=== design 1 ===
Design 1, wiring by layer:
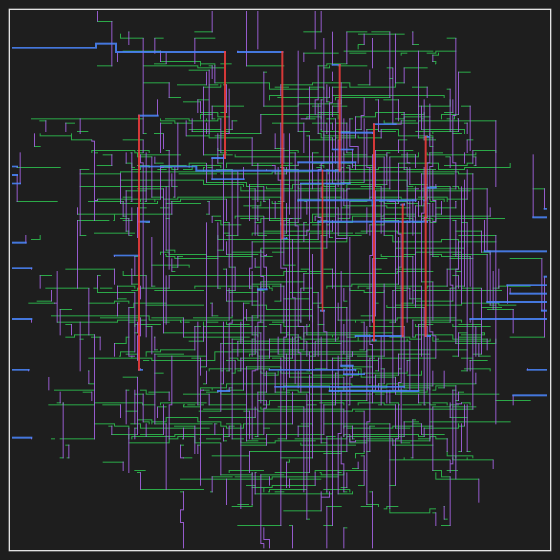

File: src/rtl/irq_ctrl.sv
// Interrupt controller: up to 8 sources with enable/pending/mode/polarity on a 5-bit CSR bus.
// Sources pass through a 2-flop synchroniser (1 flop when SYNC_IN=0); irq_out is registered.
module irq_ctrl #(
    parameter logic [4:0] BASE_ADDR = 5'h18,
    parameter int         NUM_IRQS  = 8,
    parameter bit         SYNC_IN   = 1'b1
) (
    input  logic                clk,
    input  logic                rst,
    input  logic [4:0]          csr_a,
    input  logic [7:0]          csr_di,
    input  logic                csr_we,
    output logic [7:0]          csr_do,
    input  logic [NUM_IRQS-1:0] irq_in,
    output logic                irq_out
);
    localparam logic [7:0] VALID_MASK = 8'((9'd1 << NUM_IRQS) - 9'd1);
    localparam logic [4:0] OFF_ENABLE = 5'd0;
    localparam logic [4:0] OFF_PEND   = 5'd1;
    localparam logic [4:0] OFF_MODE   = 5'd2;
    localparam logic [4:0] OFF_POL    = 5'd3;
    localparam logic [4:0] OFF_RAW    = 5'd4;

    logic [4:0] off;
    logic       hit;
    logic       wr;
    logic [7:0] irq_ext;
    logic [7:0] w1c;
    logic [7:0] rise;
    logic [7:0] fall;
    logic [7:0] lvl_set;
    logic [7:0] edge_set;
    logic [7:0] set;

    logic [7:0] en_d, en_q;
    logic [7:0] pend_d, pend_q;
    logic [7:0] mode_d, mode_q;
    logic [7:0] pol_d, pol_q;
    logic [7:0] s0_d, s0_q;
    logic [7:0] s1_d, s1_q;
    logic [7:0] prev_d, prev_q;
    logic       irq_out_d, irq_out_q;

    always_comb begin
        irq_ext = '0;
        irq_ext[NUM_IRQS-1:0] = irq_in;

        off = csr_a - BASE_ADDR;
        hit = (csr_a >= BASE_ADDR) && (off <= OFF_RAW);
        wr  = csr_we && hit;

        s0_d   = irq_ext;
        s1_d   = SYNC_IN ? s0_q : irq_ext;
        prev_d = s1_q;

        en_d   = (wr && off == OFF_ENABLE) ? (csr_di & VALID_MASK) : en_q;
        mode_d = (wr && off == OFF_MODE)   ? (csr_di & VALID_MASK) : mode_q;
        pol_d  = (wr && off == OFF_POL)    ? (csr_di & VALID_MASK) : pol_q;
        w1c    = (wr && off == OFF_PEND)   ? (csr_di & VALID_MASK) : 8'h00;

        // Polarity is applied after edge detection, so rewriting POL/MODE never fakes an edge.
        rise     = s1_q & ~prev_q;
        fall     = ~s1_q & prev_q;
        lvl_set  = s1_q ^ pol_q;
        edge_set = (pol_q & fall) | (~pol_q & rise);
        set      = ((~mode_q & lvl_set) | (mode_q & edge_set)) & VALID_MASK;

        pend_d    = ((pend_q & ~w1c) | set) & VALID_MASK;
        irq_out_d = |(pend_q & en_q & VALID_MASK);

        csr_do = 8'h00;
        if (hit) begin
            case (off)
                OFF_ENABLE: csr_do = en_q;
                OFF_PEND:   csr_do = pend_q;
                OFF_MODE:   csr_do = mode_q;
                OFF_POL:    csr_do = pol_q;
                OFF_RAW:    csr_do = s1_q & VALID_MASK;
                default:    csr_do = 8'h00;
            endcase
        end
    end

    always_ff @(posedge clk) begin
        if (rst) begin
            en_q      <= '0;
            pend_q    <= '0;
            mode_q    <= '0;
            pol_q     <= '0;
            s0_q      <= '0;
            s1_q      <= '0;
            prev_q    <= '0;
            irq_out_q <= 1'b0;
        end else begin
            en_q      <= en_d;
            pend_q    <= pend_d;
            mode_q    <= mode_d;
            pol_q     <= pol_d;
            s0_q      <= s0_d;
            s1_q      <= s1_d;
            prev_q    <= prev_d;
            irq_out_q <= irq_out_d;
        end
    end

    assign irq_out = irq_out_q;
endmodule

File: config.mk
export PLATFORM = sky130hd
export DESIGN_NAME = irq_ctrl
export DESIGN_NICKNAME = d
export VERILOG_FILES = /design/src/rtl/irq_ctrl.sv
export SDC_FILE = /design/constraint.sdc
export NUM_CORES = 1
export LEC_CHECK = 0
export CAP_MARGIN = 20
export CORE_UTILIZATION = 37
export CTS_BUF_LIST = sky130_fd_sc_hd__clkbuf_8
export CTS_CLUSTER_DIAMETER = 200
export DETAILED_ROUTE_END_ITERATION = 12
export GPL_TIMING_DRIVEN = 1
export SYNTH_ARGS = -nofsm -noshare
export SYNTH_HDL_FRONTEND = slang
export SYNTH_SLANG_ARGS = --single-unit
File: constraint.sdc
create_clock -name clk -period 2 [get_ports clk]
set_clock_uncertainty 0.05 [all_clocks]
set_input_delay 0.2 -clock clk [delete_from_list [all_inputs] [get_ports clk]]
set_output_delay 0.2 -clock clk [all_outputs]
set_load 0.05 [all_outputs]
=== design 2 ===
`src/rtl/memory_pkg.sv`:
```
// memory_pkg: shared types and helpers for sync_ram.
//   state_t   - sequencer state (CLEAR sweeps the array to zero, IDLE serves requests)
//   even_par  - even-parity bit of a word. Used only when MEM_PARITY_EN is defined.
//               Callers zero-extend narrower words to PAR_MAX_W bits.
package memory_pkg;

  typedef enum logic {
    CLEAR = 1'b0,
    IDLE  = 1'b1
  } state_t;

  localparam int PAR_MAX_W = 1024;

  function automatic logic even_par(input logic [PAR_MAX_W-1:0] d);
    return ^d;
  endfunction

endpackage

```
`src/rtl/ram_array.sv`:
```
// ram_array: DEPTH x WORD_W storage with one shared address.
//   It has a synchronous write port and a registered read port.
// Ports:
//   clk, rst  clock; asynchronous active-high reset (clears the read register only)
//   we        write enable: word[addr] <= wdata on the rising edge
//   re        read enable: rdata <= word[addr], or 0 when rzero is set
//   rzero     load zero into rdata instead of reading (out-of-range reads)
//   addr      word address; the caller keeps it below DEPTH whenever we or (re & ~rzero) is set
//   wdata     write word
//   rdata     registered read word; holds its value between reads
module ram_array #(
  parameter int WORD_W = 8,
  parameter int ADDR_W = 8,
  parameter int DEPTH  = 128
) (
  input  logic              clk,
  input  logic              rst,
  input  logic              we,
  input  logic              re,
  input  logic              rzero,
  input  logic [ADDR_W-1:0] addr,
  input  logic [WORD_W-1:0] wdata,
  output logic [WORD_W-1:0] rdata
);

  logic [WORD_W-1:0] mem [DEPTH];

  // Storage has no reset; the clear sequencer in sync_ram initialises it.
  always_ff @(posedge clk) begin
    if (we) mem[addr] <= wdata;
  end

  always_ff @(posedge clk or posedge rst) begin
    if (rst)     rdata <= '0;
    else if (re) rdata <= rzero ? '0 : mem[addr];
  end

endmodule

```
`src/rtl/sync_ram.sv`:
```
// sync_ram: synchronous single-port RAM with a hardware clear sequencer.
//   Reads have one cycle of latency. Out-of-range addresses are detected.
// Optional feature: define MEM_PARITY_EN to store an even-parity bit per word.
//   That option adds the inj_perr input and the perr output.
// Ports:
//   clk, rst   clock; asynchronous active-high reset (restarts the clear)
//   req, we    access request (accepted only while ready) and write select
//   address    word address; address >= DEPTH is flagged via addr_err
//   data_in    write data
//   clear      start zeroing the whole array (honoured in IDLE, beats req)
//   ready      1 in IDLE; busy = 1 while clearing
//   data_out   registered read data; rvalid pulses one cycle after an accepted read
//   addr_err   pulses one cycle after an accepted out-of-range access
//   inj_perr   (MEM_PARITY_EN) invert the stored parity on an accepted write
//   perr       (MEM_PARITY_EN) pulses with rvalid when the word read fails parity
//
// state | meaning
// CLEAR | writes 0 to word[ptr] each edge; leaves after word DEPTH-1 is written
// IDLE  | accepts one read/write per cycle; clear request returns to CLEAR
module sync_ram
  import memory_pkg::*;
#(
  parameter int DATA_W = 8,
  parameter int ADDR_W = 8,
  parameter int DEPTH  = 128
) (
  input  logic              clk,
  input  logic              rst,
  input  logic              req,
  input  logic              we,
  input  logic [ADDR_W-1:0] address,
  input  logic [DATA_W-1:0] data_in,
  input  logic              clear,
  output logic              ready,
  output logic              busy,
  output logic [DATA_W-1:0] data_out,
  output logic              rvalid,
  output logic              addr_err
`ifdef MEM_PARITY_EN
  ,
  input  logic              inj_perr,
  output logic              perr
`endif
);

`ifdef MEM_PARITY_EN
  localparam int MEM_W = DATA_W + 1;
`else
  localparam int MEM_W = DATA_W;
`endif

  localparam logic [ADDR_W-1:0] LAST_ADDR = ADDR_W'(DEPTH - 1);
  localparam logic [ADDR_W:0]   DEPTH_EXT = (ADDR_W + 1)'(DEPTH);

  state_t            state_q, state_d;
  logic [ADDR_W-1:0] ptr_q, ptr_d;
  logic              in_range;
  logic              accept;
  logic              arr_we, arr_re;
  logic [ADDR_W-1:0] arr_addr;
  logic [MEM_W-1:0]  arr_wdata;
  logic [MEM_W-1:0]  wr_word;
  logic [MEM_W-1:0]  rdata;

  // Extra top bit keeps the compare exact when DEPTH == 2**ADDR_W.
  assign in_range = {1'b0, address} < DEPTH_EXT;

`ifdef MEM_PARITY_EN
  assign wr_word = {even_par({{(PAR_MAX_W - DATA_W){1'b0}}, data_in}) ^ inj_perr, data_in};
`else
  assign wr_word = data_in;
`endif

  always_ff @(posedge clk or posedge rst) begin
    if (rst) begin
      state_q <= CLEAR;
      ptr_q   <= '0;
    end else begin
      state_q <= state_d;
      ptr_q   <= ptr_d;
    end
  end

  always_comb begin
    state_d   = state_q;
    ptr_d     = ptr_q;
    accept    = 1'b0;
    arr_we    = 1'b0;
    arr_re    = 1'b0;
    arr_addr  = address;
    arr_wdata = wr_word;
    case (state_q)
      CLEAR: begin
        // An all-zero word also carries correct (zero) parity.
        arr_we    = 1'b1;
        arr_addr  = ptr_q;
        arr_wdata = '0;
        if (ptr_q == LAST_ADDR) state_d = IDLE;
        else                    ptr_d   = ptr_q + 1'b1;
      end
      IDLE: begin
        if (clear) begin
          state_d = CLEAR;
          ptr_d   = '0;
        end else if (req) begin
          accept = 1'b1;
          arr_we = we & in_range;
          arr_re = ~we;
        end
      end
      default: begin
        state_d = CLEAR;
        ptr_d   = '0;
      end
    endcase
  end

  ram_array #(
    .WORD_W (MEM_W),
    .ADDR_W (ADDR_W),
    .DEPTH  (DEPTH)
  ) u_array (
    .clk   (clk),
    .rst   (rst),
    .we    (arr_we),
    .re    (arr_re),
    .rzero (~in_range),
    .addr  (arr_addr),
    .wdata (arr_wdata),
    .rdata (rdata)
  );

  always_ff @(posedge clk or posedge rst) begin
    if (rst) begin
      rvalid   <= 1'b0;
      addr_err <= 1'b0;
    end else begin
      rvalid   <= accept & ~we;
      addr_err <= accept & ~in_range;
    end
  end

`ifdef MEM_PARITY_EN
  // Remembers that the pending read hit real storage; a zero-filled out-of-range
  // read must never report a parity error.
  logic chk_q;
  always_ff @(posedge clk or posedge rst) begin
    if (rst) chk_q <= 1'b0;
    else     chk_q <= accept & ~we & in_range;
  end
  assign perr = chk_q & even_par({{(PAR_MAX_W - MEM_W){1'b0}}, rdata});
`endif

  assign data_out = rdata[DATA_W-1:0];
  assign ready    = (state_q == IDLE);
  assign busy     = (state_q == CLEAR);

endmodule

```
`config.mk`:
```
export PLATFORM = sky130hd
export DESIGN_NAME = sync_ram
export DESIGN_NICKNAME = d
export VERILOG_FILES = /design/src/rtl/memory_pkg.sv /design/src/rtl/ram_array.sv /design/src/rtl/sync_ram.sv
export SDC_FILE = /design/constraint.sdc
export NUM_CORES = 1
export LEC_CHECK = 0
export CAP_MARGIN = 20
export CELL_PAD_IN_SITES_DETAIL_PLACEMENT = 1
export CELL_PAD_IN_SITES_GLOBAL_PLACEMENT = 2
export CORE_MARGIN = 3
export CORE_UTILIZATION = 46
export DETAILED_ROUTE_END_ITERATION = 7
export PLACE_DENSITY_LB_ADDON = 0.1
export SLEW_MARGIN = 10
export SYNTH_ARGS = -nofsm -noshare
export SYNTH_HDL_FRONTEND = slang
export SYNTH_SLANG_ARGS = --single-unit
```
`constraint.sdc`:
```
create_clock -name clk -period 10.06 [get_ports clk]
set_input_delay 1.006 -clock clk [delete_from_list [all_inputs] [get_ports clk]]
set_output_delay 1.006 -clock clk [all_outputs]
set_load 0.005 [all_outputs]
```
=== design 3 ===
==> config.mk <==
export PLATFORM = sky130hd
export DESIGN_NAME = fetch_pc_ctrl
export DESIGN_NICKNAME = d
export VERILOG_FILES = /design/src/rtl/fetch_pkg.sv /design/src/rtl/fetch_redirect_buf.sv /design/src/rtl/fetch_pc_ctrl.sv
export SDC_FILE = /design/constraint.sdc
export NUM_CORES = 1
export LEC_CHECK = 0
export CORE_MARGIN = 5
export CORE_UTILIZATION = 35
export DETAILED_ROUTE_END_ITERATION = 10
export PLACE_DENSITY_LB_ADDON = 0.12
export SYNTH_ARGS = -nofsm -noshare
export SYNTH_HDL_FRONTEND = slang
export SYNTH_SLANG_ARGS = --single-unit
==> constraint.sdc <==
create_clock -name clk -period 6.35 [get_ports clk]
set_input_delay 1.27 -clock clk [delete_from_list [all_inputs] [get_ports clk]]
set_output_delay 1.27 -clock clk [all_outputs]
set_load 0.05 [all_outputs]
==> src/rtl/fetch_pkg.sv <==
// Shared types and defaults for the instruction fetch PC controller.
package fetch_pkg;

   // Fetch sequencer states; 2-bit encoding
   typedef enum logic [1:0] {
      S_BOOT = 2'd0,
      S_REQ  = 2'd1,
      S_OUT  = 2'd2
   } state_t;

   localparam logic [31:0] DEF_RESET_PC = 32'h0000_0000;
   localparam logic [31:0] DEF_PC_STEP  = 32'h0000_0004;
   localparam logic [31:0] NOP          = 32'h0000_0000;

endpackage

==> src/rtl/fetch_redirect_buf.sv <==
// One-entry holding register for a redirect that arrives while a fetch is
// still outstanding. A simultaneous set and clear keeps the new target.
module fetch_redirect_buf #(
   parameter int unsigned AW = 32
) (
   input  logic          clk,
   input  logic          rst,
   input  logic          set,
   input  logic [AW-1:0] set_pc,
   input  logic          clr,
   output logic          valid,
   output logic [AW-1:0] pc
);

   logic          valid_r;
   logic [AW-1:0] pc_r;

   // Capture a pending redirect target; set has priority over clear
   always_ff @(posedge clk or posedge rst) begin
      if (rst) begin
         valid_r <= 1'b0;
         pc_r    <= {AW{1'b0}};
      end else if (set) begin
         valid_r <= 1'b1;
         pc_r    <= set_pc;
      end else if (clr) begin
         valid_r <= 1'b0;
      end else begin
         valid_r <= valid_r;
      end
   end

   assign valid = valid_r;
   assign pc    = pc_r;

endmodule

==> src/rtl/fetch_pc_ctrl.sv <==
// Program counter sequencer for a single-outstanding request/ack instruction
// fetch. Redirects override sequential increment; a fetch made stale by a
// redirect is discarded when its ack returns and counted in squash_cnt.
module fetch_pc_ctrl
   import fetch_pkg::*;
#(
   parameter int unsigned   AW       = 32,
   parameter logic [AW-1:0] RESET_PC = AW'(DEF_RESET_PC),
   parameter logic [AW-1:0] PC_STEP  = AW'(DEF_PC_STEP)
) (
   input  logic          clk,
   input  logic          rst,
   input  logic          redirect,
   input  logic [AW-1:0] redirect_pc,
   input  logic          stall,
   output logic          imem_req,
   output logic [AW-1:0] imem_addr,
   input  logic          imem_ack,
   input  logic [31:0]   imem_rdata,
   output logic          if_valid,
   output logic [AW-1:0] if_pc,
   output logic [31:0]   if_instr,
   input  logic          if_ready,
   output logic [15:0]   squash_cnt
);

   state_t        state_r, state_next_s;
   logic [AW-1:0] pc_r, pc_next_s;
   logic          imem_req_r;
   logic          if_valid_r, if_valid_next_s;
   logic [AW-1:0] if_pc_r, if_pc_next_s;
   logic [31:0]   if_instr_r, if_instr_next_s;
   logic [15:0]   squash_r, squash_next_s;
   logic          squash_inc_s;

   logic [AW-1:0] redir_pc_s;
   logic          pend_set_s, pend_clr_s, pend_valid_s;
   logic [AW-1:0] pend_pc_s;

   // Targets are word aligned; the low two bits are dropped
   assign redir_pc_s = redirect_pc & ~AW'(3);

   // A redirect during an outstanding request is parked until the ack; the
   // address on the bus must not move mid-request
   assign pend_set_s = (state_r == S_REQ) && redirect && !imem_ack;
   assign pend_clr_s = (state_r == S_REQ) && imem_ack;

   fetch_redirect_buf #(.AW(AW)) u_redirect_buf (
      .clk    (clk),
      .rst    (rst),
      .set    (pend_set_s),
      .set_pc (redir_pc_s),
      .clr    (pend_clr_s),
      .valid  (pend_valid_s),
      .pc     (pend_pc_s)
   );

   // Next-state, next-PC and fetch-output decode
   always_comb begin
      state_next_s    = state_r;
      pc_next_s       = pc_r;
      if_valid_next_s = if_valid_r;
      if_pc_next_s    = if_pc_r;
      if_instr_next_s = if_instr_r;
      squash_inc_s    = 1'b0;
      case (state_r)
         S_BOOT: begin
            state_next_s = S_REQ;
         end
         S_REQ: begin
            if (imem_ack) begin
               if (pend_valid_s || redirect) begin
                  // Stale fetch: drop data, newest redirect target wins
                  squash_inc_s = 1'b1;
                  if (redirect) begin
                     pc_next_s = redir_pc_s;
                  end else begin
                     pc_next_s = pend_pc_s;
                  end
               end else begin
                  if_instr_next_s = imem_rdata;
                  if_pc_next_s    = pc_r;
                  if_valid_next_s = 1'b1;
                  pc_next_s       = pc_r + PC_STEP;
                  state_next_s    = S_OUT;
               end
            end else begin
               state_next_s = S_REQ;
            end
         end
         S_OUT: begin
            if (redirect) begin
               // Redirect overrides stall and drops the held instruction
               if_valid_next_s = 1'b0;
               pc_next_s       = redir_pc_s;
               squash_inc_s    = 1'b1;
               state_next_s    = S_REQ;
            end else if (if_ready && !stall) begin
               if_valid_next_s = 1'b0;
               state_next_s    = S_REQ;
            end else begin
               state_next_s = S_OUT;
            end
         end
         default: begin
            state_next_s    = S_BOOT;
            if_valid_next_s = 1'b0;
         end
      endcase
   end

   // Saturating squash counter increment
   always_comb begin
      if (squash_inc_s && (squash_r != 16'hFFFF)) begin
         squash_next_s = squash_r + 16'd1;
      end else begin
         squash_next_s = squash_r;
      end
   end

   // State, PC and registered outputs
   always_ff @(posedge clk or posedge rst) begin
      if (rst) begin
         state_r    <= S_BOOT;
         pc_r       <= RESET_PC;
         imem_req_r <= 1'b0;
         if_valid_r <= 1'b0;
         if_pc_r    <= {AW{1'b0}};
         if_instr_r <= NOP;
         squash_r   <= 16'h0000;
      end else begin
         state_r    <= state_next_s;
         pc_r       <= pc_next_s;
         imem_req_r <= (state_next_s == S_REQ);
         if_valid_r <= if_valid_next_s;
         if_pc_r    <= if_pc_next_s;
         if_instr_r <= if_instr_next_s;
         squash_r   <= squash_next_s;
      end
   end

   // Request is only raised in S_REQ, where pc_r is the fetch address
   assign imem_req   = imem_req_r;
   assign imem_addr  = pc_r;
   assign if_valid   = if_valid_r;
   assign if_pc      = if_pc_r;
   assign if_instr   = if_instr_r;
   assign squash_cnt = squash_r;

endmodule
=== design 4 ===
<file path="config.mk">
export PLATFORM = sky130hd
export DESIGN_NAME = gate_test_sequencer
export DESIGN_NICKNAME = d
export VERILOG_FILES = /design/src/rtl/gate_seq_pkg.sv /design/src/rtl/gate_seq_timer.sv /design/src/rtl/gate_test_sequencer.sv
export SDC_FILE = /design/constraint.sdc
export NUM_CORES = 1
export LEC_CHECK = 0
export CORE_MARGIN = 5
export CORE_UTILIZATION = 47
export CTS_CLUSTER_SIZE = 14
export DETAILED_ROUTE_END_ITERATION = 12
export PLACE_DENSITY = 0.77
export SLEW_MARGIN = 20
export SYNTH_ARGS = -nofsm -noshare
export SYNTH_HDL_FRONTEND = slang
export SYNTH_SLANG_ARGS = --single-unit
</file>
<file path="constraint.sdc">
create_clock -name CLK -period 1.66 [get_ports CLK]
set_input_delay 0.166 -clock CLK [delete_from_list [all_inputs] [get_ports CLK]]
set_output_delay 0.166 -clock CLK [all_outputs]
set_load 0.005 [all_outputs]
</file>
<file path="src/rtl/gate_seq_pkg.sv">
// Shared types and sizing helpers for the gate test sequencer.
package gate_seq_pkg;

    typedef enum logic [1:0] {
        ST_IDLE   = 2'd0,
        ST_SETTLE = 2'd1,
        ST_SAMPLE = 2'd2,
        ST_FINISH = 2'd3
    } seq_state_t;

    function automatic int vec_count(input int n_in);
        return 1 << n_in;
    endfunction

    // Settle counter width: max($clog2(SETTLE_CYCLES), 1).
    function automatic int cnt_width(input int settle_cycles);
        int w;
        w = $clog2(settle_cycles);
        return (w < 1) ? 1 : w;
    endfunction

endpackage

</file>
<file path="src/rtl/gate_seq_timer.sv">
// Loadable settle down-counter; holds at zero and flags it.
module gate_seq_timer #(
    parameter int W = 2
) (
    input  logic         clk,
    input  logic         rst_n,
    input  logic         load,
    input  logic [W-1:0] load_val,
    input  logic         en,
    output logic [W-1:0] cnt,
    output logic         zero
);

    always_ff @(posedge clk) begin
        if (!rst_n) begin
            cnt <= '0;
        end else if (load) begin
            cnt <= load_val;
        end else if (en && (cnt != '0)) begin
            cnt <= cnt - W'(1);
        end
    end

    assign zero = (cnt == '0);

endmodule

</file>
<file path="src/rtl/gate_test_sequencer.sv">
// Walks every input vector of a gate under test and checks its output against a latched truth table.
// Optional first-failure capture is built when GATE_SEQ_FAIL_CAPTURE_EN is defined.
//
// state  | meaning
// IDLE   | waiting for START
// SETTLE | driving vec, counting down the settle time
// SAMPLE | comparing DUT_O with the expected bit for vec
// FINISH | one-cycle DONE, result published
module gate_test_sequencer
    import gate_seq_pkg::*;
#(
    parameter int N_IN          = 2,
    parameter int SETTLE_CYCLES = 4
) (
    input  logic                  CLK,
    input  logic                  RST_N,
    input  logic                  START,
    input  logic [2**N_IN-1:0]    TRUTH,
    input  logic                  DUT_O,
    output logic [N_IN-1:0]       DUT_I,
    output logic                  BUSY,
    output logic                  DONE,
    output logic                  PASS,
    output logic [N_IN:0]         ERR_CNT,
    output logic                  FAIL_VALID,
    output logic [N_IN-1:0]       FAIL_VEC,
    output logic                  FAIL_OBS
);

    localparam int NVEC = vec_count(N_IN);
    localparam int CW   = cnt_width(SETTLE_CYCLES);
    localparam logic [CW-1:0] CNT_LOAD = CW'(SETTLE_CYCLES - 1);

    seq_state_t        state, state_next;
    logic [NVEC-1:0]   truth_q;
    logic [N_IN-1:0]   vec;
    logic [N_IN:0]     err_cnt;
    logic              pass_q;
    logic [CW-1:0]     cnt;
    logic              cnt_zero;
    logic              start_acc;
    logic              last_vec;
    logic              mismatch;
    logic              timer_load;
    logic              timer_en;

    assign start_acc  = (state == ST_IDLE) && START;
    assign last_vec   = (vec == {N_IN{1'b1}});
    assign mismatch   = (state == ST_SAMPLE) && (DUT_O != truth_q[vec]);
    assign timer_load = start_acc || ((state == ST_SAMPLE) && !last_vec);
    assign timer_en   = (state == ST_SETTLE);

    gate_seq_timer #(.W(CW)) u_timer (
        .clk      (CLK),
        .rst_n    (RST_N),
        .load     (timer_load),
        .load_val (CNT_LOAD),
        .en       (timer_en),
        .cnt      (cnt),
        .zero     (cnt_zero)
    );

    always_ff @(posedge CLK) begin
        if (!RST_N) begin
            state <= ST_IDLE;
        end else begin
            state <= state_next;
        end
    end

    always_comb begin
        state_next = state;
        case (state)
            ST_IDLE:   if (START) state_next = ST_SETTLE;
            ST_SETTLE: if (cnt_zero) state_next = ST_SAMPLE;
            ST_SAMPLE: state_next = last_vec ? ST_FINISH : ST_SETTLE;
            ST_FINISH: state_next = ST_IDLE;
            default:   state_next = ST_IDLE;
        endcase
    end

    always_comb begin
        BUSY = 1'b0;
        DONE = 1'b0;
        case (state)
            ST_SETTLE, ST_SAMPLE: BUSY = 1'b1;
            ST_FINISH:            DONE = 1'b1;
            default:              ;
        endcase
    end

    // PASS is resolved on the edge into FINISH so it is already valid while DONE is high.
    always_ff @(posedge CLK) begin
        if (!RST_N) begin
            truth_q <= '0;
            vec     <= '0;
            err_cnt <= '0;
            pass_q  <= 1'b0;
        end else begin
            case (state)
                ST_IDLE: begin
                    if (START) begin
                        truth_q <= TRUTH;
                        vec     <= '0;
                        err_cnt <= '0;
                        pass_q  <= 1'b0;
                    end
                end
                ST_SAMPLE: begin
                    if (mismatch) err_cnt <= err_cnt + (N_IN+1)'(1);
                    if (last_vec) pass_q <= (err_cnt == '0) && !mismatch;
                    else          vec    <= vec + N_IN'(1);
                end
                ST_FINISH: vec <= '0;
                default: ;
            endcase
        end
    end

    assign DUT_I   = vec;
    assign PASS    = pass_q;
    assign ERR_CNT = err_cnt;

`ifdef GATE_SEQ_FAIL_CAPTURE_EN
    logic            fail_valid_q;
    logic [N_IN-1:0] fail_vec_q;
    logic            fail_obs_q;

    always_ff @(posedge CLK) begin
        if (!RST_N) begin
            fail_valid_q <= 1'b0;
            fail_vec_q   <= '0;
            fail_obs_q   <= 1'b0;
        end else if (start_acc) begin
            fail_valid_q <= 1'b0;
            fail_vec_q   <= '0;
            fail_obs_q   <= 1'b0;
        end else if (mismatch && !fail_valid_q) begin
            fail_valid_q <= 1'b1;
            fail_vec_q   <= vec;
            fail_obs_q   <= DUT_O;
        end
    end

    assign FAIL_VALID = fail_valid_q;
    assign FAIL_VEC   = fail_vec_q;
    assign FAIL_OBS   = fail_obs_q;
`else
    assign FAIL_VALID = 1'b0;
    assign FAIL_VEC   = '0;
    assign FAIL_OBS   = 1'b0;
`endif

endmodule

</file>
=== design 5 ===
`src/rtl/mem_port_arbiter.sv`:
```
// Two-master round-robin arbiter driving one shared memory port, one transaction in flight.
// Write ack 2 cycles after the sample edge, read ack RD_LAT+2; the losing master stalls by holding req.
module mem_port_arbiter #(
  parameter int AW     = 64,
  parameter int DW     = 64,
  parameter int RD_LAT = 2
) (
  input  logic          clk,
  input  logic          reset_n,
  input  logic          m0_req,
  input  logic          m0_we,
  input  logic [AW-1:0] m0_addr,
  input  logic [DW-1:0] m0_wdata,
  output logic [DW-1:0] m0_rdata,
  output logic          m0_ack,
  input  logic          m1_req,
  input  logic          m1_we,
  input  logic [AW-1:0] m1_addr,
  input  logic [DW-1:0] m1_wdata,
  output logic [DW-1:0] m1_rdata,
  output logic          m1_ack,
  output logic [1:0]    grant,
  output logic [AW-1:0] mem_addr,
  output logic [DW-1:0] mem_wdata,
  output logic          mem_we,
  output logic          mem_re,
  input  logic [DW-1:0] mem_rdata
);

  localparam logic [2:0] LAT = 3'(RD_LAT);

  typedef enum logic [1:0] {IDLE, ISSUE, WAIT, RESP} state_t;

  state_t     state;
  logic       last_m1;
  logic       own_m1;
  logic       pick_m1;
  logic [2:0] cnt;

  // m1 wins when alone, or on a tie when m0 was served last
  always_comb pick_m1 = m1_req & (~m0_req | ~last_m1);

  always_ff @(posedge clk or negedge reset_n) begin
    if (!reset_n) begin
      state     <= IDLE;
      last_m1   <= 1'b1;
      own_m1    <= 1'b0;
      cnt       <= 3'd0;
      grant     <= 2'b00;
      mem_addr  <= '0;
      mem_wdata <= '0;
      mem_we    <= 1'b0;
      mem_re    <= 1'b0;
      m0_ack    <= 1'b0;
      m1_ack    <= 1'b0;
      m0_rdata  <= '0;
      m1_rdata  <= '0;
    end else begin
      m0_ack <= 1'b0;
      m1_ack <= 1'b0;
      mem_we <= 1'b0;
      mem_re <= 1'b0;
      case (state)
        IDLE: begin
          if (m0_req | m1_req) begin
            own_m1    <= pick_m1;
            grant     <= pick_m1 ? 2'b10 : 2'b01;
            mem_addr  <= pick_m1 ? m1_addr : m0_addr;
            mem_wdata <= pick_m1 ? m1_wdata : m0_wdata;
            mem_we    <= pick_m1 ? m1_we : m0_we;
            mem_re    <= pick_m1 ? ~m1_we : ~m0_we;
            state     <= ISSUE;
          end
        end
        ISSUE: begin
          // mem_we still reflects the latched direction during ISSUE
          cnt   <= 3'd1;
          state <= mem_we ? RESP : WAIT;
        end
        WAIT: begin
          if (cnt == LAT) begin
            if (own_m1) m1_rdata <= mem_rdata;
            else        m0_rdata <= mem_rdata;
            cnt   <= 3'd0;
            state <= RESP;
          end else begin
            cnt <= cnt + 3'd1;
          end
        end
        RESP: begin
          m0_ack  <= ~own_m1;
          m1_ack  <= own_m1;
          last_m1 <= own_m1;
          grant   <= 2'b00;
          state   <= IDLE;
        end
        default: state <= IDLE;
      endcase
    end
  end

endmodule
```
`config.mk`:
```
export PLATFORM = sky130hd
export DESIGN_NAME = mem_port_arbiter
export DESIGN_NICKNAME = d
export VERILOG_FILES = /design/src/rtl/mem_port_arbiter.sv
export SDC_FILE = /design/constraint.sdc
export NUM_CORES = 1
export LEC_CHECK = 0
export ABC_AREA = 1
export ABC_CLOCK_PERIOD_IN_PS = 1800
export CAP_MARGIN = 20
export CORE_AREA = 2 2 231 233
export DETAILED_ROUTE_END_ITERATION = 8
export DIE_AREA = 0 0 233 235
export PLACE_DENSITY_LB_ADDON = 0.25
export SKIP_CTS_REPAIR_TIMING = 1
export SLEW_MARGIN = 40
export SYNTH_ARGS = -nofsm -noshare
export SYNTH_HDL_FRONTEND = slang
export SYNTH_SLANG_ARGS = --single-unit
```
`constraint.sdc`:
```
create_clock -name clk -period 1.8 [get_ports clk]
set_input_delay 0.36 -clock clk [delete_from_list [all_inputs] [get_ports clk]]
set_output_delay 0.36 -clock clk [all_outputs]
set_load 0.005 [all_outputs]
```
Design 5, cell placement:
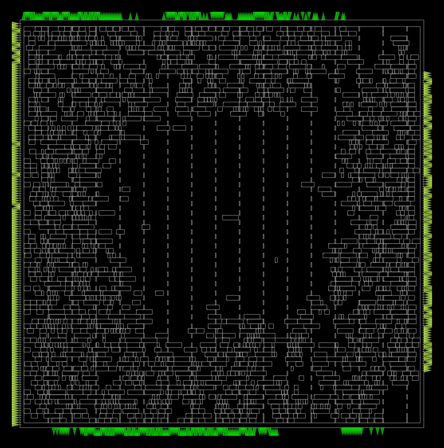
Flops: 269
FP Rows: 84
non-filler instance count after layout: 2,670
fill count: 5,243

==> flow_summary.toml, design 5 <==
# implementation run metrics
[status]
status = "finished, final reports clean"

[floorplanning]
die_w_um = 233
pin_count = 588

[grt]
met1_usage = 0.225

[cts]
insertion_delay_ps = 530
path_clk_slew_ps = 60
cts_tree = "built"

[final_timing]
skew_ps = 16.7

[cells_and_area]
comb_share = 0.212
logic_gates = 952
post-route-util = 0.396

[synthesis]
edf_count = 0
syn-mean-instance-area_um2 = 8.71
syn_inst = 1345
top_cell_area_share = 0.573

[power_and_ir_drop]
clockPowerShare = 0.211
swShare = 0.359

[setup_path]
r2r_start = "state[1]"
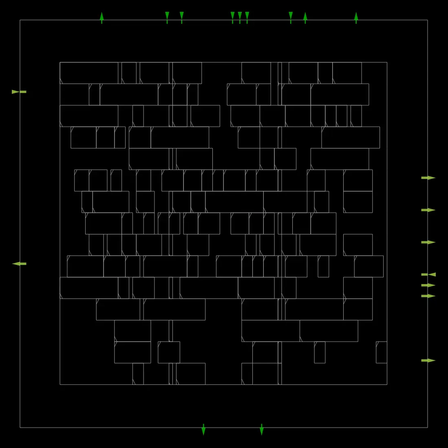
Design 4: cell placement
fill count: 158
Flops: 14
Taps Inserted: 17
core box area: 1690 um2
non-filler instance count after layout: 136

==> flow_summary.toml, design 4 <==
# implementation run metrics
[cells_and_area]
layout_top_cell = "clkdlybuf4s50_1"
nNonClkInverters = 8
dominant_cells = "logic gates"
post-route-cell-area_um2 = 1050
comb_share = 0.459
clockNetworkAreaShare = 0.0346
sh_seq_area = 0.269

[cts]
path_clk_slew_ps = 80
cts-root-buf = "clkbuf_4"
postCtsSetupRepairBufs = 2
cts_tree = "built"
cts_made_buffers = 3

[placed_design]
io_buffers = 15
place.gp.congestion = 0.839

[final_timing]
hold_viol_final = 0
min_period_over_period = 0.921

[status]
status = "finished, final reports clean"

[hold_path]
holdPathStages = 3

[setup_path]
path_max_fanout = 4
crit_family = "buffers and inverters"

[grt]
antenna_found_initial = 0
grt-ovfl-total = 0
grt_util_all_layers = 0.144

[synthesis]
netlist_logic_family_top = "simple AND/OR/NAND/NOR gates"
synthAoiAreaFrac = 0.174
synth.most_common_cell = "dfxtp_1"

[power_and_ir_drop]
p_int_mw = 0.857
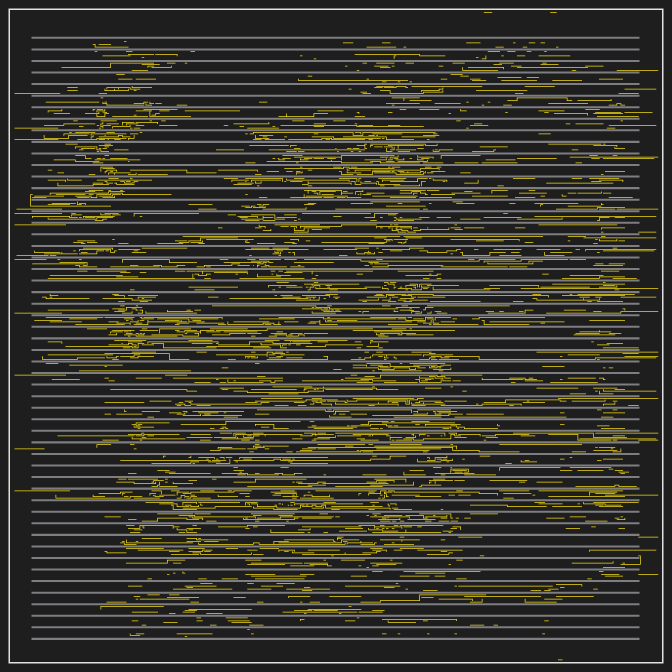
Design 3: the metal 1 layer
Supply wires on this layer in gray.
800 nets have wire on it. The layer carries 9,360 um of wire.
GRT met1 Usage: 0.228
via count: 5,930
Detailed Route WL: 20,500 um

==> flow_summary.toml, design 3 <==
# implementation run metrics
[synthesis]
synthAoiAreaFrac = 0.113
yosys_most_used_dff = "dfrtp_1"
ys_sh_simple = 0.166
ys_area_um2 = 7200
synthArstFlopShare = 1.00

[power_and_ir_drop]
power_density_nw_per_um2 = 581
cellLeakagePower_nw = 3.94

[cells_and_area]
clockNetworkAreaShare = 0.0610
antenna_cells = 0

[cts]
path_clk_slew_ps = 60
ctsHoldBuffers = 0

[floorplanning]
coreArea_um2 = 20200
fp_util = 0.356

[final_timing]
slew_violations = 0
setup_slack_ps = 2660

[grt]
grt_max_degree = 102

[status]
status = "finished, final reports clean"

[placed_design]
detailed_place_hpwl_um = 14000

[setup_path]
r2r_start = "state_r[1]"

[detailed_routing]
wl_per_cell_um = 18.5
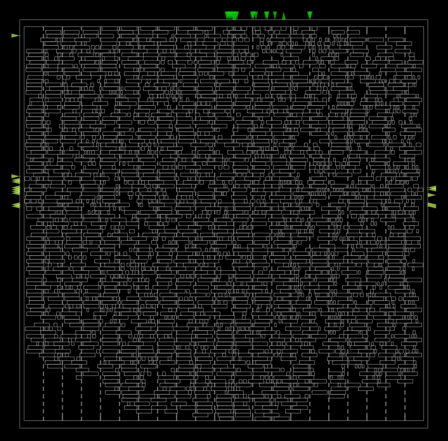
Design 2: cell placement
FP Rows: 105
Flops: 1,043
core box area: 82,800 um2
Taps Inserted: 1,070
non-filler instance count after layout: 3,570

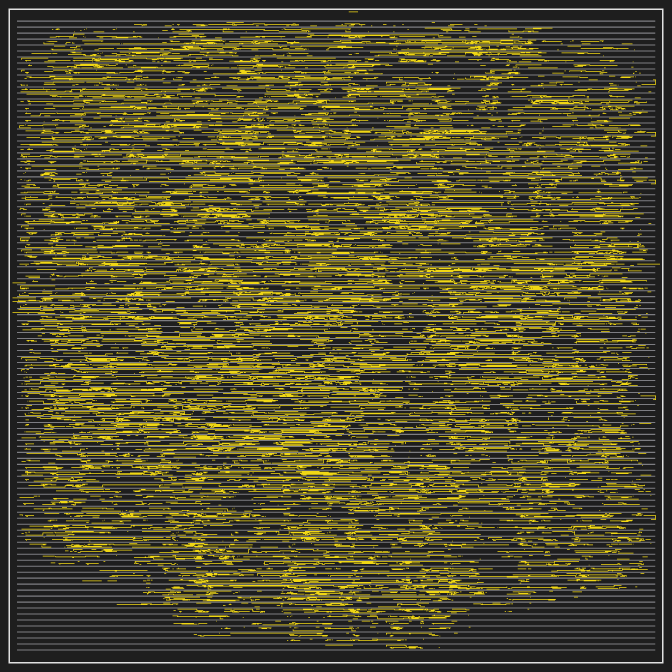
Design 2: the metal 1 layer
Supply wires on this layer in gray.
The longest straight run is 87.4 um. The layer holds 42% of the routed length.
Detailed Route WL: 113,000 um
GRT met1 Usage: 0.348
via count: 22,500

==> flow_summary.toml, design 2 <==
# implementation run metrics
[detailed_routing]
first_pass_iters = 6
route.met3.wl_um = 6480

[setup_path]
critPathCapture = "u_array.rdata[3]"
crit_path_end_kind = "register"
startpoint_type = "input pin"
crit_path_top_delay_cell = "o41ai_1"

[power_and_ir_drop]
power_density_nw_per_um2 = 275
pg_seq_mw = 4.98
swShare = 0.333

[hold_path]
hold_end = "ptr_q[7]"

[grt]
met2_usage = 0.431
grt_pass1_vias = 23300

[synthesis]
seq_area_frac_synth = 0.807
common_cells = "edfxtp_1 (1,024), o22ai_1 (417), nand2_1 (220), nor2_1 (136), buf_2 (78)"
adder_share = 0.000323

[status]
status = "finished, final reports clean"

[cells_and_area]
mostFrequentLayoutCells = "edfxtp_1 (1,024), o22ai_1 (417), nand2_1 (220)"
combGateArea_um2 = 6910
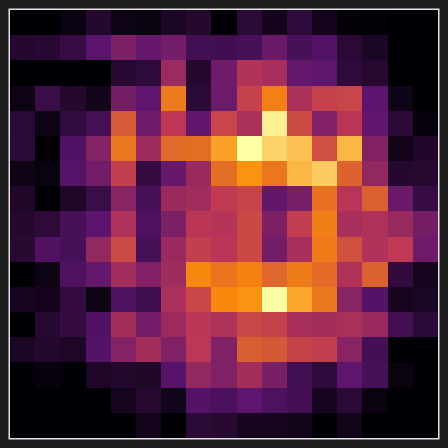
Design 1: wire density map
17 x 17 tiles, from black (low) to pale yellow (high), scaled to the fullest tile. Values are wire area over tile area, all layers added.
The densest ninth of the die: center. The mean over all tiles is 0.15. The emptiest ninth of the die: lower left. 14% of the tiles are nearly empty.

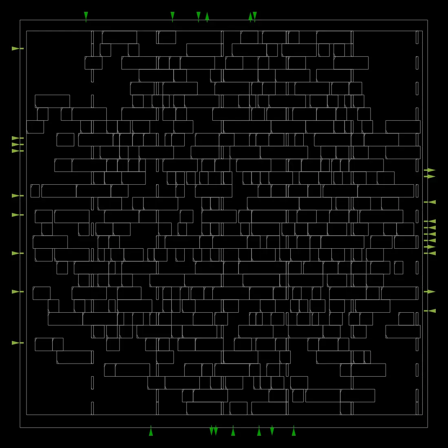
Design 1: cell placement
Taps Inserted: 96
core box area: 6870 um2
fill count: 600
non-filler instance count after layout: 446
Flops: 57

About 'wiring by layer' of design 1:
M3: in blue, wire length 301 um. M2: in purple, wire length 3,190 um. M1: in green, wire length 3,400 um. M4: in red, wire length 215 um.
DR WL/cell: 15.9 um
Detailed Route WL: 7110 um
via count: 2,364
gr usage total: 0.196

==> flow_summary.toml, design 1 <==
# implementation run metrics
[final_timing]
worst_slew_pin_slew_ps = 502
whs_ps = 272
slew_violations = 0

[cells_and_area]
post-route-util = 0.571
comb_share = 0.422
sh_seq_area = 0.291
logic_gates = 197
nNonClkBuffers = 71
flop_area_um2 = 1140
layout-drive-gt1-share = 0.263

[grt]
top_usage_layer = "met2"
grt_pass1_vias = 2186
grt-ovfl-total = 0

[power_and_ir_drop]
peakVddDrop_mv = 0.383
power_density_nw_per_um2 = 640

[synthesis]
synth.most_common_cell = "dfxtp_1"
edf_count = 0
yosys-mux-area-fraction = 0.0944
ys_sh_simple = 0.286
netlist_logic_family_top = "simple AND/OR/NAND/NOR gates"

[setup_path]
max_stage_delay_ps = 460
critical_path_class = "input pin to output pin"
r2r_setup_slack_ps = 1100
startpoint = "csr_a[1]"

[detailed_routing]
ant_nets = 0

[status]
status = "finished, final reports clean"

[cts]
postCtsSetupRepairBufs = 1

[hold_path]
hp-class = "input pin to register"

[floorplanning]
dieArea_um2 = 7510

=== design 6 ===
Design 6, wiring by layer:
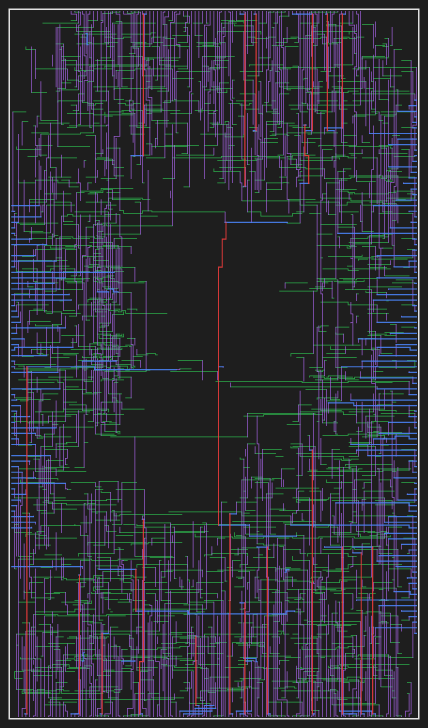

[src/rtl/layer_scheduler.sv]
// Time-multiplexes one shared Perceptron across the M neurons of a layer:
// latch inputs, fetch each weight row, evaluate, and stream results in order.
module layer_scheduler #(
  parameter  int N          = 4,
  parameter  int M          = 8,
  parameter  int DATA_WIDTH = 16,
  localparam int IW         = $clog2(M)
) (
  input  logic                         clk,
  input  logic                         rst,
  input  logic                         start_i,
  input  logic                         abort_i,
  input  logic signed [DATA_WIDTH-1:0] x_in_i [N],
  output logic                         busy_o,
  output logic                         done_o,
  output logic                         wmem_en_o,
  output logic        [IW-1:0]         wmem_addr_o,
  input  logic signed [DATA_WIDTH-1:0] wmem_w_i [N],
  input  logic signed [DATA_WIDTH-1:0] wmem_b_i,
  output logic signed [DATA_WIDTH-1:0] pe_x_o [N],
  output logic signed [DATA_WIDTH-1:0] pe_w_o [N],
  output logic signed [DATA_WIDTH-1:0] pe_b_o,
  input  logic signed [DATA_WIDTH-1:0] pe_y_i,
  output logic                         out_valid_o,
  input  logic                         out_ready_i,
  output logic signed [DATA_WIDTH-1:0] out_data_o,
  output logic        [IW-1:0]         out_idx_o,
  output logic                         out_last_o
);

  typedef enum logic [2:0] {
    S_IDLE, S_FETCH, S_LOAD, S_EVAL, S_EMIT, S_DONE
  } state_t;

  localparam logic [IW-1:0] LAST_IDX = IW'(M - 1);

  state_t                         state_q, state_d;
  logic        [IW-1:0]           idx_q, idx_d;
  logic                           busy_q, done_q, wmem_en_q, out_valid_q;
  logic        [IW-1:0]           wmem_addr_q, out_idx_q;
  logic signed [DATA_WIDTH-1:0]   pe_x_q [N];
  logic signed [DATA_WIDTH-1:0]   pe_w_q [N];
  logic signed [DATA_WIDTH-1:0]   pe_b_q, out_data_q;
  logic                           load_x, load_w, capture;

  always_comb begin
    state_d = state_q;
    idx_d   = idx_q;
    load_x  = 1'b0;
    load_w  = 1'b0;
    capture = 1'b0;
    case (state_q)
      S_IDLE: begin
        if (start_i) begin
          state_d = S_FETCH;
          idx_d   = '0;
          load_x  = 1'b1;
        end
      end
      S_FETCH: state_d = S_LOAD;
      S_LOAD: begin
        state_d = S_EVAL;
        load_w  = 1'b1;
      end
      S_EVAL: begin
        state_d = S_EMIT;
        capture = 1'b1;
      end
      S_EMIT: begin
        if (out_ready_i) begin
          if (idx_q == LAST_IDX) begin
            state_d = S_DONE;
          end else begin
            state_d = S_FETCH;
            idx_d   = idx_q + IW'(1);
          end
        end
      end
      S_DONE:  state_d = S_IDLE;
      default: state_d = S_IDLE;
    endcase
    // Abort overrides every transition outside IDLE and suppresses any capture.
    if (abort_i && state_q != S_IDLE) begin
      state_d = S_IDLE;
      idx_d   = idx_q;
      load_w  = 1'b0;
      capture = 1'b0;
    end
  end

  // Status outputs are registered from the next state so they align with it.
  always_ff @(posedge clk or posedge rst) begin
    if (rst) begin
      state_q     <= S_IDLE;
      idx_q       <= '0;
      busy_q      <= 1'b0;
      done_q      <= 1'b0;
      wmem_en_q   <= 1'b0;
      wmem_addr_q <= '0;
      out_valid_q <= 1'b0;
      out_data_q  <= '0;
      out_idx_q   <= '0;
      pe_b_q      <= '0;
    end else begin
      state_q     <= state_d;
      idx_q       <= idx_d;
      busy_q      <= (state_d == S_FETCH) || (state_d == S_LOAD) ||
                     (state_d == S_EVAL)  || (state_d == S_EMIT);
      done_q      <= (state_d == S_DONE);
      wmem_en_q   <= (state_d == S_FETCH);
      out_valid_q <= (state_d == S_EMIT);
      if (state_d == S_FETCH) wmem_addr_q <= idx_d;
      if (load_w)             pe_b_q      <= wmem_b_i;
      if (capture) begin
        out_data_q <= pe_y_i;
        out_idx_q  <= idx_q;
      end
    end
  end

  genvar gi;
  generate
    for (gi = 0; gi < N; gi++) begin : g_lane
      always_ff @(posedge clk or posedge rst) begin
        if (rst) begin
          pe_x_q[gi] <= '0;
          pe_w_q[gi] <= '0;
        end else begin
          if (load_x) pe_x_q[gi] <= x_in_i[gi];
          if (load_w) pe_w_q[gi] <= wmem_w_i[gi];
        end
      end
      assign pe_x_o[gi] = pe_x_q[gi];
      assign pe_w_o[gi] = pe_w_q[gi];
    end
  endgenerate

  assign busy_o      = busy_q;
  assign done_o      = done_q;
  assign wmem_en_o   = wmem_en_q;
  assign wmem_addr_o = wmem_addr_q;
  assign pe_b_o      = pe_b_q;
  assign out_valid_o = out_valid_q;
  assign out_data_o  = out_data_q;
  assign out_idx_o   = out_idx_q;
  assign out_last_o  = out_valid_q && (out_idx_q == LAST_IDX);

endmodule

[config.mk]
export PLATFORM = sky130hd
export DESIGN_NAME = layer_scheduler
export DESIGN_NICKNAME = d
export VERILOG_FILES = /design/src/rtl/layer_scheduler.sv
export SDC_FILE = /design/constraint.sdc
export NUM_CORES = 1
export LEC_CHECK = 0
export CAP_MARGIN = 0
export CORE_ASPECT_RATIO = 1.75
export CORE_MARGIN = 1
export CORE_UTILIZATION = 40
export CTS_BUF_LIST = sky130_fd_sc_hd__clkbuf_16
export DETAILED_ROUTE_END_ITERATION = 8
export GPL_TIMING_DRIVEN = 0
export PLACE_DENSITY = 0.87
export RECOVER_POWER = 100
export SETUP_SLACK_MARGIN = 0.1
export SKIP_CTS_REPAIR_TIMING = 1
export SYNTH_ARGS = -nofsm -noshare
export SYNTH_HDL_FRONTEND = slang
export SYNTH_SLANG_ARGS = --single-unit
[constraint.sdc]
create_clock -name clk -period 6.6 [get_ports clk]
set_input_delay 1.32 -clock clk [delete_from_list [all_inputs] [get_ports clk]]
set_output_delay 1.32 -clock clk [all_outputs]
set_load 0.005 [all_outputs]
=== design 7 ===
**src/rtl/fetch_sequencer.sv**
```systemverilog
`default_nettype none
// ============================================================================
// Module   : fetch_sequencer
// Purpose  : Instruction-fetch controller. Owns the program counter, runs
//            each fetch through the imem request/grant/response handshake,
//            holds the fetched word for decode under valid/ready and loads
//            the next PC (PC+4 or a redirect target) on consumption. Any
//            response made stale by a redirect is swallowed.
// Ports    : clk, rst_n           - clock, synchronous active-low reset
//            imem_req/addr        - fetch request and its address (== pc)
//            imem_gnt             - memory accepted the request
//            imem_rvalid/rdata    - fetch response
//            inst_valid/inst/pc   - held instruction presented to decode
//            inst_ready           - decode consumes the held instruction
//            redirect/redirect_pc - next-PC override, sampled every cycle
//            fetch_cnt            - number of consumed instructions
// Revision : 1.0 - initial release
// ============================================================================
module fetch_sequencer #(
    parameter logic [31:0] RESET_PC = 32'h0000_0000
) (
    input  logic        clk,
    input  logic        rst_n,
    output logic        imem_req,
    output logic [31:0] imem_addr,
    input  logic        imem_gnt,
    input  logic        imem_rvalid,
    input  logic [31:0] imem_rdata,
    output logic        inst_valid,
    output logic [31:0] inst,
    output logic [31:0] inst_pc,
    input  logic        inst_ready,
    input  logic        redirect,
    input  logic [31:0] redirect_pc,
    output logic [31:0] fetch_cnt
);

    localparam logic [31:0] c_PC_STEP = 32'd4;

    typedef enum logic [1:0] {
        S_IDLE = 2'd0,
        S_REQ  = 2'd1,
        S_WAIT = 2'd2,
        S_HOLD = 2'd3
    } state_t;

    state_t      r_state;
    state_t      w_state_nxt;
    logic [31:0] r_pc;
    logic [31:0] w_pc_nxt;
    logic        r_drop;
    logic        w_drop_nxt;
    logic [31:0] r_inst;
    logic [31:0] w_inst_nxt;
    logic [31:0] r_inst_pc;
    logic [31:0] w_inst_pc_nxt;
    logic [31:0] r_fetch_cnt;
    logic [31:0] w_fetch_cnt_nxt;

    always_ff @(posedge clk) begin
        if (!rst_n) begin
            r_state     <= S_IDLE;
            r_pc        <= RESET_PC;
            r_drop      <= 1'b0;
            r_inst      <= 32'd0;
            r_inst_pc   <= 32'd0;
            r_fetch_cnt <= 32'd0;
        end else begin
            r_state     <= w_state_nxt;
            r_pc        <= w_pc_nxt;
            r_drop      <= w_drop_nxt;
            r_inst      <= w_inst_nxt;
            r_inst_pc   <= w_inst_pc_nxt;
            r_fetch_cnt <= w_fetch_cnt_nxt;
        end
    end

    always_comb begin
        w_state_nxt     = r_state;
        w_pc_nxt        = r_pc;
        w_drop_nxt      = r_drop;
        w_inst_nxt      = r_inst;
        w_inst_pc_nxt   = r_inst_pc;
        w_fetch_cnt_nxt = r_fetch_cnt;

        unique case (r_state)
            S_IDLE: begin
                w_state_nxt = S_REQ;
            end

            S_REQ: begin
                // The address may follow a redirect freely until granted.
                if (redirect) begin
                    w_pc_nxt = redirect_pc;
                end
                if (imem_gnt) begin
                    w_state_nxt = S_WAIT;
                    // Granted with the old address: its response is stale.
                    if (redirect) begin
                        w_drop_nxt = 1'b1;
                    end
                end
            end

            S_WAIT: begin
                if (redirect) begin
                    w_pc_nxt = redirect_pc;
                end
                if (imem_rvalid) begin
                    if (r_drop || redirect) begin
                        // Exactly one response is swallowed per stale fetch.
                        w_drop_nxt  = 1'b0;
                        w_state_nxt = S_REQ;
                    end else begin
                        w_inst_nxt    = imem_rdata;
                        w_inst_pc_nxt = r_pc;
                        w_state_nxt   = S_HOLD;
                    end
                end else if (redirect) begin
                    w_drop_nxt = 1'b1;
                end
            end

            S_HOLD: begin
                if (inst_ready) begin
                    w_fetch_cnt_nxt = r_fetch_cnt + 32'd1;
                    w_pc_nxt        = redirect ? redirect_pc : (r_pc + c_PC_STEP);
                    w_state_nxt     = S_REQ;
                end else if (redirect) begin
                    // Flush the unconsumed instruction without counting it.
                    w_pc_nxt    = redirect_pc;
                    w_state_nxt = S_REQ;
                end
            end

            default: begin
                w_state_nxt = S_IDLE;
            end
        endcase
    end

    assign imem_req   = (r_state == S_REQ);
    assign imem_addr  = r_pc;
    assign inst_valid = (r_state == S_HOLD);
    assign inst       = r_inst;
    assign inst_pc    = r_inst_pc;
    assign fetch_cnt  = r_fetch_cnt;

endmodule
`default_nettype wire

```
**config.mk**
```make
export PLATFORM = sky130hd
export DESIGN_NAME = fetch_sequencer
export DESIGN_NICKNAME = d
export VERILOG_FILES = /design/src/rtl/fetch_sequencer.sv
export SDC_FILE = /design/constraint.sdc
export NUM_CORES = 1
export LEC_CHECK = 0
export CAP_MARGIN = 20
export CELL_PAD_IN_SITES_DETAIL_PLACEMENT = 1
export CELL_PAD_IN_SITES_GLOBAL_PLACEMENT = 2
export CORE_ASPECT_RATIO = 1.4
export CORE_MARGIN = 3
export CORE_UTILIZATION = 25
export DETAILED_ROUTE_END_ITERATION = 7
export PLACE_DENSITY = 0.79
export SLEW_MARGIN = 15
export SYNTH_ARGS = -nofsm -noshare
export SYNTH_HDL_FRONTEND = slang
export SYNTH_SLANG_ARGS = --single-unit
```
**constraint.sdc**
```tcl
create_clock -name clk -period 2.6 [get_ports clk]
set_input_delay 0.78 -clock clk [delete_from_list [all_inputs] [get_ports clk]]
set_output_delay 0.78 -clock clk [all_outputs]
set_load 0.01 [all_outputs]
```
=== design 8 ===
**config.mk**
```make
export PLATFORM = sky130hd
export DESIGN_NAME = adder_logic
export DESIGN_NICKNAME = d
export VERILOG_FILES = /design/src/rtl/adder_logic_pkg.sv /design/src/rtl/adder_logic_full_adder.sv /design/src/rtl/adder_logic.sv
export SDC_FILE = /design/constraint.sdc
export NUM_CORES = 1
export LEC_CHECK = 0
export CORE_AREA = 2 2 39 41
export CTS_BUF_LIST = sky130_fd_sc_hd__clkbuf_8
export DETAILED_ROUTE_END_ITERATION = 16
export DIE_AREA = 0 0 41 43
export GPL_ROUTABILITY_DRIVEN = 0
export GPL_TIMING_DRIVEN = 0
export PLACE_DENSITY = 0.49
export SETUP_SLACK_MARGIN = 0.02
export SLEW_MARGIN = 0
export SYNTH_ARGS = -nofsm -noshare
export SYNTH_HDL_FRONTEND = slang
export SYNTH_SLANG_ARGS = --single-unit
```
**constraint.sdc**
```tcl
create_clock -name clk -period 3 [get_ports clk]
set_input_delay 0.9 -clock clk [delete_from_list [all_inputs] [get_ports clk]]
set_output_delay 0.9 -clock clk [all_outputs]
set_load 0.02 [all_outputs]
```
**src/rtl/adder_logic_pkg.sv**
```systemverilog
`default_nettype none
// ============================================================================
// adder_logic_pkg : shared constants for the adder_logic slice
// Revision 1.0 : initial release
// ============================================================================
package adder_logic_pkg;

   localparam int c_default_width = 3;

endpackage : adder_logic_pkg
`default_nettype wire

```
**src/rtl/adder_logic_full_adder.sv**
```systemverilog
`default_nettype none
// ============================================================================
// full_adder : one-bit full adder cell used by the adder_logic ripple chain
// Revision 1.0 : initial release
// ============================================================================
module full_adder (
   input  logic a,
   input  logic b,
   input  logic cin,
   output logic s,
   output logic cout
);

   logic w_prop;

   assign w_prop = a ^ b;
   assign s      = w_prop ^ cin;
   assign cout   = (a & b) | (cin & w_prop);

endmodule : full_adder
`default_nettype wire

```
**src/rtl/adder_logic.sv**
```systemverilog
`default_nettype none
// ============================================================================
// adder_logic : ripple-carry adder with a registered copy and valid flag
// Revision 1.0 : initial release
// ============================================================================
module adder_logic
   import adder_logic_pkg::*;
#(
   parameter int WIDTH = c_default_width
) (
   input  logic             clk,
   input  logic             reset,
   input  logic [WIDTH-1:0] a,
   input  logic [WIDTH-1:0] b,
   output logic [WIDTH:0]   sum,
   output logic [WIDTH:0]   sum_q,
   output logic             sum_valid
);

   logic [WIDTH:0] w_carry;
   logic [WIDTH:0] r_sum_q;
   logic           r_sum_valid;

   assign w_carry[0] = 1'b0;

   generate
      for (genvar i = 0; i < WIDTH; i++) begin : g_bit
         full_adder u_fa (
            .a    (a[i]),
            .b    (b[i]),
            .cin  (w_carry[i]),
            .s    (sum[i]),
            .cout (w_carry[i+1])
         );
      end
   endgenerate

   // The final carry-out becomes the extra sum bit, so the result never wraps.
   assign sum[WIDTH] = w_carry[WIDTH];

   always_ff @(posedge clk) begin
      if (reset) begin
         r_sum_q     <= '0;
         r_sum_valid <= 1'b0;
      end else begin
         r_sum_q     <= sum;
         r_sum_valid <= 1'b1;
      end
   end

   assign sum_q     = r_sum_q;
   assign sum_valid = r_sum_valid;

endmodule : adder_logic
`default_nettype wire

```

==> gallery <==
Cell classes on the final placement.
image #1
The bar under the picture is 50 um long. Fill, decap, tap and diode cells in gray.
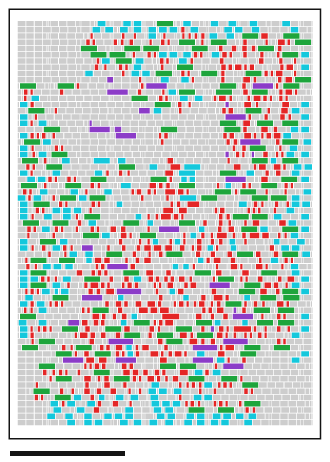
image #2
The bar under the picture is 10 um long. Fill, decap, tap and diode cells in gray.
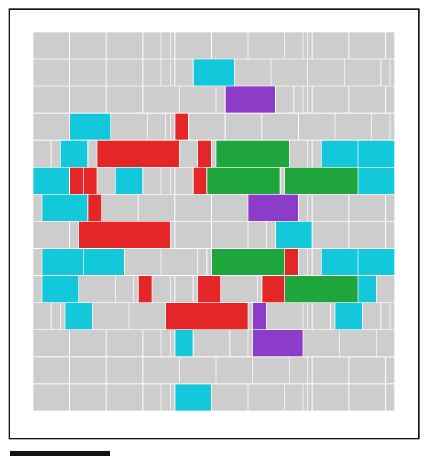
image #3
The bar under the picture is 20 um long. Fill, decap, tap and diode cells in gray.
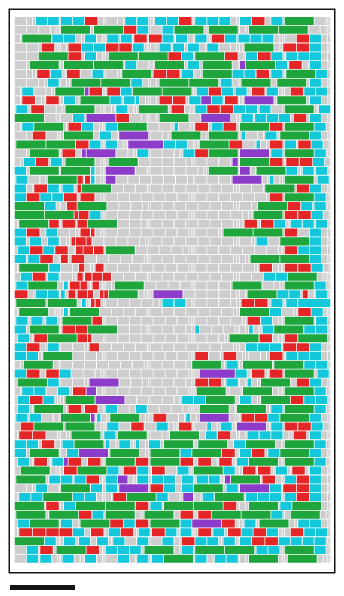
Of these, largest die: image #1
Of these, most sequential cells: image #3
| picture | from |
|---|---|
| image #1 | design 7 |
| image #2 | design 8 |
| image #3 | design 6 |

Design 6, the metal 1 layer:
Supply wires on this layer in gray.
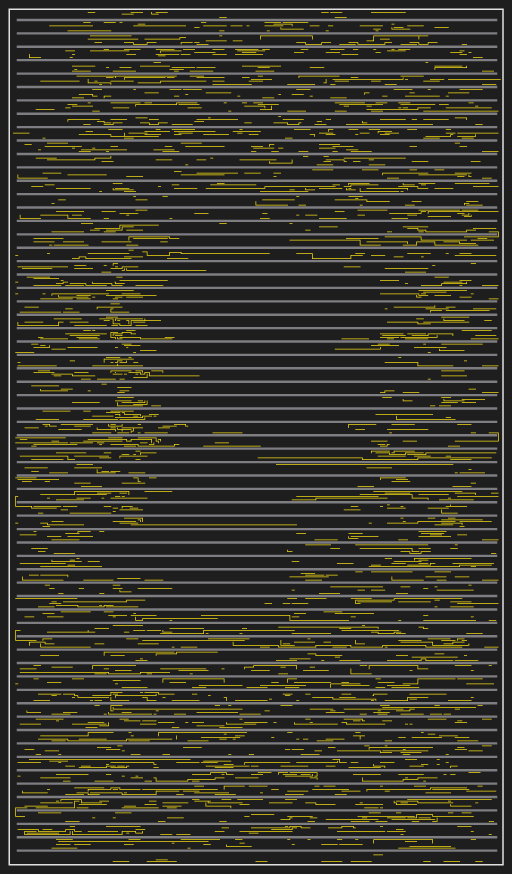
The layer carries 6,210 um of wire. The layer holds 34% of the routed length. The wires run mostly horizontal.

Notes on 'wiring by layer' of design 6 above:
M2: in purple, wire length 10,300 um. M1: in green, wire length 6,210 um. M3: in blue, wire length 1,120 um. M4: in red, wire length 799 um.

==> flow_summary.toml, design 6 <==
# implementation run metrics
[status]
status = "complete, but fails checks"
violations = "capacitance limit, slew limit"

[synthesis]
yosys_cells = 400
ys_warn_count = 0

[setup_path]
startpoint_type = "input pin"
crit_buf_inv = 3

[grt]
met1_usage = 0.218
antenna_found_initial = 2
use_met3 = 0.0552
grt_pass1_vias = 5384

[final_timing]
finalSetupTns_ps = 0
hold_viol_final = 0
slew_violations = 68

[cells_and_area]
final_cell_count_no_fill = 993
sh_seq_area = 0.407
nonClkBufAreaFrac = 0.318
post-route-cell-area_um2 = 10800

[hold_path]
hp-class = "register to register"

[cts]
cts_made_buffers = 17

[detailed_routing]
maxUsedRoutingLayer = "met4"

[power_and_ir_drop]
clockPowerShare = 0.206

[job]
max-cap-violations = 2
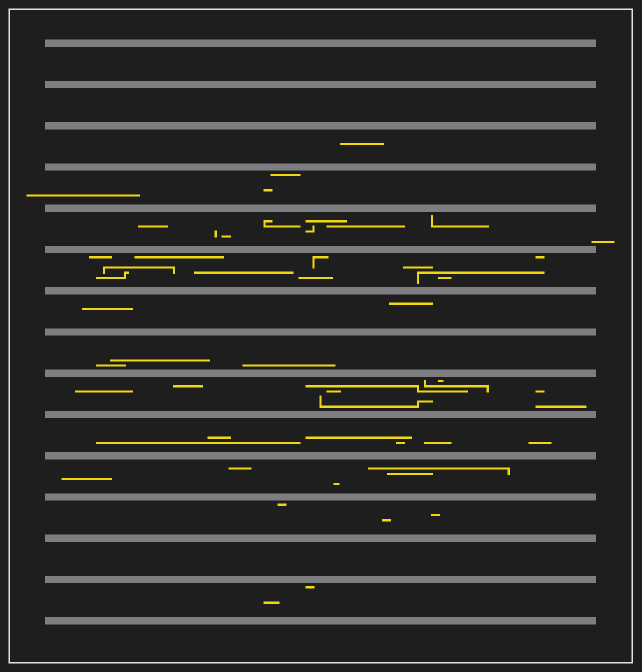
Design 8: the metal 1 layer
Supply wires on this layer in gray.
39 nets have wire on it. The layer holds 41% of the routed length.
GRT met1 Usage: 0.0841
via count: 190

==> flow_summary.toml, design 8 <==
# implementation run metrics
[cells_and_area]
seq_cell_count = 5
dominant_cells = "non-clock buffers"
comb_share = 0.194
combGateArea_um2 = 90.1
mostFrequentLayoutCells = "clkdlybuf4s50_1 (8), dfxtp_1 (5), inv_2 (4), buf_4 (4), buf_6 (4)"
largest_register_ffs = 4
nNonClkBuffers = 20

[final_timing]
min_period_over_period = 1.02
setup_slack_ps = -50.3
finalSetupViolCount = 1

[floorplanning]
die_w_um = 41
nWellTaps = 16
die_h_um = 43

[status]
status = "complete, but fails checks"
violations = "setup timing"

[hold_path]
holdPathStages = 3
min_from = "b[0]"
hp-class = "input pin to register"

[setup_path]
path_max_fanout = 2
path_cells = "buf_6 -> ha_4 -> fa_2 -> inv_2 -> fa_2 -> inv_2 -> buf_6"

[grt]
met2_usage = 0.0594
grt_max_degree = 6

[synthesis]
synthArstFlopShare = 0
xor_area_frac = 0
ys_sh_simple = 0.0889

[power_and_ir_drop]
power_density_nw_per_um2 = 577

[detailed_routing]
drc = 0

[placed_design]
detailed_place_hpwl_um = 320
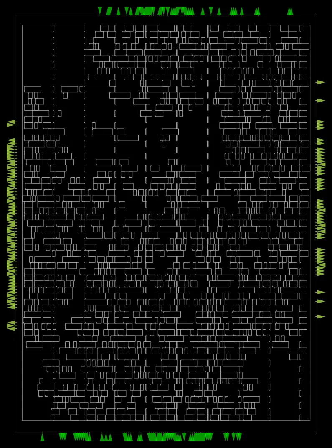
Design 7: cell placement
core box area: 22,800 um2
sequential share of cell area: 0.293
Util after Layout: 0.393
Taps Inserted: 301

==> flow_summary.toml, design 7 <==
# implementation run metrics
[job]
tool_warnings = 30

[setup_path]
crit_buf_inv = 1
crit_path_end_kind = "output pin"
cp.depth = 2
r2r.worst_path.cells = 5

[cts]
htreeDepth = 4
cts-root-buf = "clkbuf_16"
cts_made_buffers = 17

[status]
status = "finished, final reports clean"

[cells_and_area]
layout-drive-gt1-share = 0.0832
nNonClkInverters = 17

[synthesis]
ys_ff = 131
yosys_most_used_dff = "dfxtp_1"
xor_area_frac = 0.0390

[power_and_ir_drop]
peakVddDrop_mv = 0.478

=== design 9 ===
Design 9, the metal 1 layer:
Supply wires on this layer in gray.
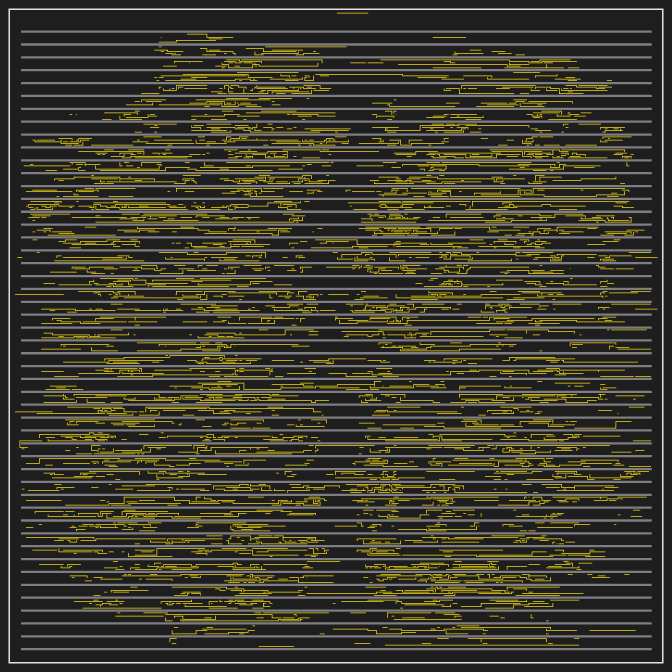

--- config.mk ---
export PLATFORM = sky130hd
export DESIGN_NAME = prog_clk_divider
export DESIGN_NICKNAME = d
export VERILOG_FILES = /design/src/rtl/clk_div_pkg.sv /design/src/rtl/prog_clk_div_chan.sv /design/src/rtl/prog_clk_divider.sv
export SDC_FILE = /design/constraint.sdc
export NUM_CORES = 1
export LEC_CHECK = 0
export CAP_MARGIN = 20
export CORE_MARGIN = 2
export CORE_UTILIZATION = 45
export DETAILED_ROUTE_END_ITERATION = 8
export PLACE_DENSITY_LB_ADDON = 0.08
export SETUP_SLACK_MARGIN = 0.5
export SLEW_MARGIN = 5
export SYNTH_ARGS = -nofsm -noshare
export SYNTH_HDL_FRONTEND = slang
export SYNTH_SLANG_ARGS = --single-unit
--- constraint.sdc ---
create_clock -name clk -period 4.5 [get_ports clk]
set_clock_uncertainty 0.2 [all_clocks]
set_input_delay 0.45 -clock clk [delete_from_list [all_inputs] [get_ports clk]]
set_output_delay 0.45 -clock clk [all_outputs]
set_load 0.01 [all_outputs]
--- src/rtl/clk_div_pkg.sv ---
// Shared constants and helpers for the multi-channel programmable clock divider.
// Ratio encodings with special meaning, plus the div_ratio bus slice locator.
package clk_div_pkg;

  localparam int RATIO_OFF    = 0;
  localparam int RATIO_BYPASS = 1;

  // Low bit index of channel ch's ratio field within the packed div_ratio bus.
  function automatic int ratio_lo(input int ch, input int cnt_w);
    return ch * cnt_w;
  endfunction

endpackage

--- src/rtl/prog_clk_div_chan.sv ---
// One divider channel: period counter, active/shadow ratio pair and registered outputs.
// A new ratio is only adopted at a period boundary, on sync, or when the channel is idle.
module prog_clk_div_chan
  import clk_div_pkg::*;
#(
  parameter int CNT_W = 8
) (
  input  logic             clk,
  input  logic             rst,
  input  logic             en,
  input  logic             load,
  input  logic             sync,
  input  logic [CNT_W-1:0] ratio,
  output logic             div_out,
  output logic             tick
);

  logic [CNT_W-1:0] cnt_reg, cnt_next;
  logic [CNT_W-1:0] act_reg, act_next;
  logic [CNT_W-1:0] shd_reg, shd_next;
  logic             pend_reg, pend_next;
  logic             div_out_reg, div_out_next;
  logic             tick_reg, tick_next;

  logic             active;
  logic             at_wrap;
  logic             pend_eff;
  logic             apply;
  logic [CNT_W-1:0] shd_eff;
  logic [CNT_W-1:0] last_cnt;
  logic [CNT_W:0]   high_len;

  always_comb begin
    active   = (act_reg != CNT_W'(RATIO_OFF));
    last_cnt = act_reg - CNT_W'(RATIO_BYPASS);
    at_wrap  = active && (cnt_reg == last_cnt);
    // A load arriving on the apply edge is used directly, bypassing the shadow.
    pend_eff = pend_reg || load;
    shd_eff  = load ? ratio : shd_reg;
    apply    = pend_eff && (!active || (en && (at_wrap || sync)));

    cnt_next  = cnt_reg;
    act_next  = act_reg;
    shd_next  = shd_eff;
    pend_next = pend_eff;

    if (apply) begin
      act_next  = shd_eff;
      cnt_next  = '0;
      pend_next = 1'b0;
    end else if (en && active) begin
      if (at_wrap || sync) cnt_next = '0;
      else                 cnt_next = cnt_reg + CNT_W'(1);
    end

    // High for ceil(R/2) cycles; the extra bit keeps R = 2**CNT_W-1 from overflowing.
    high_len     = ({1'b0, act_next} + (CNT_W+1)'(1)) >> 1;
    div_out_next = (act_next != CNT_W'(RATIO_OFF)) && ({1'b0, cnt_next} < high_len);
    tick_next    = (act_next != CNT_W'(RATIO_OFF)) && (cnt_next == '0);
  end

  always_ff @(posedge clk) begin
    if (rst) begin
      cnt_reg     <= '0;
      act_reg     <= '0;
      shd_reg     <= '0;
      pend_reg    <= 1'b0;
      div_out_reg <= 1'b0;
      tick_reg    <= 1'b0;
    end else begin
      cnt_reg     <= cnt_next;
      act_reg     <= act_next;
      shd_reg     <= shd_next;
      pend_reg    <= pend_next;
      div_out_reg <= div_out_next;
      tick_reg    <= tick_next;
    end
  end

  assign div_out = div_out_reg;
  assign tick    = tick_reg;

endmodule

--- src/rtl/prog_clk_divider.sv ---
// Multi-channel programmable clock divider: one independent divider channel per
// ratio slice, with shared enable, load and phase-align controls.
module prog_clk_divider
  import clk_div_pkg::*;
#(
  parameter int CHANNELS = 4,
  parameter int CNT_W    = 8
) (
  input  logic                      clk,
  input  logic                      rst,
  input  logic                      en,
  input  logic                      load,
  input  logic                      sync,
  input  logic [CHANNELS*CNT_W-1:0] div_ratio,
  output logic [CHANNELS-1:0]       div_out,
  output logic [CHANNELS-1:0]       tick
);

  genvar gi;
  generate
    for (gi = 0; gi < CHANNELS; gi++) begin : g_chan
      prog_clk_div_chan #(
        .CNT_W (CNT_W)
      ) u_chan (
        .clk     (clk),
        .rst     (rst),
        .en      (en),
        .load    (load),
        .sync    (sync),
        .ratio   (div_ratio[ratio_lo(gi, CNT_W) +: CNT_W]),
        .div_out (div_out[gi]),
        .tick    (tick[gi])
      );
    end
  endgenerate

endmodule
=== design 10 ===
--- src/rtl/single_port_ram_pipelined_if.sv ---
// Request/response bundle for single_port_ram_pipelined: requester drives master, RAM implements slave.
// Widths are passed in so one interface type serves every RAM configuration.
interface single_port_ram_pipelined_if #(
    parameter int WIDTH         = 32,
    parameter int ADDRESS_WIDTH = 6,
    parameter int NUM_BYTES     = 4
);
    logic                     write_enable;
    logic [NUM_BYTES-1:0]     write_byte_enable;
    logic                     read_enable;
    logic [ADDRESS_WIDTH-1:0] address;
    logic [WIDTH-1:0]         write_data;
    logic [WIDTH-1:0]         read_data;
    logic                     read_valid;
    logic                     clear_busy;
    logic                     read_parity_error;

    modport master (
        output write_enable, write_byte_enable, read_enable, address, write_data,
        input  read_data, read_valid, clear_busy, read_parity_error
    );

    modport slave (
        input  write_enable, write_byte_enable, read_enable, address, write_data,
        output read_data, read_valid, clear_busy, read_parity_error
    );
endinterface

--- src/rtl/single_port_ram_pipelined.sv ---
// Single-port RAM with byte-lane writes, read pipeline and post-reset zeroing; optional per-lane parity via SINGLE_PORT_RAM_PIPELINED_PARITY_EN.
// Latency: read sampled at edge N is visible after edge N+READ_LATENCY-1, one request per cycle, in order.
// Backpressure: none; while clear_busy is high every request is silently dropped.
module single_port_ram_pipelined #(
    parameter int WIDTH         = 32,
    parameter int DEPTH         = 64,
    parameter int ADDRESS_WIDTH = $clog2(DEPTH),
    parameter int BYTE_WIDTH    = 8,
    parameter int READ_LATENCY  = 1,
    parameter int WRITE_FIRST   = 0
) (
    input  logic                      clock,
    input  logic                      resetn,
    single_port_ram_pipelined_if.slave bus
);
    localparam int NUM_BYTES = WIDTH / BYTE_WIDTH;

    typedef enum logic {CLEARING, IDLE} state_t;

    state_t                   state;
    logic [ADDRESS_WIDTH-1:0] clr_cnt;
    logic                     clear_busy_q;

    logic [WIDTH-1:0]         mem [DEPTH];
    logic                     in_range;
    logic                     wr_acc;
    logic                     rd_acc;
    logic                     mem_we;
    logic [ADDRESS_WIDTH-1:0] mem_addr;
    logic [WIDTH-1:0]         mem_wdat;
    logic [NUM_BYTES-1:0]     mem_mask;
    logic [WIDTH-1:0]         old_word;
    logic [WIDTH-1:0]         rd_word;
    logic                     rd_perr;

    logic [READ_LATENCY-1:0]  pipe_vld;
    logic [READ_LATENCY-1:0]  pipe_perr;
    logic [WIDTH-1:0]         pipe_dat [READ_LATENCY];

    always_comb begin
        in_range = ({1'b0, bus.address} < (ADDRESS_WIDTH+1)'(DEPTH));
        wr_acc   = (state == IDLE) && bus.write_enable && in_range;
        rd_acc   = (state == IDLE) && bus.read_enable;
        // The clear sequencer owns the single write port until it finishes.
        mem_we   = (state == CLEARING) || wr_acc;
        mem_addr = (state == CLEARING) ? clr_cnt : bus.address;
        mem_wdat = (state == CLEARING) ? '0 : bus.write_data;
        mem_mask = (state == CLEARING) ? '1 : bus.write_byte_enable;
        old_word = in_range ? mem[bus.address] : '0;
        rd_word  = old_word;
        if ((WRITE_FIRST != 0) && wr_acc) begin
            for (int i = 0; i < NUM_BYTES; i++) begin
                if (bus.write_byte_enable[i]) begin
                    rd_word[i*BYTE_WIDTH +: BYTE_WIDTH] = bus.write_data[i*BYTE_WIDTH +: BYTE_WIDTH];
                end
            end
        end
    end

    always_ff @(posedge clock) begin
        if (mem_we) begin
            for (int i = 0; i < NUM_BYTES; i++) begin
                if (mem_mask[i]) begin
                    mem[mem_addr][i*BYTE_WIDTH +: BYTE_WIDTH] <= mem_wdat[i*BYTE_WIDTH +: BYTE_WIDTH];
                end
            end
        end
    end

`ifdef SINGLE_PORT_RAM_PIPELINED_PARITY_EN
    logic [NUM_BYTES-1:0] par_mem [DEPTH];
    logic [NUM_BYTES-1:0] mem_wpar;
    logic [NUM_BYTES-1:0] old_par;
    logic [NUM_BYTES-1:0] rd_par;

    always_comb begin
        mem_wpar = '0;
        for (int i = 0; i < NUM_BYTES; i++) begin
            mem_wpar[i] = ^mem_wdat[i*BYTE_WIDTH +: BYTE_WIDTH];
        end
        old_par = in_range ? par_mem[bus.address] : '0;
        rd_par  = old_par;
        // Freshly forwarded lanes carry their freshly computed parity.
        if ((WRITE_FIRST != 0) && wr_acc) begin
            for (int i = 0; i < NUM_BYTES; i++) begin
                if (bus.write_byte_enable[i]) begin
                    rd_par[i] = mem_wpar[i];
                end
            end
        end
        rd_perr = 1'b0;
        for (int i = 0; i < NUM_BYTES; i++) begin
            rd_perr = rd_perr | ((^rd_word[i*BYTE_WIDTH +: BYTE_WIDTH]) ^ rd_par[i]);
        end
    end

    always_ff @(posedge clock) begin
        if (mem_we) begin
            for (int i = 0; i < NUM_BYTES; i++) begin
                if (mem_mask[i]) begin
                    par_mem[mem_addr][i] <= mem_wpar[i];
                end
            end
        end
    end
`else
    assign rd_perr = 1'b0;
`endif

    always_ff @(posedge clock or negedge resetn) begin
        if (!resetn) begin
            state        <= CLEARING;
            clr_cnt      <= '0;
            clear_busy_q <= 1'b1;
        end else begin
            unique case (state)
                CLEARING: begin
                    if (clr_cnt == ADDRESS_WIDTH'(DEPTH - 1)) begin
                        state        <= IDLE;
                        clear_busy_q <= 1'b0;
                    end
                    clr_cnt <= clr_cnt + ADDRESS_WIDTH'(1);
                end
                IDLE: begin
                    state        <= IDLE;
                    clear_busy_q <= 1'b0;
                end
                default: begin
                    state        <= CLEARING;
                    clr_cnt      <= '0;
                    clear_busy_q <= 1'b1;
                end
            endcase
        end
    end

    // Each stage only reloads data under a valid, so the last stage holds between responses.
    always_ff @(posedge clock or negedge resetn) begin
        if (!resetn) begin
            pipe_vld  <= '0;
            pipe_perr <= '0;
            for (int k = 0; k < READ_LATENCY; k++) begin
                pipe_dat[k] <= '0;
            end
        end else begin
            pipe_vld[0]  <= rd_acc;
            pipe_perr[0] <= rd_acc && rd_perr;
            if (rd_acc) begin
                pipe_dat[0] <= rd_word;
            end
            for (int k = 1; k < READ_LATENCY; k++) begin
                pipe_vld[k]  <= pipe_vld[k-1];
                pipe_perr[k] <= pipe_perr[k-1];
                if (pipe_vld[k-1]) begin
                    pipe_dat[k] <= pipe_dat[k-1];
                end
            end
        end
    end

    assign bus.read_data         = pipe_dat[READ_LATENCY-1];
    assign bus.read_valid        = pipe_vld[READ_LATENCY-1];
    assign bus.read_parity_error = pipe_perr[READ_LATENCY-1];
    assign bus.clear_busy        = clear_busy_q;
endmodule

--- src/flat_wrapper.sv ---
// flat-port wrapper written by rule: the top's interface ports become plain ports
module single_port_ram_pipelined_flat 
#(
    parameter int WIDTH         = 32,
    parameter int DEPTH         = 64,
    parameter int ADDRESS_WIDTH = $clog2(DEPTH),
    parameter int BYTE_WIDTH    = 8,
    parameter int READ_LATENCY  = 1,
    parameter int WRITE_FIRST   = 0
)
  (clock, resetn, bus_write_enable, bus_write_byte_enable, bus_read_enable, bus_address, bus_write_data, bus_read_data, bus_read_valid, bus_clear_busy, bus_read_parity_error);
  single_port_ram_pipelined_if #(.WIDTH(WIDTH), .ADDRESS_WIDTH(ADDRESS_WIDTH)) bus_i ();
  input  logic clock;
  input  logic resetn;
  input wire logic [$bits(bus_i.write_enable)-1:0] bus_write_enable;
  input wire logic [$bits(bus_i.write_byte_enable)-1:0] bus_write_byte_enable;
  input wire logic [$bits(bus_i.read_enable)-1:0] bus_read_enable;
  input wire logic [$bits(bus_i.address)-1:0] bus_address;
  input wire logic [$bits(bus_i.write_data)-1:0] bus_write_data;
  output wire logic [$bits(bus_i.read_data)-1:0] bus_read_data;
  output wire logic [$bits(bus_i.read_valid)-1:0] bus_read_valid;
  output wire logic [$bits(bus_i.clear_busy)-1:0] bus_clear_busy;
  output wire logic [$bits(bus_i.read_parity_error)-1:0] bus_read_parity_error;
  assign bus_i.write_enable = bus_write_enable;
  assign bus_i.write_byte_enable = bus_write_byte_enable;
  assign bus_i.read_enable = bus_read_enable;
  assign bus_i.address = bus_address;
  assign bus_i.write_data = bus_write_data;
  assign bus_read_data = bus_i.read_data;
  assign bus_read_valid = bus_i.read_valid;
  assign bus_clear_busy = bus_i.clear_busy;
  assign bus_read_parity_error = bus_i.read_parity_error;
  single_port_ram_pipelined #(.WIDTH(WIDTH), .DEPTH(DEPTH), .ADDRESS_WIDTH(ADDRESS_WIDTH), .BYTE_WIDTH(BYTE_WIDTH), .READ_LATENCY(READ_LATENCY), .WRITE_FIRST(WRITE_FIRST)) u_core (.clock(clock), .resetn(resetn), .bus(bus_i));
endmodule
--- config.mk ---
export PLATFORM = sky130hd
export DESIGN_NAME = single_port_ram_pipelined_flat
export DESIGN_NICKNAME = d
export VERILOG_FILES = /design/src/rtl/single_port_ram_pipelined_if.sv /design/src/rtl/single_port_ram_pipelined.sv /design/src/flat_wrapper.sv
export SDC_FILE = /design/constraint.sdc
export NUM_CORES = 2
export LEC_CHECK = 0
export CORE_ASPECT_RATIO = 0.7
export CORE_MARGIN = 4
export CORE_UTILIZATION = 29
export DETAILED_ROUTE_END_ITERATION = 7
export PLACE_DENSITY = 0.52
export SLEW_MARGIN = 10
export SYNTH_ARGS = -nofsm -noshare
export SYNTH_HDL_FRONTEND = slang
export SYNTH_SLANG_ARGS = --single-unit
export TNS_END_PERCENT = 5
--- constraint.sdc ---
create_clock -name clock -period 2.63 [get_ports clock]
set_input_delay 0.526 -clock clock [delete_from_list [all_inputs] [get_ports clock]]
set_output_delay 0.526 -clock clock [all_outputs]
set_load 0.03 [all_outputs]
=== design 11 ===
--- src/rtl/approx_wallace_mac_accumulator_if.sv ---
// approx_wallace_mac_accumulator_if: product-in / run-sum-out handshake bundle for the approximate MAC accumulator
interface approx_wallace_mac_accumulator_if #(
  parameter int PROD_W = 16,
  parameter int ACC_W  = 24,
  parameter int CNT_W  = 8
);
  logic              start;
  logic [CNT_W-1:0]  len;
  logic              prod_valid;
  logic              prod_ready;
  logic [PROD_W-1:0] prod;
  logic              acc_valid;
  logic              acc_ready;
  logic [ACC_W-1:0]  acc_out;
  logic              busy;
  logic              overflow;
  modport master (
    output start, len, prod_valid, prod, acc_ready,
    input  prod_ready, acc_valid, acc_out, busy, overflow
  );
  modport slave (
    input  start, len, prod_valid, prod, acc_ready,
    output prod_ready, acc_valid, acc_out, busy, overflow
  );
endinterface

--- src/rtl/approx_wallace_mac_accumulator.sv ---
// approx_wallace_mac_accumulator: accumulates a run of len approximate products and hands back the sum.
// Define ACC_SATURATE_EN to clamp at 2^ACC_W-1 on carry instead of wrapping.
module approx_wallace_mac_accumulator #(
  parameter int PROD_W = 16,
  parameter int ACC_W  = 24,
  parameter int CNT_W  = 8
) (
  input logic clk,
  input logic rst_n,
  approx_wallace_mac_accumulator_if.slave bus
);
  typedef enum logic [1:0] {IDLE, ACCUM, HOLD} state_t;
  state_t state, state_nxt;
  logic [ACC_W-1:0] acc;
  logic [CNT_W-1:0] remaining;
  logic             ovf;
  logic [ACC_W:0]   sum;
  logic             xfer;
  logic             take_start;
  assign sum        = {1'b0, acc} + (ACC_W+1)'(bus.prod);
  assign xfer       = (state == ACCUM) && bus.prod_valid;
  assign take_start = (state == IDLE) && bus.start;
  always_ff @(posedge clk or negedge rst_n)
    if (!rst_n) state <= IDLE;
    else        state <= state_nxt;
  always_comb begin
    state_nxt       = state;
    bus.prod_ready  = 1'b0;
    bus.acc_valid   = 1'b0;
    bus.busy        = state != IDLE;
    case (state)
      IDLE:    state_nxt = bus.start ? ((bus.len == '0) ? HOLD : ACCUM) : IDLE;
      ACCUM: begin
        bus.prod_ready = 1'b1;
        state_nxt      = (xfer && remaining == CNT_W'(1)) ? HOLD : ACCUM;
      end
      HOLD: begin
        bus.acc_valid = 1'b1;
        state_nxt     = bus.acc_ready ? IDLE : HOLD;
      end
      default: state_nxt = IDLE;
    endcase
  end
  // Once saturated, any later non-zero product carries again, so the clamp holds for the rest of the run.
  always_ff @(posedge clk or negedge rst_n)
    if (!rst_n) begin
      acc       <= '0;
      remaining <= '0;
      ovf       <= 1'b0;
    end else if (take_start) begin
      acc       <= '0;
      remaining <= bus.len;
      ovf       <= 1'b0;
    end else if (xfer) begin
`ifdef ACC_SATURATE_EN
      acc       <= sum[ACC_W] ? '1 : sum[ACC_W-1:0];
`else
      acc       <= sum[ACC_W-1:0];
`endif
      remaining <= remaining - CNT_W'(1);
      ovf       <= ovf | sum[ACC_W];
    end
  assign bus.acc_out  = acc;
  assign bus.overflow = ovf;
endmodule

--- src/flat_wrapper.sv ---
// flat-port wrapper written by rule: the top's interface ports become plain ports
module approx_wallace_mac_accumulator_flat 
#(
  parameter int PROD_W = 16,
  parameter int ACC_W  = 24,
  parameter int CNT_W  = 8
)
  (clk, rst_n, bus_start, bus_len, bus_prod_valid, bus_prod, bus_acc_ready, bus_prod_ready, bus_acc_valid, bus_acc_out, bus_busy, bus_overflow);
  approx_wallace_mac_accumulator_if #(.PROD_W(PROD_W), .ACC_W(ACC_W), .CNT_W(CNT_W)) bus_i ();
  input logic clk;
  input logic rst_n;
  input wire logic [$bits(bus_i.start)-1:0] bus_start;
  input wire logic [$bits(bus_i.len)-1:0] bus_len;
  input wire logic [$bits(bus_i.prod_valid)-1:0] bus_prod_valid;
  input wire logic [$bits(bus_i.prod)-1:0] bus_prod;
  input wire logic [$bits(bus_i.acc_ready)-1:0] bus_acc_ready;
  output wire logic [$bits(bus_i.prod_ready)-1:0] bus_prod_ready;
  output wire logic [$bits(bus_i.acc_valid)-1:0] bus_acc_valid;
  output wire logic [$bits(bus_i.acc_out)-1:0] bus_acc_out;
  output wire logic [$bits(bus_i.busy)-1:0] bus_busy;
  output wire logic [$bits(bus_i.overflow)-1:0] bus_overflow;
  assign bus_i.start = bus_start;
  assign bus_i.len = bus_len;
  assign bus_i.prod_valid = bus_prod_valid;
  assign bus_i.prod = bus_prod;
  assign bus_i.acc_ready = bus_acc_ready;
  assign bus_prod_ready = bus_i.prod_ready;
  assign bus_acc_valid = bus_i.acc_valid;
  assign bus_acc_out = bus_i.acc_out;
  assign bus_busy = bus_i.busy;
  assign bus_overflow = bus_i.overflow;
  approx_wallace_mac_accumulator #(.PROD_W(PROD_W), .ACC_W(ACC_W), .CNT_W(CNT_W)) u_core (.clk(clk), .rst_n(rst_n), .bus(bus_i));
endmodule
--- config.mk ---
export PLATFORM = sky130hd
export DESIGN_NAME = approx_wallace_mac_accumulator_flat
export DESIGN_NICKNAME = d
export VERILOG_FILES = /design/src/rtl/approx_wallace_mac_accumulator_if.sv /design/src/rtl/approx_wallace_mac_accumulator.sv /design/src/flat_wrapper.sv
export SDC_FILE = /design/constraint.sdc
export NUM_CORES = 1
export LEC_CHECK = 0
export CORE_MARGIN = 3
export CORE_UTILIZATION = 30
export DETAILED_ROUTE_END_ITERATION = 8
export PLACE_DENSITY_LB_ADDON = 0.3
export RECOVER_POWER = 50
export SYNTH_ARGS = -nofsm -noshare
export SYNTH_HDL_FRONTEND = slang
export SYNTH_SLANG_ARGS = --single-unit
--- constraint.sdc ---
create_clock -name clk -period 6.3 [get_ports clk]
set_input_delay 0.63 -clock clk [delete_from_list [all_inputs] [get_ports clk]]
set_output_delay 0.63 -clock clk [all_outputs]
set_load 0.05 [all_outputs]
=== design 12 ===
## config.mk

```make
export PLATFORM = sky130hd
export DESIGN_NAME = i2s_frame_pairer
export DESIGN_NICKNAME = d
export VERILOG_FILES = /design/src/rtl/i2s_pkg.sv /design/src/rtl/i2s_frame_fifo.sv /design/src/rtl/i2s_frame_pairer.sv
export SDC_FILE = /design/constraint.sdc
export NUM_CORES = 1
export LEC_CHECK = 0
export CORE_MARGIN = 10
export CORE_UTILIZATION = 60
export CTS_CLUSTER_DIAMETER = 40
export CTS_CLUSTER_SIZE = 28
export DETAILED_ROUTE_END_ITERATION = 6
export GPL_ROUTABILITY_DRIVEN = 0
export GPL_TIMING_DRIVEN = 0
export PLACE_DENSITY = 0.9
export SLEW_MARGIN = 20
export SYNTH_ARGS = -nofsm -noshare
export SYNTH_HDL_FRONTEND = slang
export SYNTH_SLANG_ARGS = --single-unit
```

## constraint.sdc

```tcl
create_clock -name CLK -period 7.1 [get_ports CLK]
set_input_delay 0.71 -clock CLK [delete_from_list [all_inputs] [get_ports CLK]]
set_output_delay 0.71 -clock CLK [all_outputs]
set_load 0.03 [all_outputs]
```

## src/rtl/i2s_pkg.sv

```systemverilog
// Shared I2S definitions: channel tags and left/right pairing-state encoding,
// used by the receive, pairing and transmit stages.
package i2s_pkg;

  localparam logic CH_LEFT  = 1'b0;
  localparam logic CH_RIGHT = 1'b1;

  typedef logic [0:0] pair_state_t;

  localparam pair_state_t WAIT_LEFT = 1'b0;
  localparam pair_state_t HAVE_LEFT = 1'b1;

  function automatic logic is_left(input logic channel);
    return (channel == CH_LEFT);
  endfunction

endpackage

```

## src/rtl/i2s_frame_fifo.sv

```systemverilog
// First-word-fall-through frame FIFO. A push into a full FIFO is accepted only
// when a pop happens in the same cycle; fill is tracked apart from the pointers.
module i2s_frame_fifo #(
  parameter int WIDTH = 48,
  parameter int DEPTH = 8
) (
  input  logic                     CLK,
  input  logic                     RST,
  input  logic                     push,
  input  logic [WIDTH-1:0]         push_data,
  input  logic                     pop,
  output logic [WIDTH-1:0]         head_data,
  output logic                     full,
  output logic                     empty,
  output logic [$clog2(DEPTH):0]   fill
);

  localparam int AW = $clog2(DEPTH);
  localparam logic [AW:0] FILL_MAX = (AW+1)'(DEPTH);

  logic [WIDTH-1:0] mem_r [DEPTH];
  logic [AW-1:0]    wr_ptr_r;
  logic [AW-1:0]    rd_ptr_r;
  logic [AW:0]      fill_r;
  logic [WIDTH-1:0] hold_r;
  logic             pop_en_s;
  logic             push_en_s;

  assign empty    = (fill_r == {(AW+1){1'b0}});
  assign full     = (fill_r == FILL_MAX);
  assign fill     = fill_r;
  assign pop_en_s  = pop && !empty;
  assign push_en_s = push && (!full || pop_en_s);

  // Pointer, fill and last-read bookkeeping
  always_ff @(posedge CLK or posedge RST) begin
    if (RST) begin
      wr_ptr_r <= {AW{1'b0}};
      rd_ptr_r <= {AW{1'b0}};
      fill_r   <= {(AW+1){1'b0}};
      hold_r   <= {WIDTH{1'b0}};
    end else begin
      if (push_en_s) begin
        wr_ptr_r <= wr_ptr_r + AW'(1);
      end
      if (pop_en_s) begin
        rd_ptr_r <= rd_ptr_r + AW'(1);
        hold_r   <= mem_r[rd_ptr_r];
      end
      case ({push_en_s, pop_en_s})
        2'b10:   fill_r <= fill_r + (AW+1)'(1);
        2'b01:   fill_r <= fill_r - (AW+1)'(1);
        default: fill_r <= fill_r;
      endcase
    end
  end

  // Frame storage; contents are only observable once fill says so
  always_ff @(posedge CLK) begin
    if (push_en_s) begin
      mem_r[wr_ptr_r] <= push_data;
    end
  end

  // Empty FIFO keeps showing the last frame read so the outputs stay stable
  always_comb begin
    if (empty) begin
      head_data = hold_r;
    end else begin
      head_data = mem_r[rd_ptr_r];
    end
  end

endmodule

```

## src/rtl/i2s_frame_pairer.sv

```systemverilog
// Pairs consecutive left/right I2S samples into stereo frames, buffers them in
// a FWFT FIFO and flags channel-sequence errors and dropped frames.
module i2s_frame_pairer
  import i2s_pkg::*;
#(
  parameter int SAMPLE_WIDTH = 24,
  parameter int DEPTH        = 8
) (
  input  logic                      CLK,
  input  logic                      RST,
  input  logic [SAMPLE_WIDTH-1:0]   in_sample,
  input  logic                      in_valid,
  input  logic                      in_channel,
  output logic [SAMPLE_WIDTH-1:0]   out_left,
  output logic [SAMPLE_WIDTH-1:0]   out_right,
  output logic                      out_valid,
  input  logic                      out_ready,
  output logic [$clog2(DEPTH):0]    fill,
  output logic                      overflow,
  output logic                      sync_err,
  input  logic                      clear_flags
);

  localparam int FW = 2 * SAMPLE_WIDTH;

  pair_state_t               state_r;
  pair_state_t               state_nxt_s;
  logic [SAMPLE_WIDTH-1:0]   left_r;
  logic [SAMPLE_WIDTH-1:0]   left_nxt_s;
  logic                      push_s;
  logic                      seq_err_s;
  logic                      pop_s;
  logic                      ovf_s;
  logic                      overflow_r;
  logic                      sync_err_r;
  logic [FW-1:0]             head_s;
  logic                      full_s;
  logic                      empty_s;

  // Pairing decisions for the sample presented this cycle
  always_comb begin
    state_nxt_s = state_r;
    left_nxt_s  = left_r;
    push_s      = 1'b0;
    seq_err_s   = 1'b0;
    if (in_valid) begin
      case (state_r)
        WAIT_LEFT: begin
          if (is_left(in_channel)) begin
            left_nxt_s  = in_sample;
            state_nxt_s = HAVE_LEFT;
          end else begin
            seq_err_s   = 1'b1;
          end
        end
        HAVE_LEFT: begin
          if (in_channel == CH_RIGHT) begin
            push_s      = 1'b1;
            state_nxt_s = WAIT_LEFT;
          end else begin
            left_nxt_s  = in_sample;
            seq_err_s   = 1'b1;
          end
        end
        default: begin
          state_nxt_s = WAIT_LEFT;
        end
      endcase
    end else begin
      state_nxt_s = state_r;
    end
  end

  assign pop_s = out_valid && out_ready;
  // A completed frame is lost only when the FIFO is full and nothing leaves
  assign ovf_s = push_s && full_s && !pop_s;

  // Pairing state, left holding register and sticky flags
  always_ff @(posedge CLK or posedge RST) begin
    if (RST) begin
      state_r    <= WAIT_LEFT;
      left_r     <= {SAMPLE_WIDTH{1'b0}};
      overflow_r <= 1'b0;
      sync_err_r <= 1'b0;
    end else begin
      state_r <= state_nxt_s;
      left_r  <= left_nxt_s;
      if (ovf_s) begin
        overflow_r <= 1'b1;
      end else if (clear_flags) begin
        overflow_r <= 1'b0;
      end else begin
        overflow_r <= overflow_r;
      end
      if (seq_err_s) begin
        sync_err_r <= 1'b1;
      end else if (clear_flags) begin
        sync_err_r <= 1'b0;
      end else begin
        sync_err_r <= sync_err_r;
      end
    end
  end

  i2s_frame_fifo #(
    .WIDTH (FW),
    .DEPTH (DEPTH)
  ) u_fifo (
    .CLK       (CLK),
    .RST       (RST),
    .push      (push_s),
    .push_data ({left_r, in_sample}),
    .pop       (pop_s),
    .head_data (head_s),
    .full      (full_s),
    .empty     (empty_s),
    .fill      (fill)
  );

  assign out_valid = !empty_s;
  assign out_left  = head_s[FW-1:SAMPLE_WIDTH];
  assign out_right = head_s[SAMPLE_WIDTH-1:0];
  assign overflow  = overflow_r;
  assign sync_err  = sync_err_r;

endmodule
```

Design 11, cell classes on the final placement:
The bar under the picture is 20 um long. Fill, decap, tap and diode cells in gray.
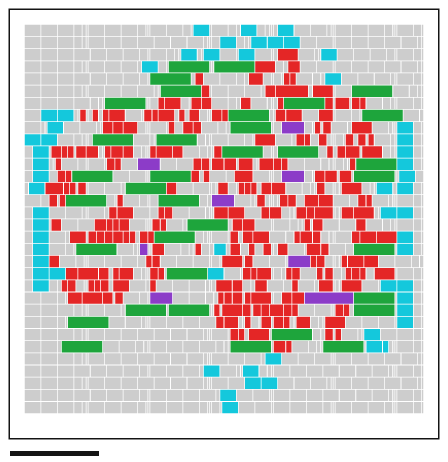
remaining logic cells: in red, cells 238, share of their area 49%. remaining buffers and delay cells: in cyan, cells 58, share of their area 19%. clock drivers and dummy loads: in purple, cells 8, share of their area 3.8%. registers: in green, cells 35, share of their area 29%.

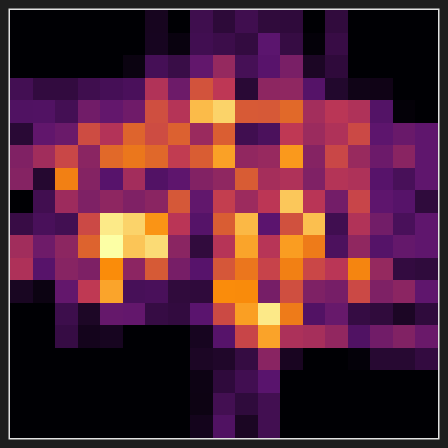
Design 11: wire density map
19 x 19 tiles, from black (low) to pale yellow (high), scaled to the fullest tile. Values are wire area over tile area, all layers added.
The densest ninth of the die: center. 18% of the tiles are over half the peak. The mean over all tiles is 0.11. The fullest tile reaches 0.43. 28% of the tiles are nearly empty.

==> flow_summary.toml, design 11 <==
# implementation run metrics
[detailed_routing]
ant_nets = 0
met1Wirelength_um = 2960
avgViaCountPerCell = 5.19

[synthesis]
synthTopCellsByArea = "dfrtp_1 (36%), ha_1 (9.3%), nand2_1 (6.4%)"
yosys_most_used_dff = "dfrtp_1"
adder_share = 0.102
seq_area_frac_synth = 0.363
synth_top_cell_by_area = "dfrtp_1"

[setup_path]
critical_path_class = "input pin to register"
arrival_ps = 3090

[job]
max-cap-violations = 1

[cts]
cts_made_buffers = 5
htreeDepth = 2
cts_resized = 0

[cells_and_area]
logic_gates = 227
post-route-cell-area_um2 = 3190
nNonClkBuffers = 58
clkbuf_count = 6

[power_and_ir_drop]
swShare = 0.497

[grt]
met2_usage = 0.246

[final_timing]
slew_violations = 36

[placed_design]
detailed_place_hpwl_um = 4690

[status]
status = "complete, but fails checks"
violations = "capacitance limit, slew limit"
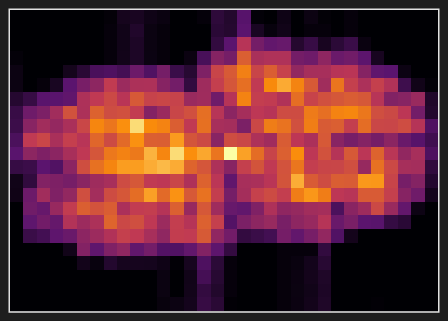
Design 10: wire density map
32 x 22 tiles, from black (low) to pale yellow (high), scaled to the fullest tile. Values are wire area over tile area, all layers added.
The emptiest ninth of the die: lower right. The densest ninth of the die: center. The fullest tile reaches 0.45. 30% of the tiles are nearly empty. The mean over all tiles is 0.13. 26% of the tiles are over half the peak.

==> flow_summary.toml, design 10 <==
# implementation run metrics
[grt]
met1_usage = 0.227
grt_max_degree = 65

[cts]
path_clk_slew_ps = 60
htreeDepth = 4
cts-root-buf = "clkbuf_16"

[setup_path]
startpoint_type = "register"
crit_buf_inv = 4
cp.depth = 8

[cells_and_area]
final_cell_count_no_fill = 8539
layout_top_cell = "edfxtp_1"
seq_cell_count = 2089
fin_nets = 4761
mostFrequentLayoutCells = "edfxtp_1 (2,048), buf_4 (553), mux4_2 (384)"
regMostFlops = "u_core.mem"
comb_share = 0.174
clkbuf_count = 256
post-route-util = 0.358

[final_timing]
hold_viol_final = 0
finalSetupTns_ps = 0
setup_slack_ps = 68.3
slew_violations = 0

[placed_design]
io_buffers = 79
place.gp.congestion = 0.822

[synthesis]
synthTopCellsByArea = "edfxtp_1 (76%), mux4_2 (11%), mux2i_1 (3.6%)"
synth_top_cell_by_area = "edfxtp_1"

[status]
status = "finished, final reports clean"

[detailed_routing]
maxUsedRoutingLayer = "met5"

[power_and_ir_drop]
pg_seq_mw = 36.0
p_comb_frac = 0.028
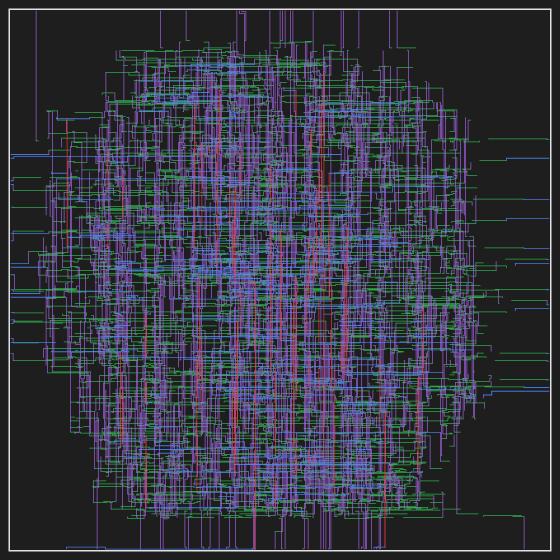
Design 12: wiring by layer
M2: in purple, wire length 23.3 mm. M4: in red, wire length 1,710 um. M3: in blue, wire length 4,090 um. M1: in green, wire length 17,100 um.
via count: 11,100
DR WL/cell: 27.1 um
gr usage total: 0.235

==> flow_summary.toml, design 12 <==
# implementation run metrics
[status]
status = "finished, final reports clean"

[setup_path]
arrival_ps = 3590
crit_path_end_kind = "output pin"
critical_path_class = "register to output pin"
startpoint_type = "register"
crit_path_top_delay_cell = "clkdlybuf4s50_1"
cp.depth = 6
required_ps = 6390

[detailed_routing]
drc = 0
route.met3.wl_um = 4090

[cells_and_area]
clkbuf_count = 44
areaGrowthSynthToFinish_pct = 18.1
post-route-util = 0.714
clockNetworkAreaShare = 0.0688
seq_cell_count = 469
fin_nets = 1310

[hold_path]
min_from = "u_fifo.hold_r[42]"

[placed_design]
place_inst = 1625
pre_cts_slack_ps = 3430
detailed_place_hpwl_um = 29300

[final_timing]
slew_violations = 0
worst_slew_pin_slew_ps = 1130

[power_and_ir_drop]
peakVddDrop_mv = 0.307
powerComb_mw = 3.63

[cts]
htreeDepth = 2
cts-root-buf = "clkbuf_16"
cts_buffer_depth = 3

[grt]
grt-ovfl-total = 0

[synthesis]
xor_area_frac = 0.00427
fp_nets = 1142
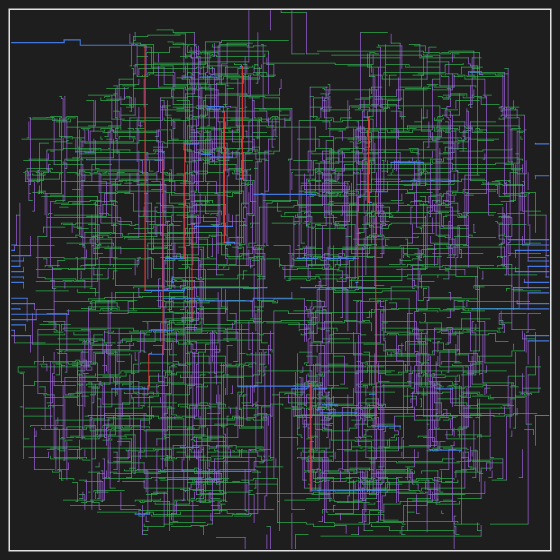
Design 9: wiring by layer
M2: in purple, wire length 9,810 um. M1: in green, wire length 10,200 um. M4: in red, wire length 367 um. M3: in blue, wire length 649 um.

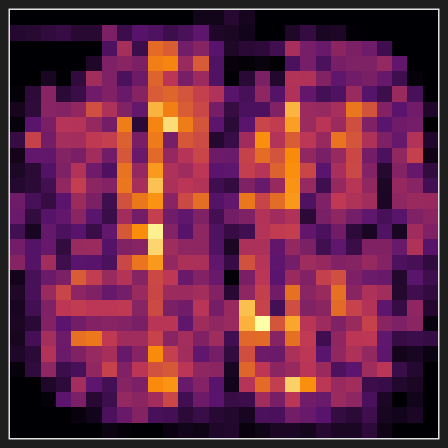
Design 9: wire density map
28 x 28 tiles, from black (low) to pale yellow (high), scaled to the fullest tile. Values are wire area over tile area, all layers added.
The fullest tile reaches 0.56. The mean over all tiles is 0.17. The densest ninth of the die: center.
Detailed Route WL: 21,000 um
via count: 7,366
gr usage total: 0.229
DR WL/cell: 15.8 um

Notes on 'the metal 1 layer' of design 9 above:
The wires run mostly horizontal. The longest straight run is 41.9 um. 1,091 nets have wire on it.
GRT met1 Usage: 0.309

==> flow_summary.toml, design 9 <==
# implementation run metrics
[power_and_ir_drop]
powerComb_mw = 2.72
pg_seq_mw = 1.27
p_sw_mw = 2.00

[floorplanning]
pin_count = 45
dieArea_um2 = 19000
die_h_um = 138

[setup_path]
path_max_fanout = 6
crit_path_top_delay_cell = "or3b_4"
crit_family = "simple AND/OR/NAND/NOR gates"
critical_path_class = "register to register"
r2r_end = "g_chan[2].u_chan.div_out"
r2r.worst_path.cells = 21

[status]
status = "finished, final reports clean"

[final_timing]
fin_crit_ps = 4270
finalSetupViolCount = 0
hold_viol_final = 0

[detailed_routing]
met1Wirelength_um = 10200
first_pass_iters = 6

[placed_design]
detailed_place_hpwl_um = 15100

[job]
max-cap-violations = 0

[cts]
insertion_delay_ps = 360
clock-sinks = 108

[synthesis]
seq_area_frac_synth = 0.268
syn_area_um2 = 8060
ys_warn_count = 0
fp_nets = 1109

[cells_and_area]
clkbuf_count = 11
nNonClkInverters = 28
nonClkBufAreaFrac = 0.119

## Gallery

The metal 1 layer.
Supply wires on this layer in gray.
shot_01.png
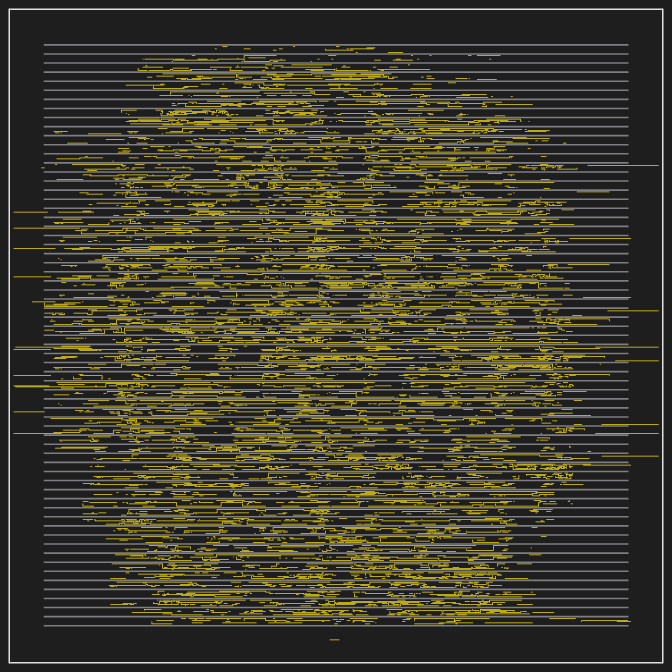
shot_02.png
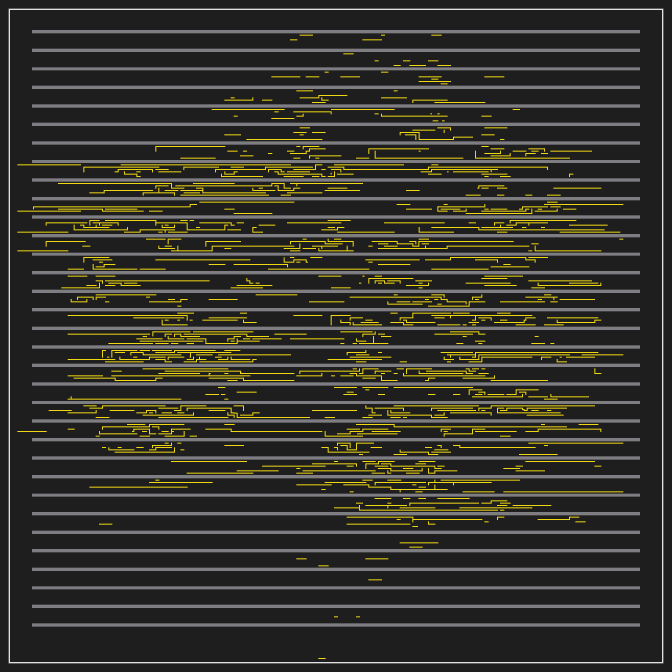
shot_03.png
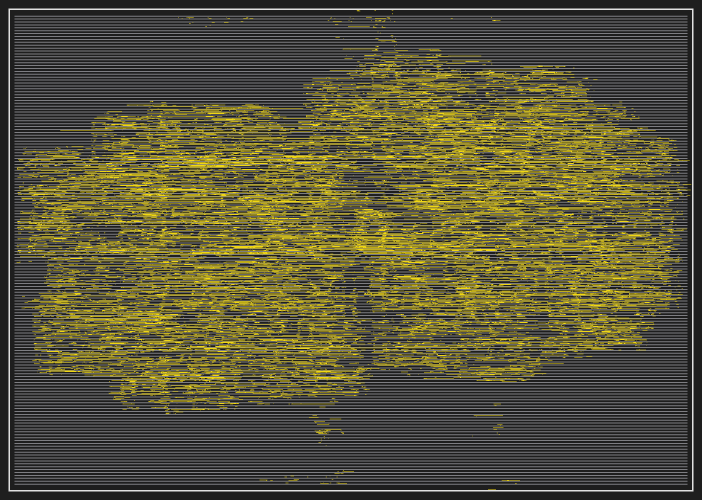
| picture | from |
|---|---|
| shot_03.png | design 10 |
| shot_02.png | design 11 |
| shot_01.png | design 12 |

Key to shot_03.png:
The layer holds 45% of the routed length. The layer carries 102 mm of wire.



==> gallery <==
Cell classes on the final placement.
(a)
The bar under the picture is 100 um long. Fill, decap, tap and diode cells in gray.
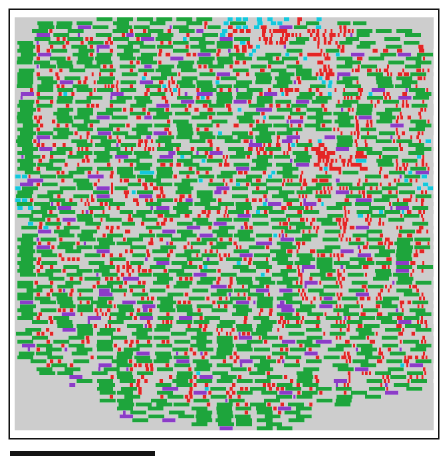
(b)
The bar under the picture is 200 um long. Fill, decap, tap and diode cells in gray.
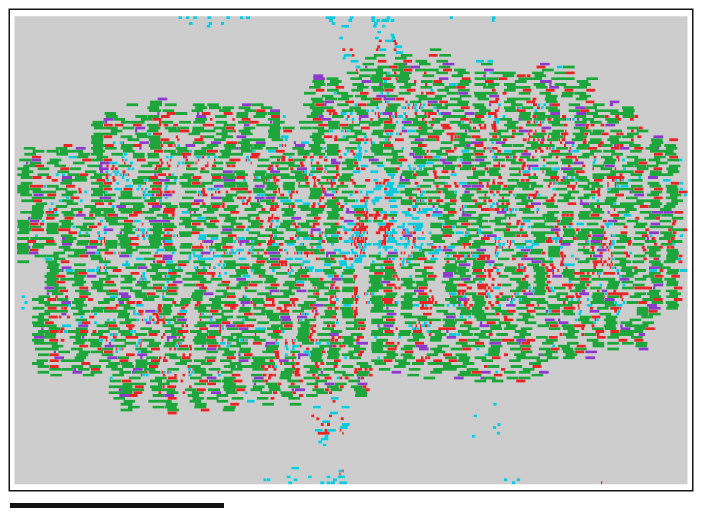
(c)
The bar under the picture is 50 um long. Fill, decap, tap and diode cells in gray.
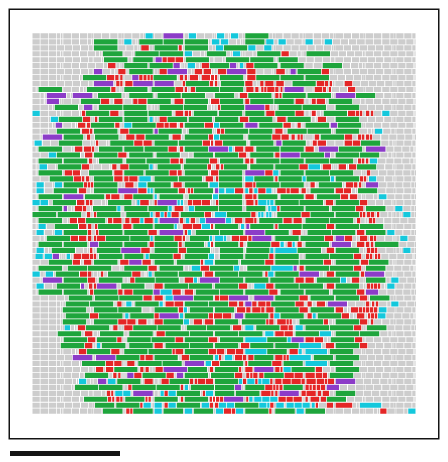
(d)
The bar under the picture is 50 um long. Fill, decap, tap and diode cells in gray.
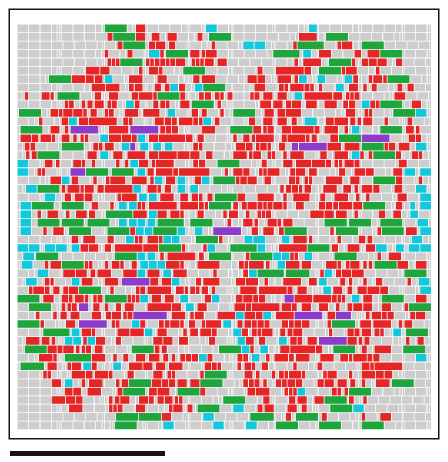
(e)
The bar under the picture is 20 um long. Fill, decap, tap and diode cells in gray.
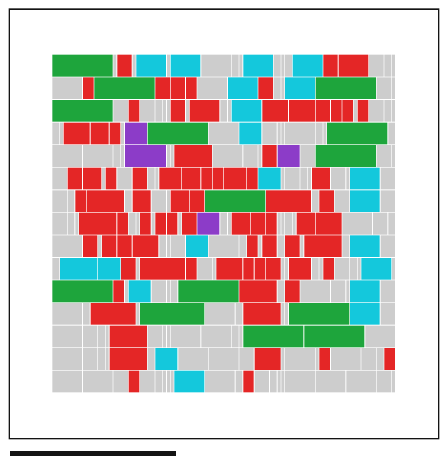
(f)
The bar under the picture is 50 um long. Fill, decap, tap and diode cells in gray.
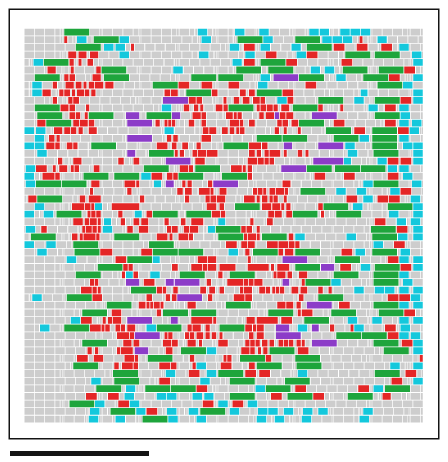
(a) is design 2.
(c) is design 12.
(b) is design 10.
(f) is design 3.
(d) is design 9.
(e) is design 4.
Of these, largest die: (b)


==> gallery <==
Cell placement.
picture 1
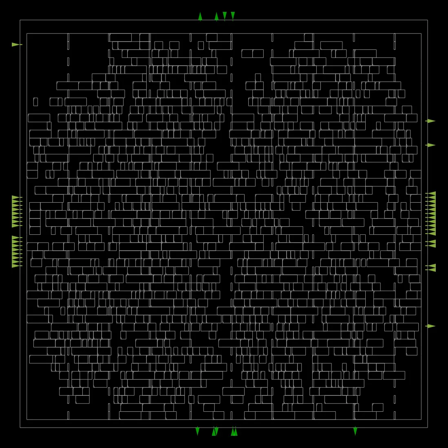
picture 2
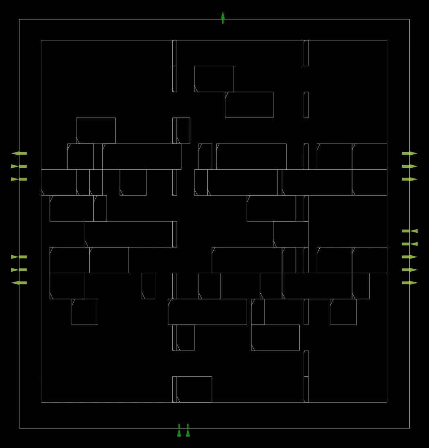
picture 3
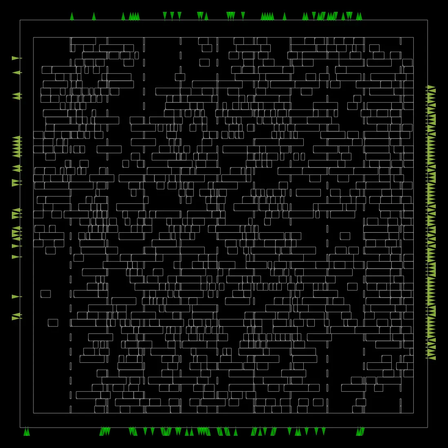
picture 4
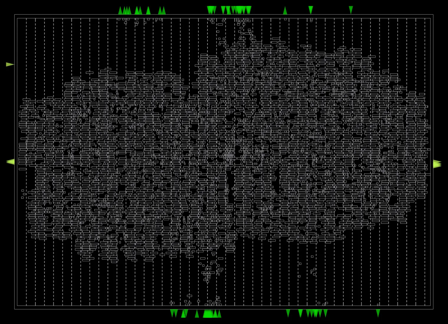
picture 5
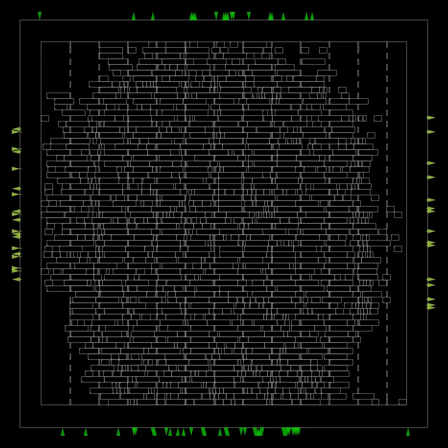
picture 6
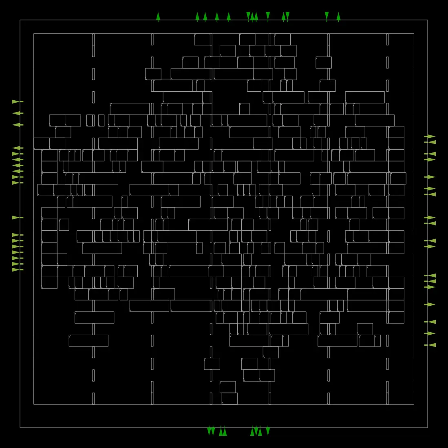
- fewest cells: picture 2
- highest utilization: picture 5
For design 10, see picture 4.
For design 9, see picture 1.
For design 8, see picture 2.
For design 11, see picture 6.
For design 3, see picture 3.
For design 12, see picture 5.

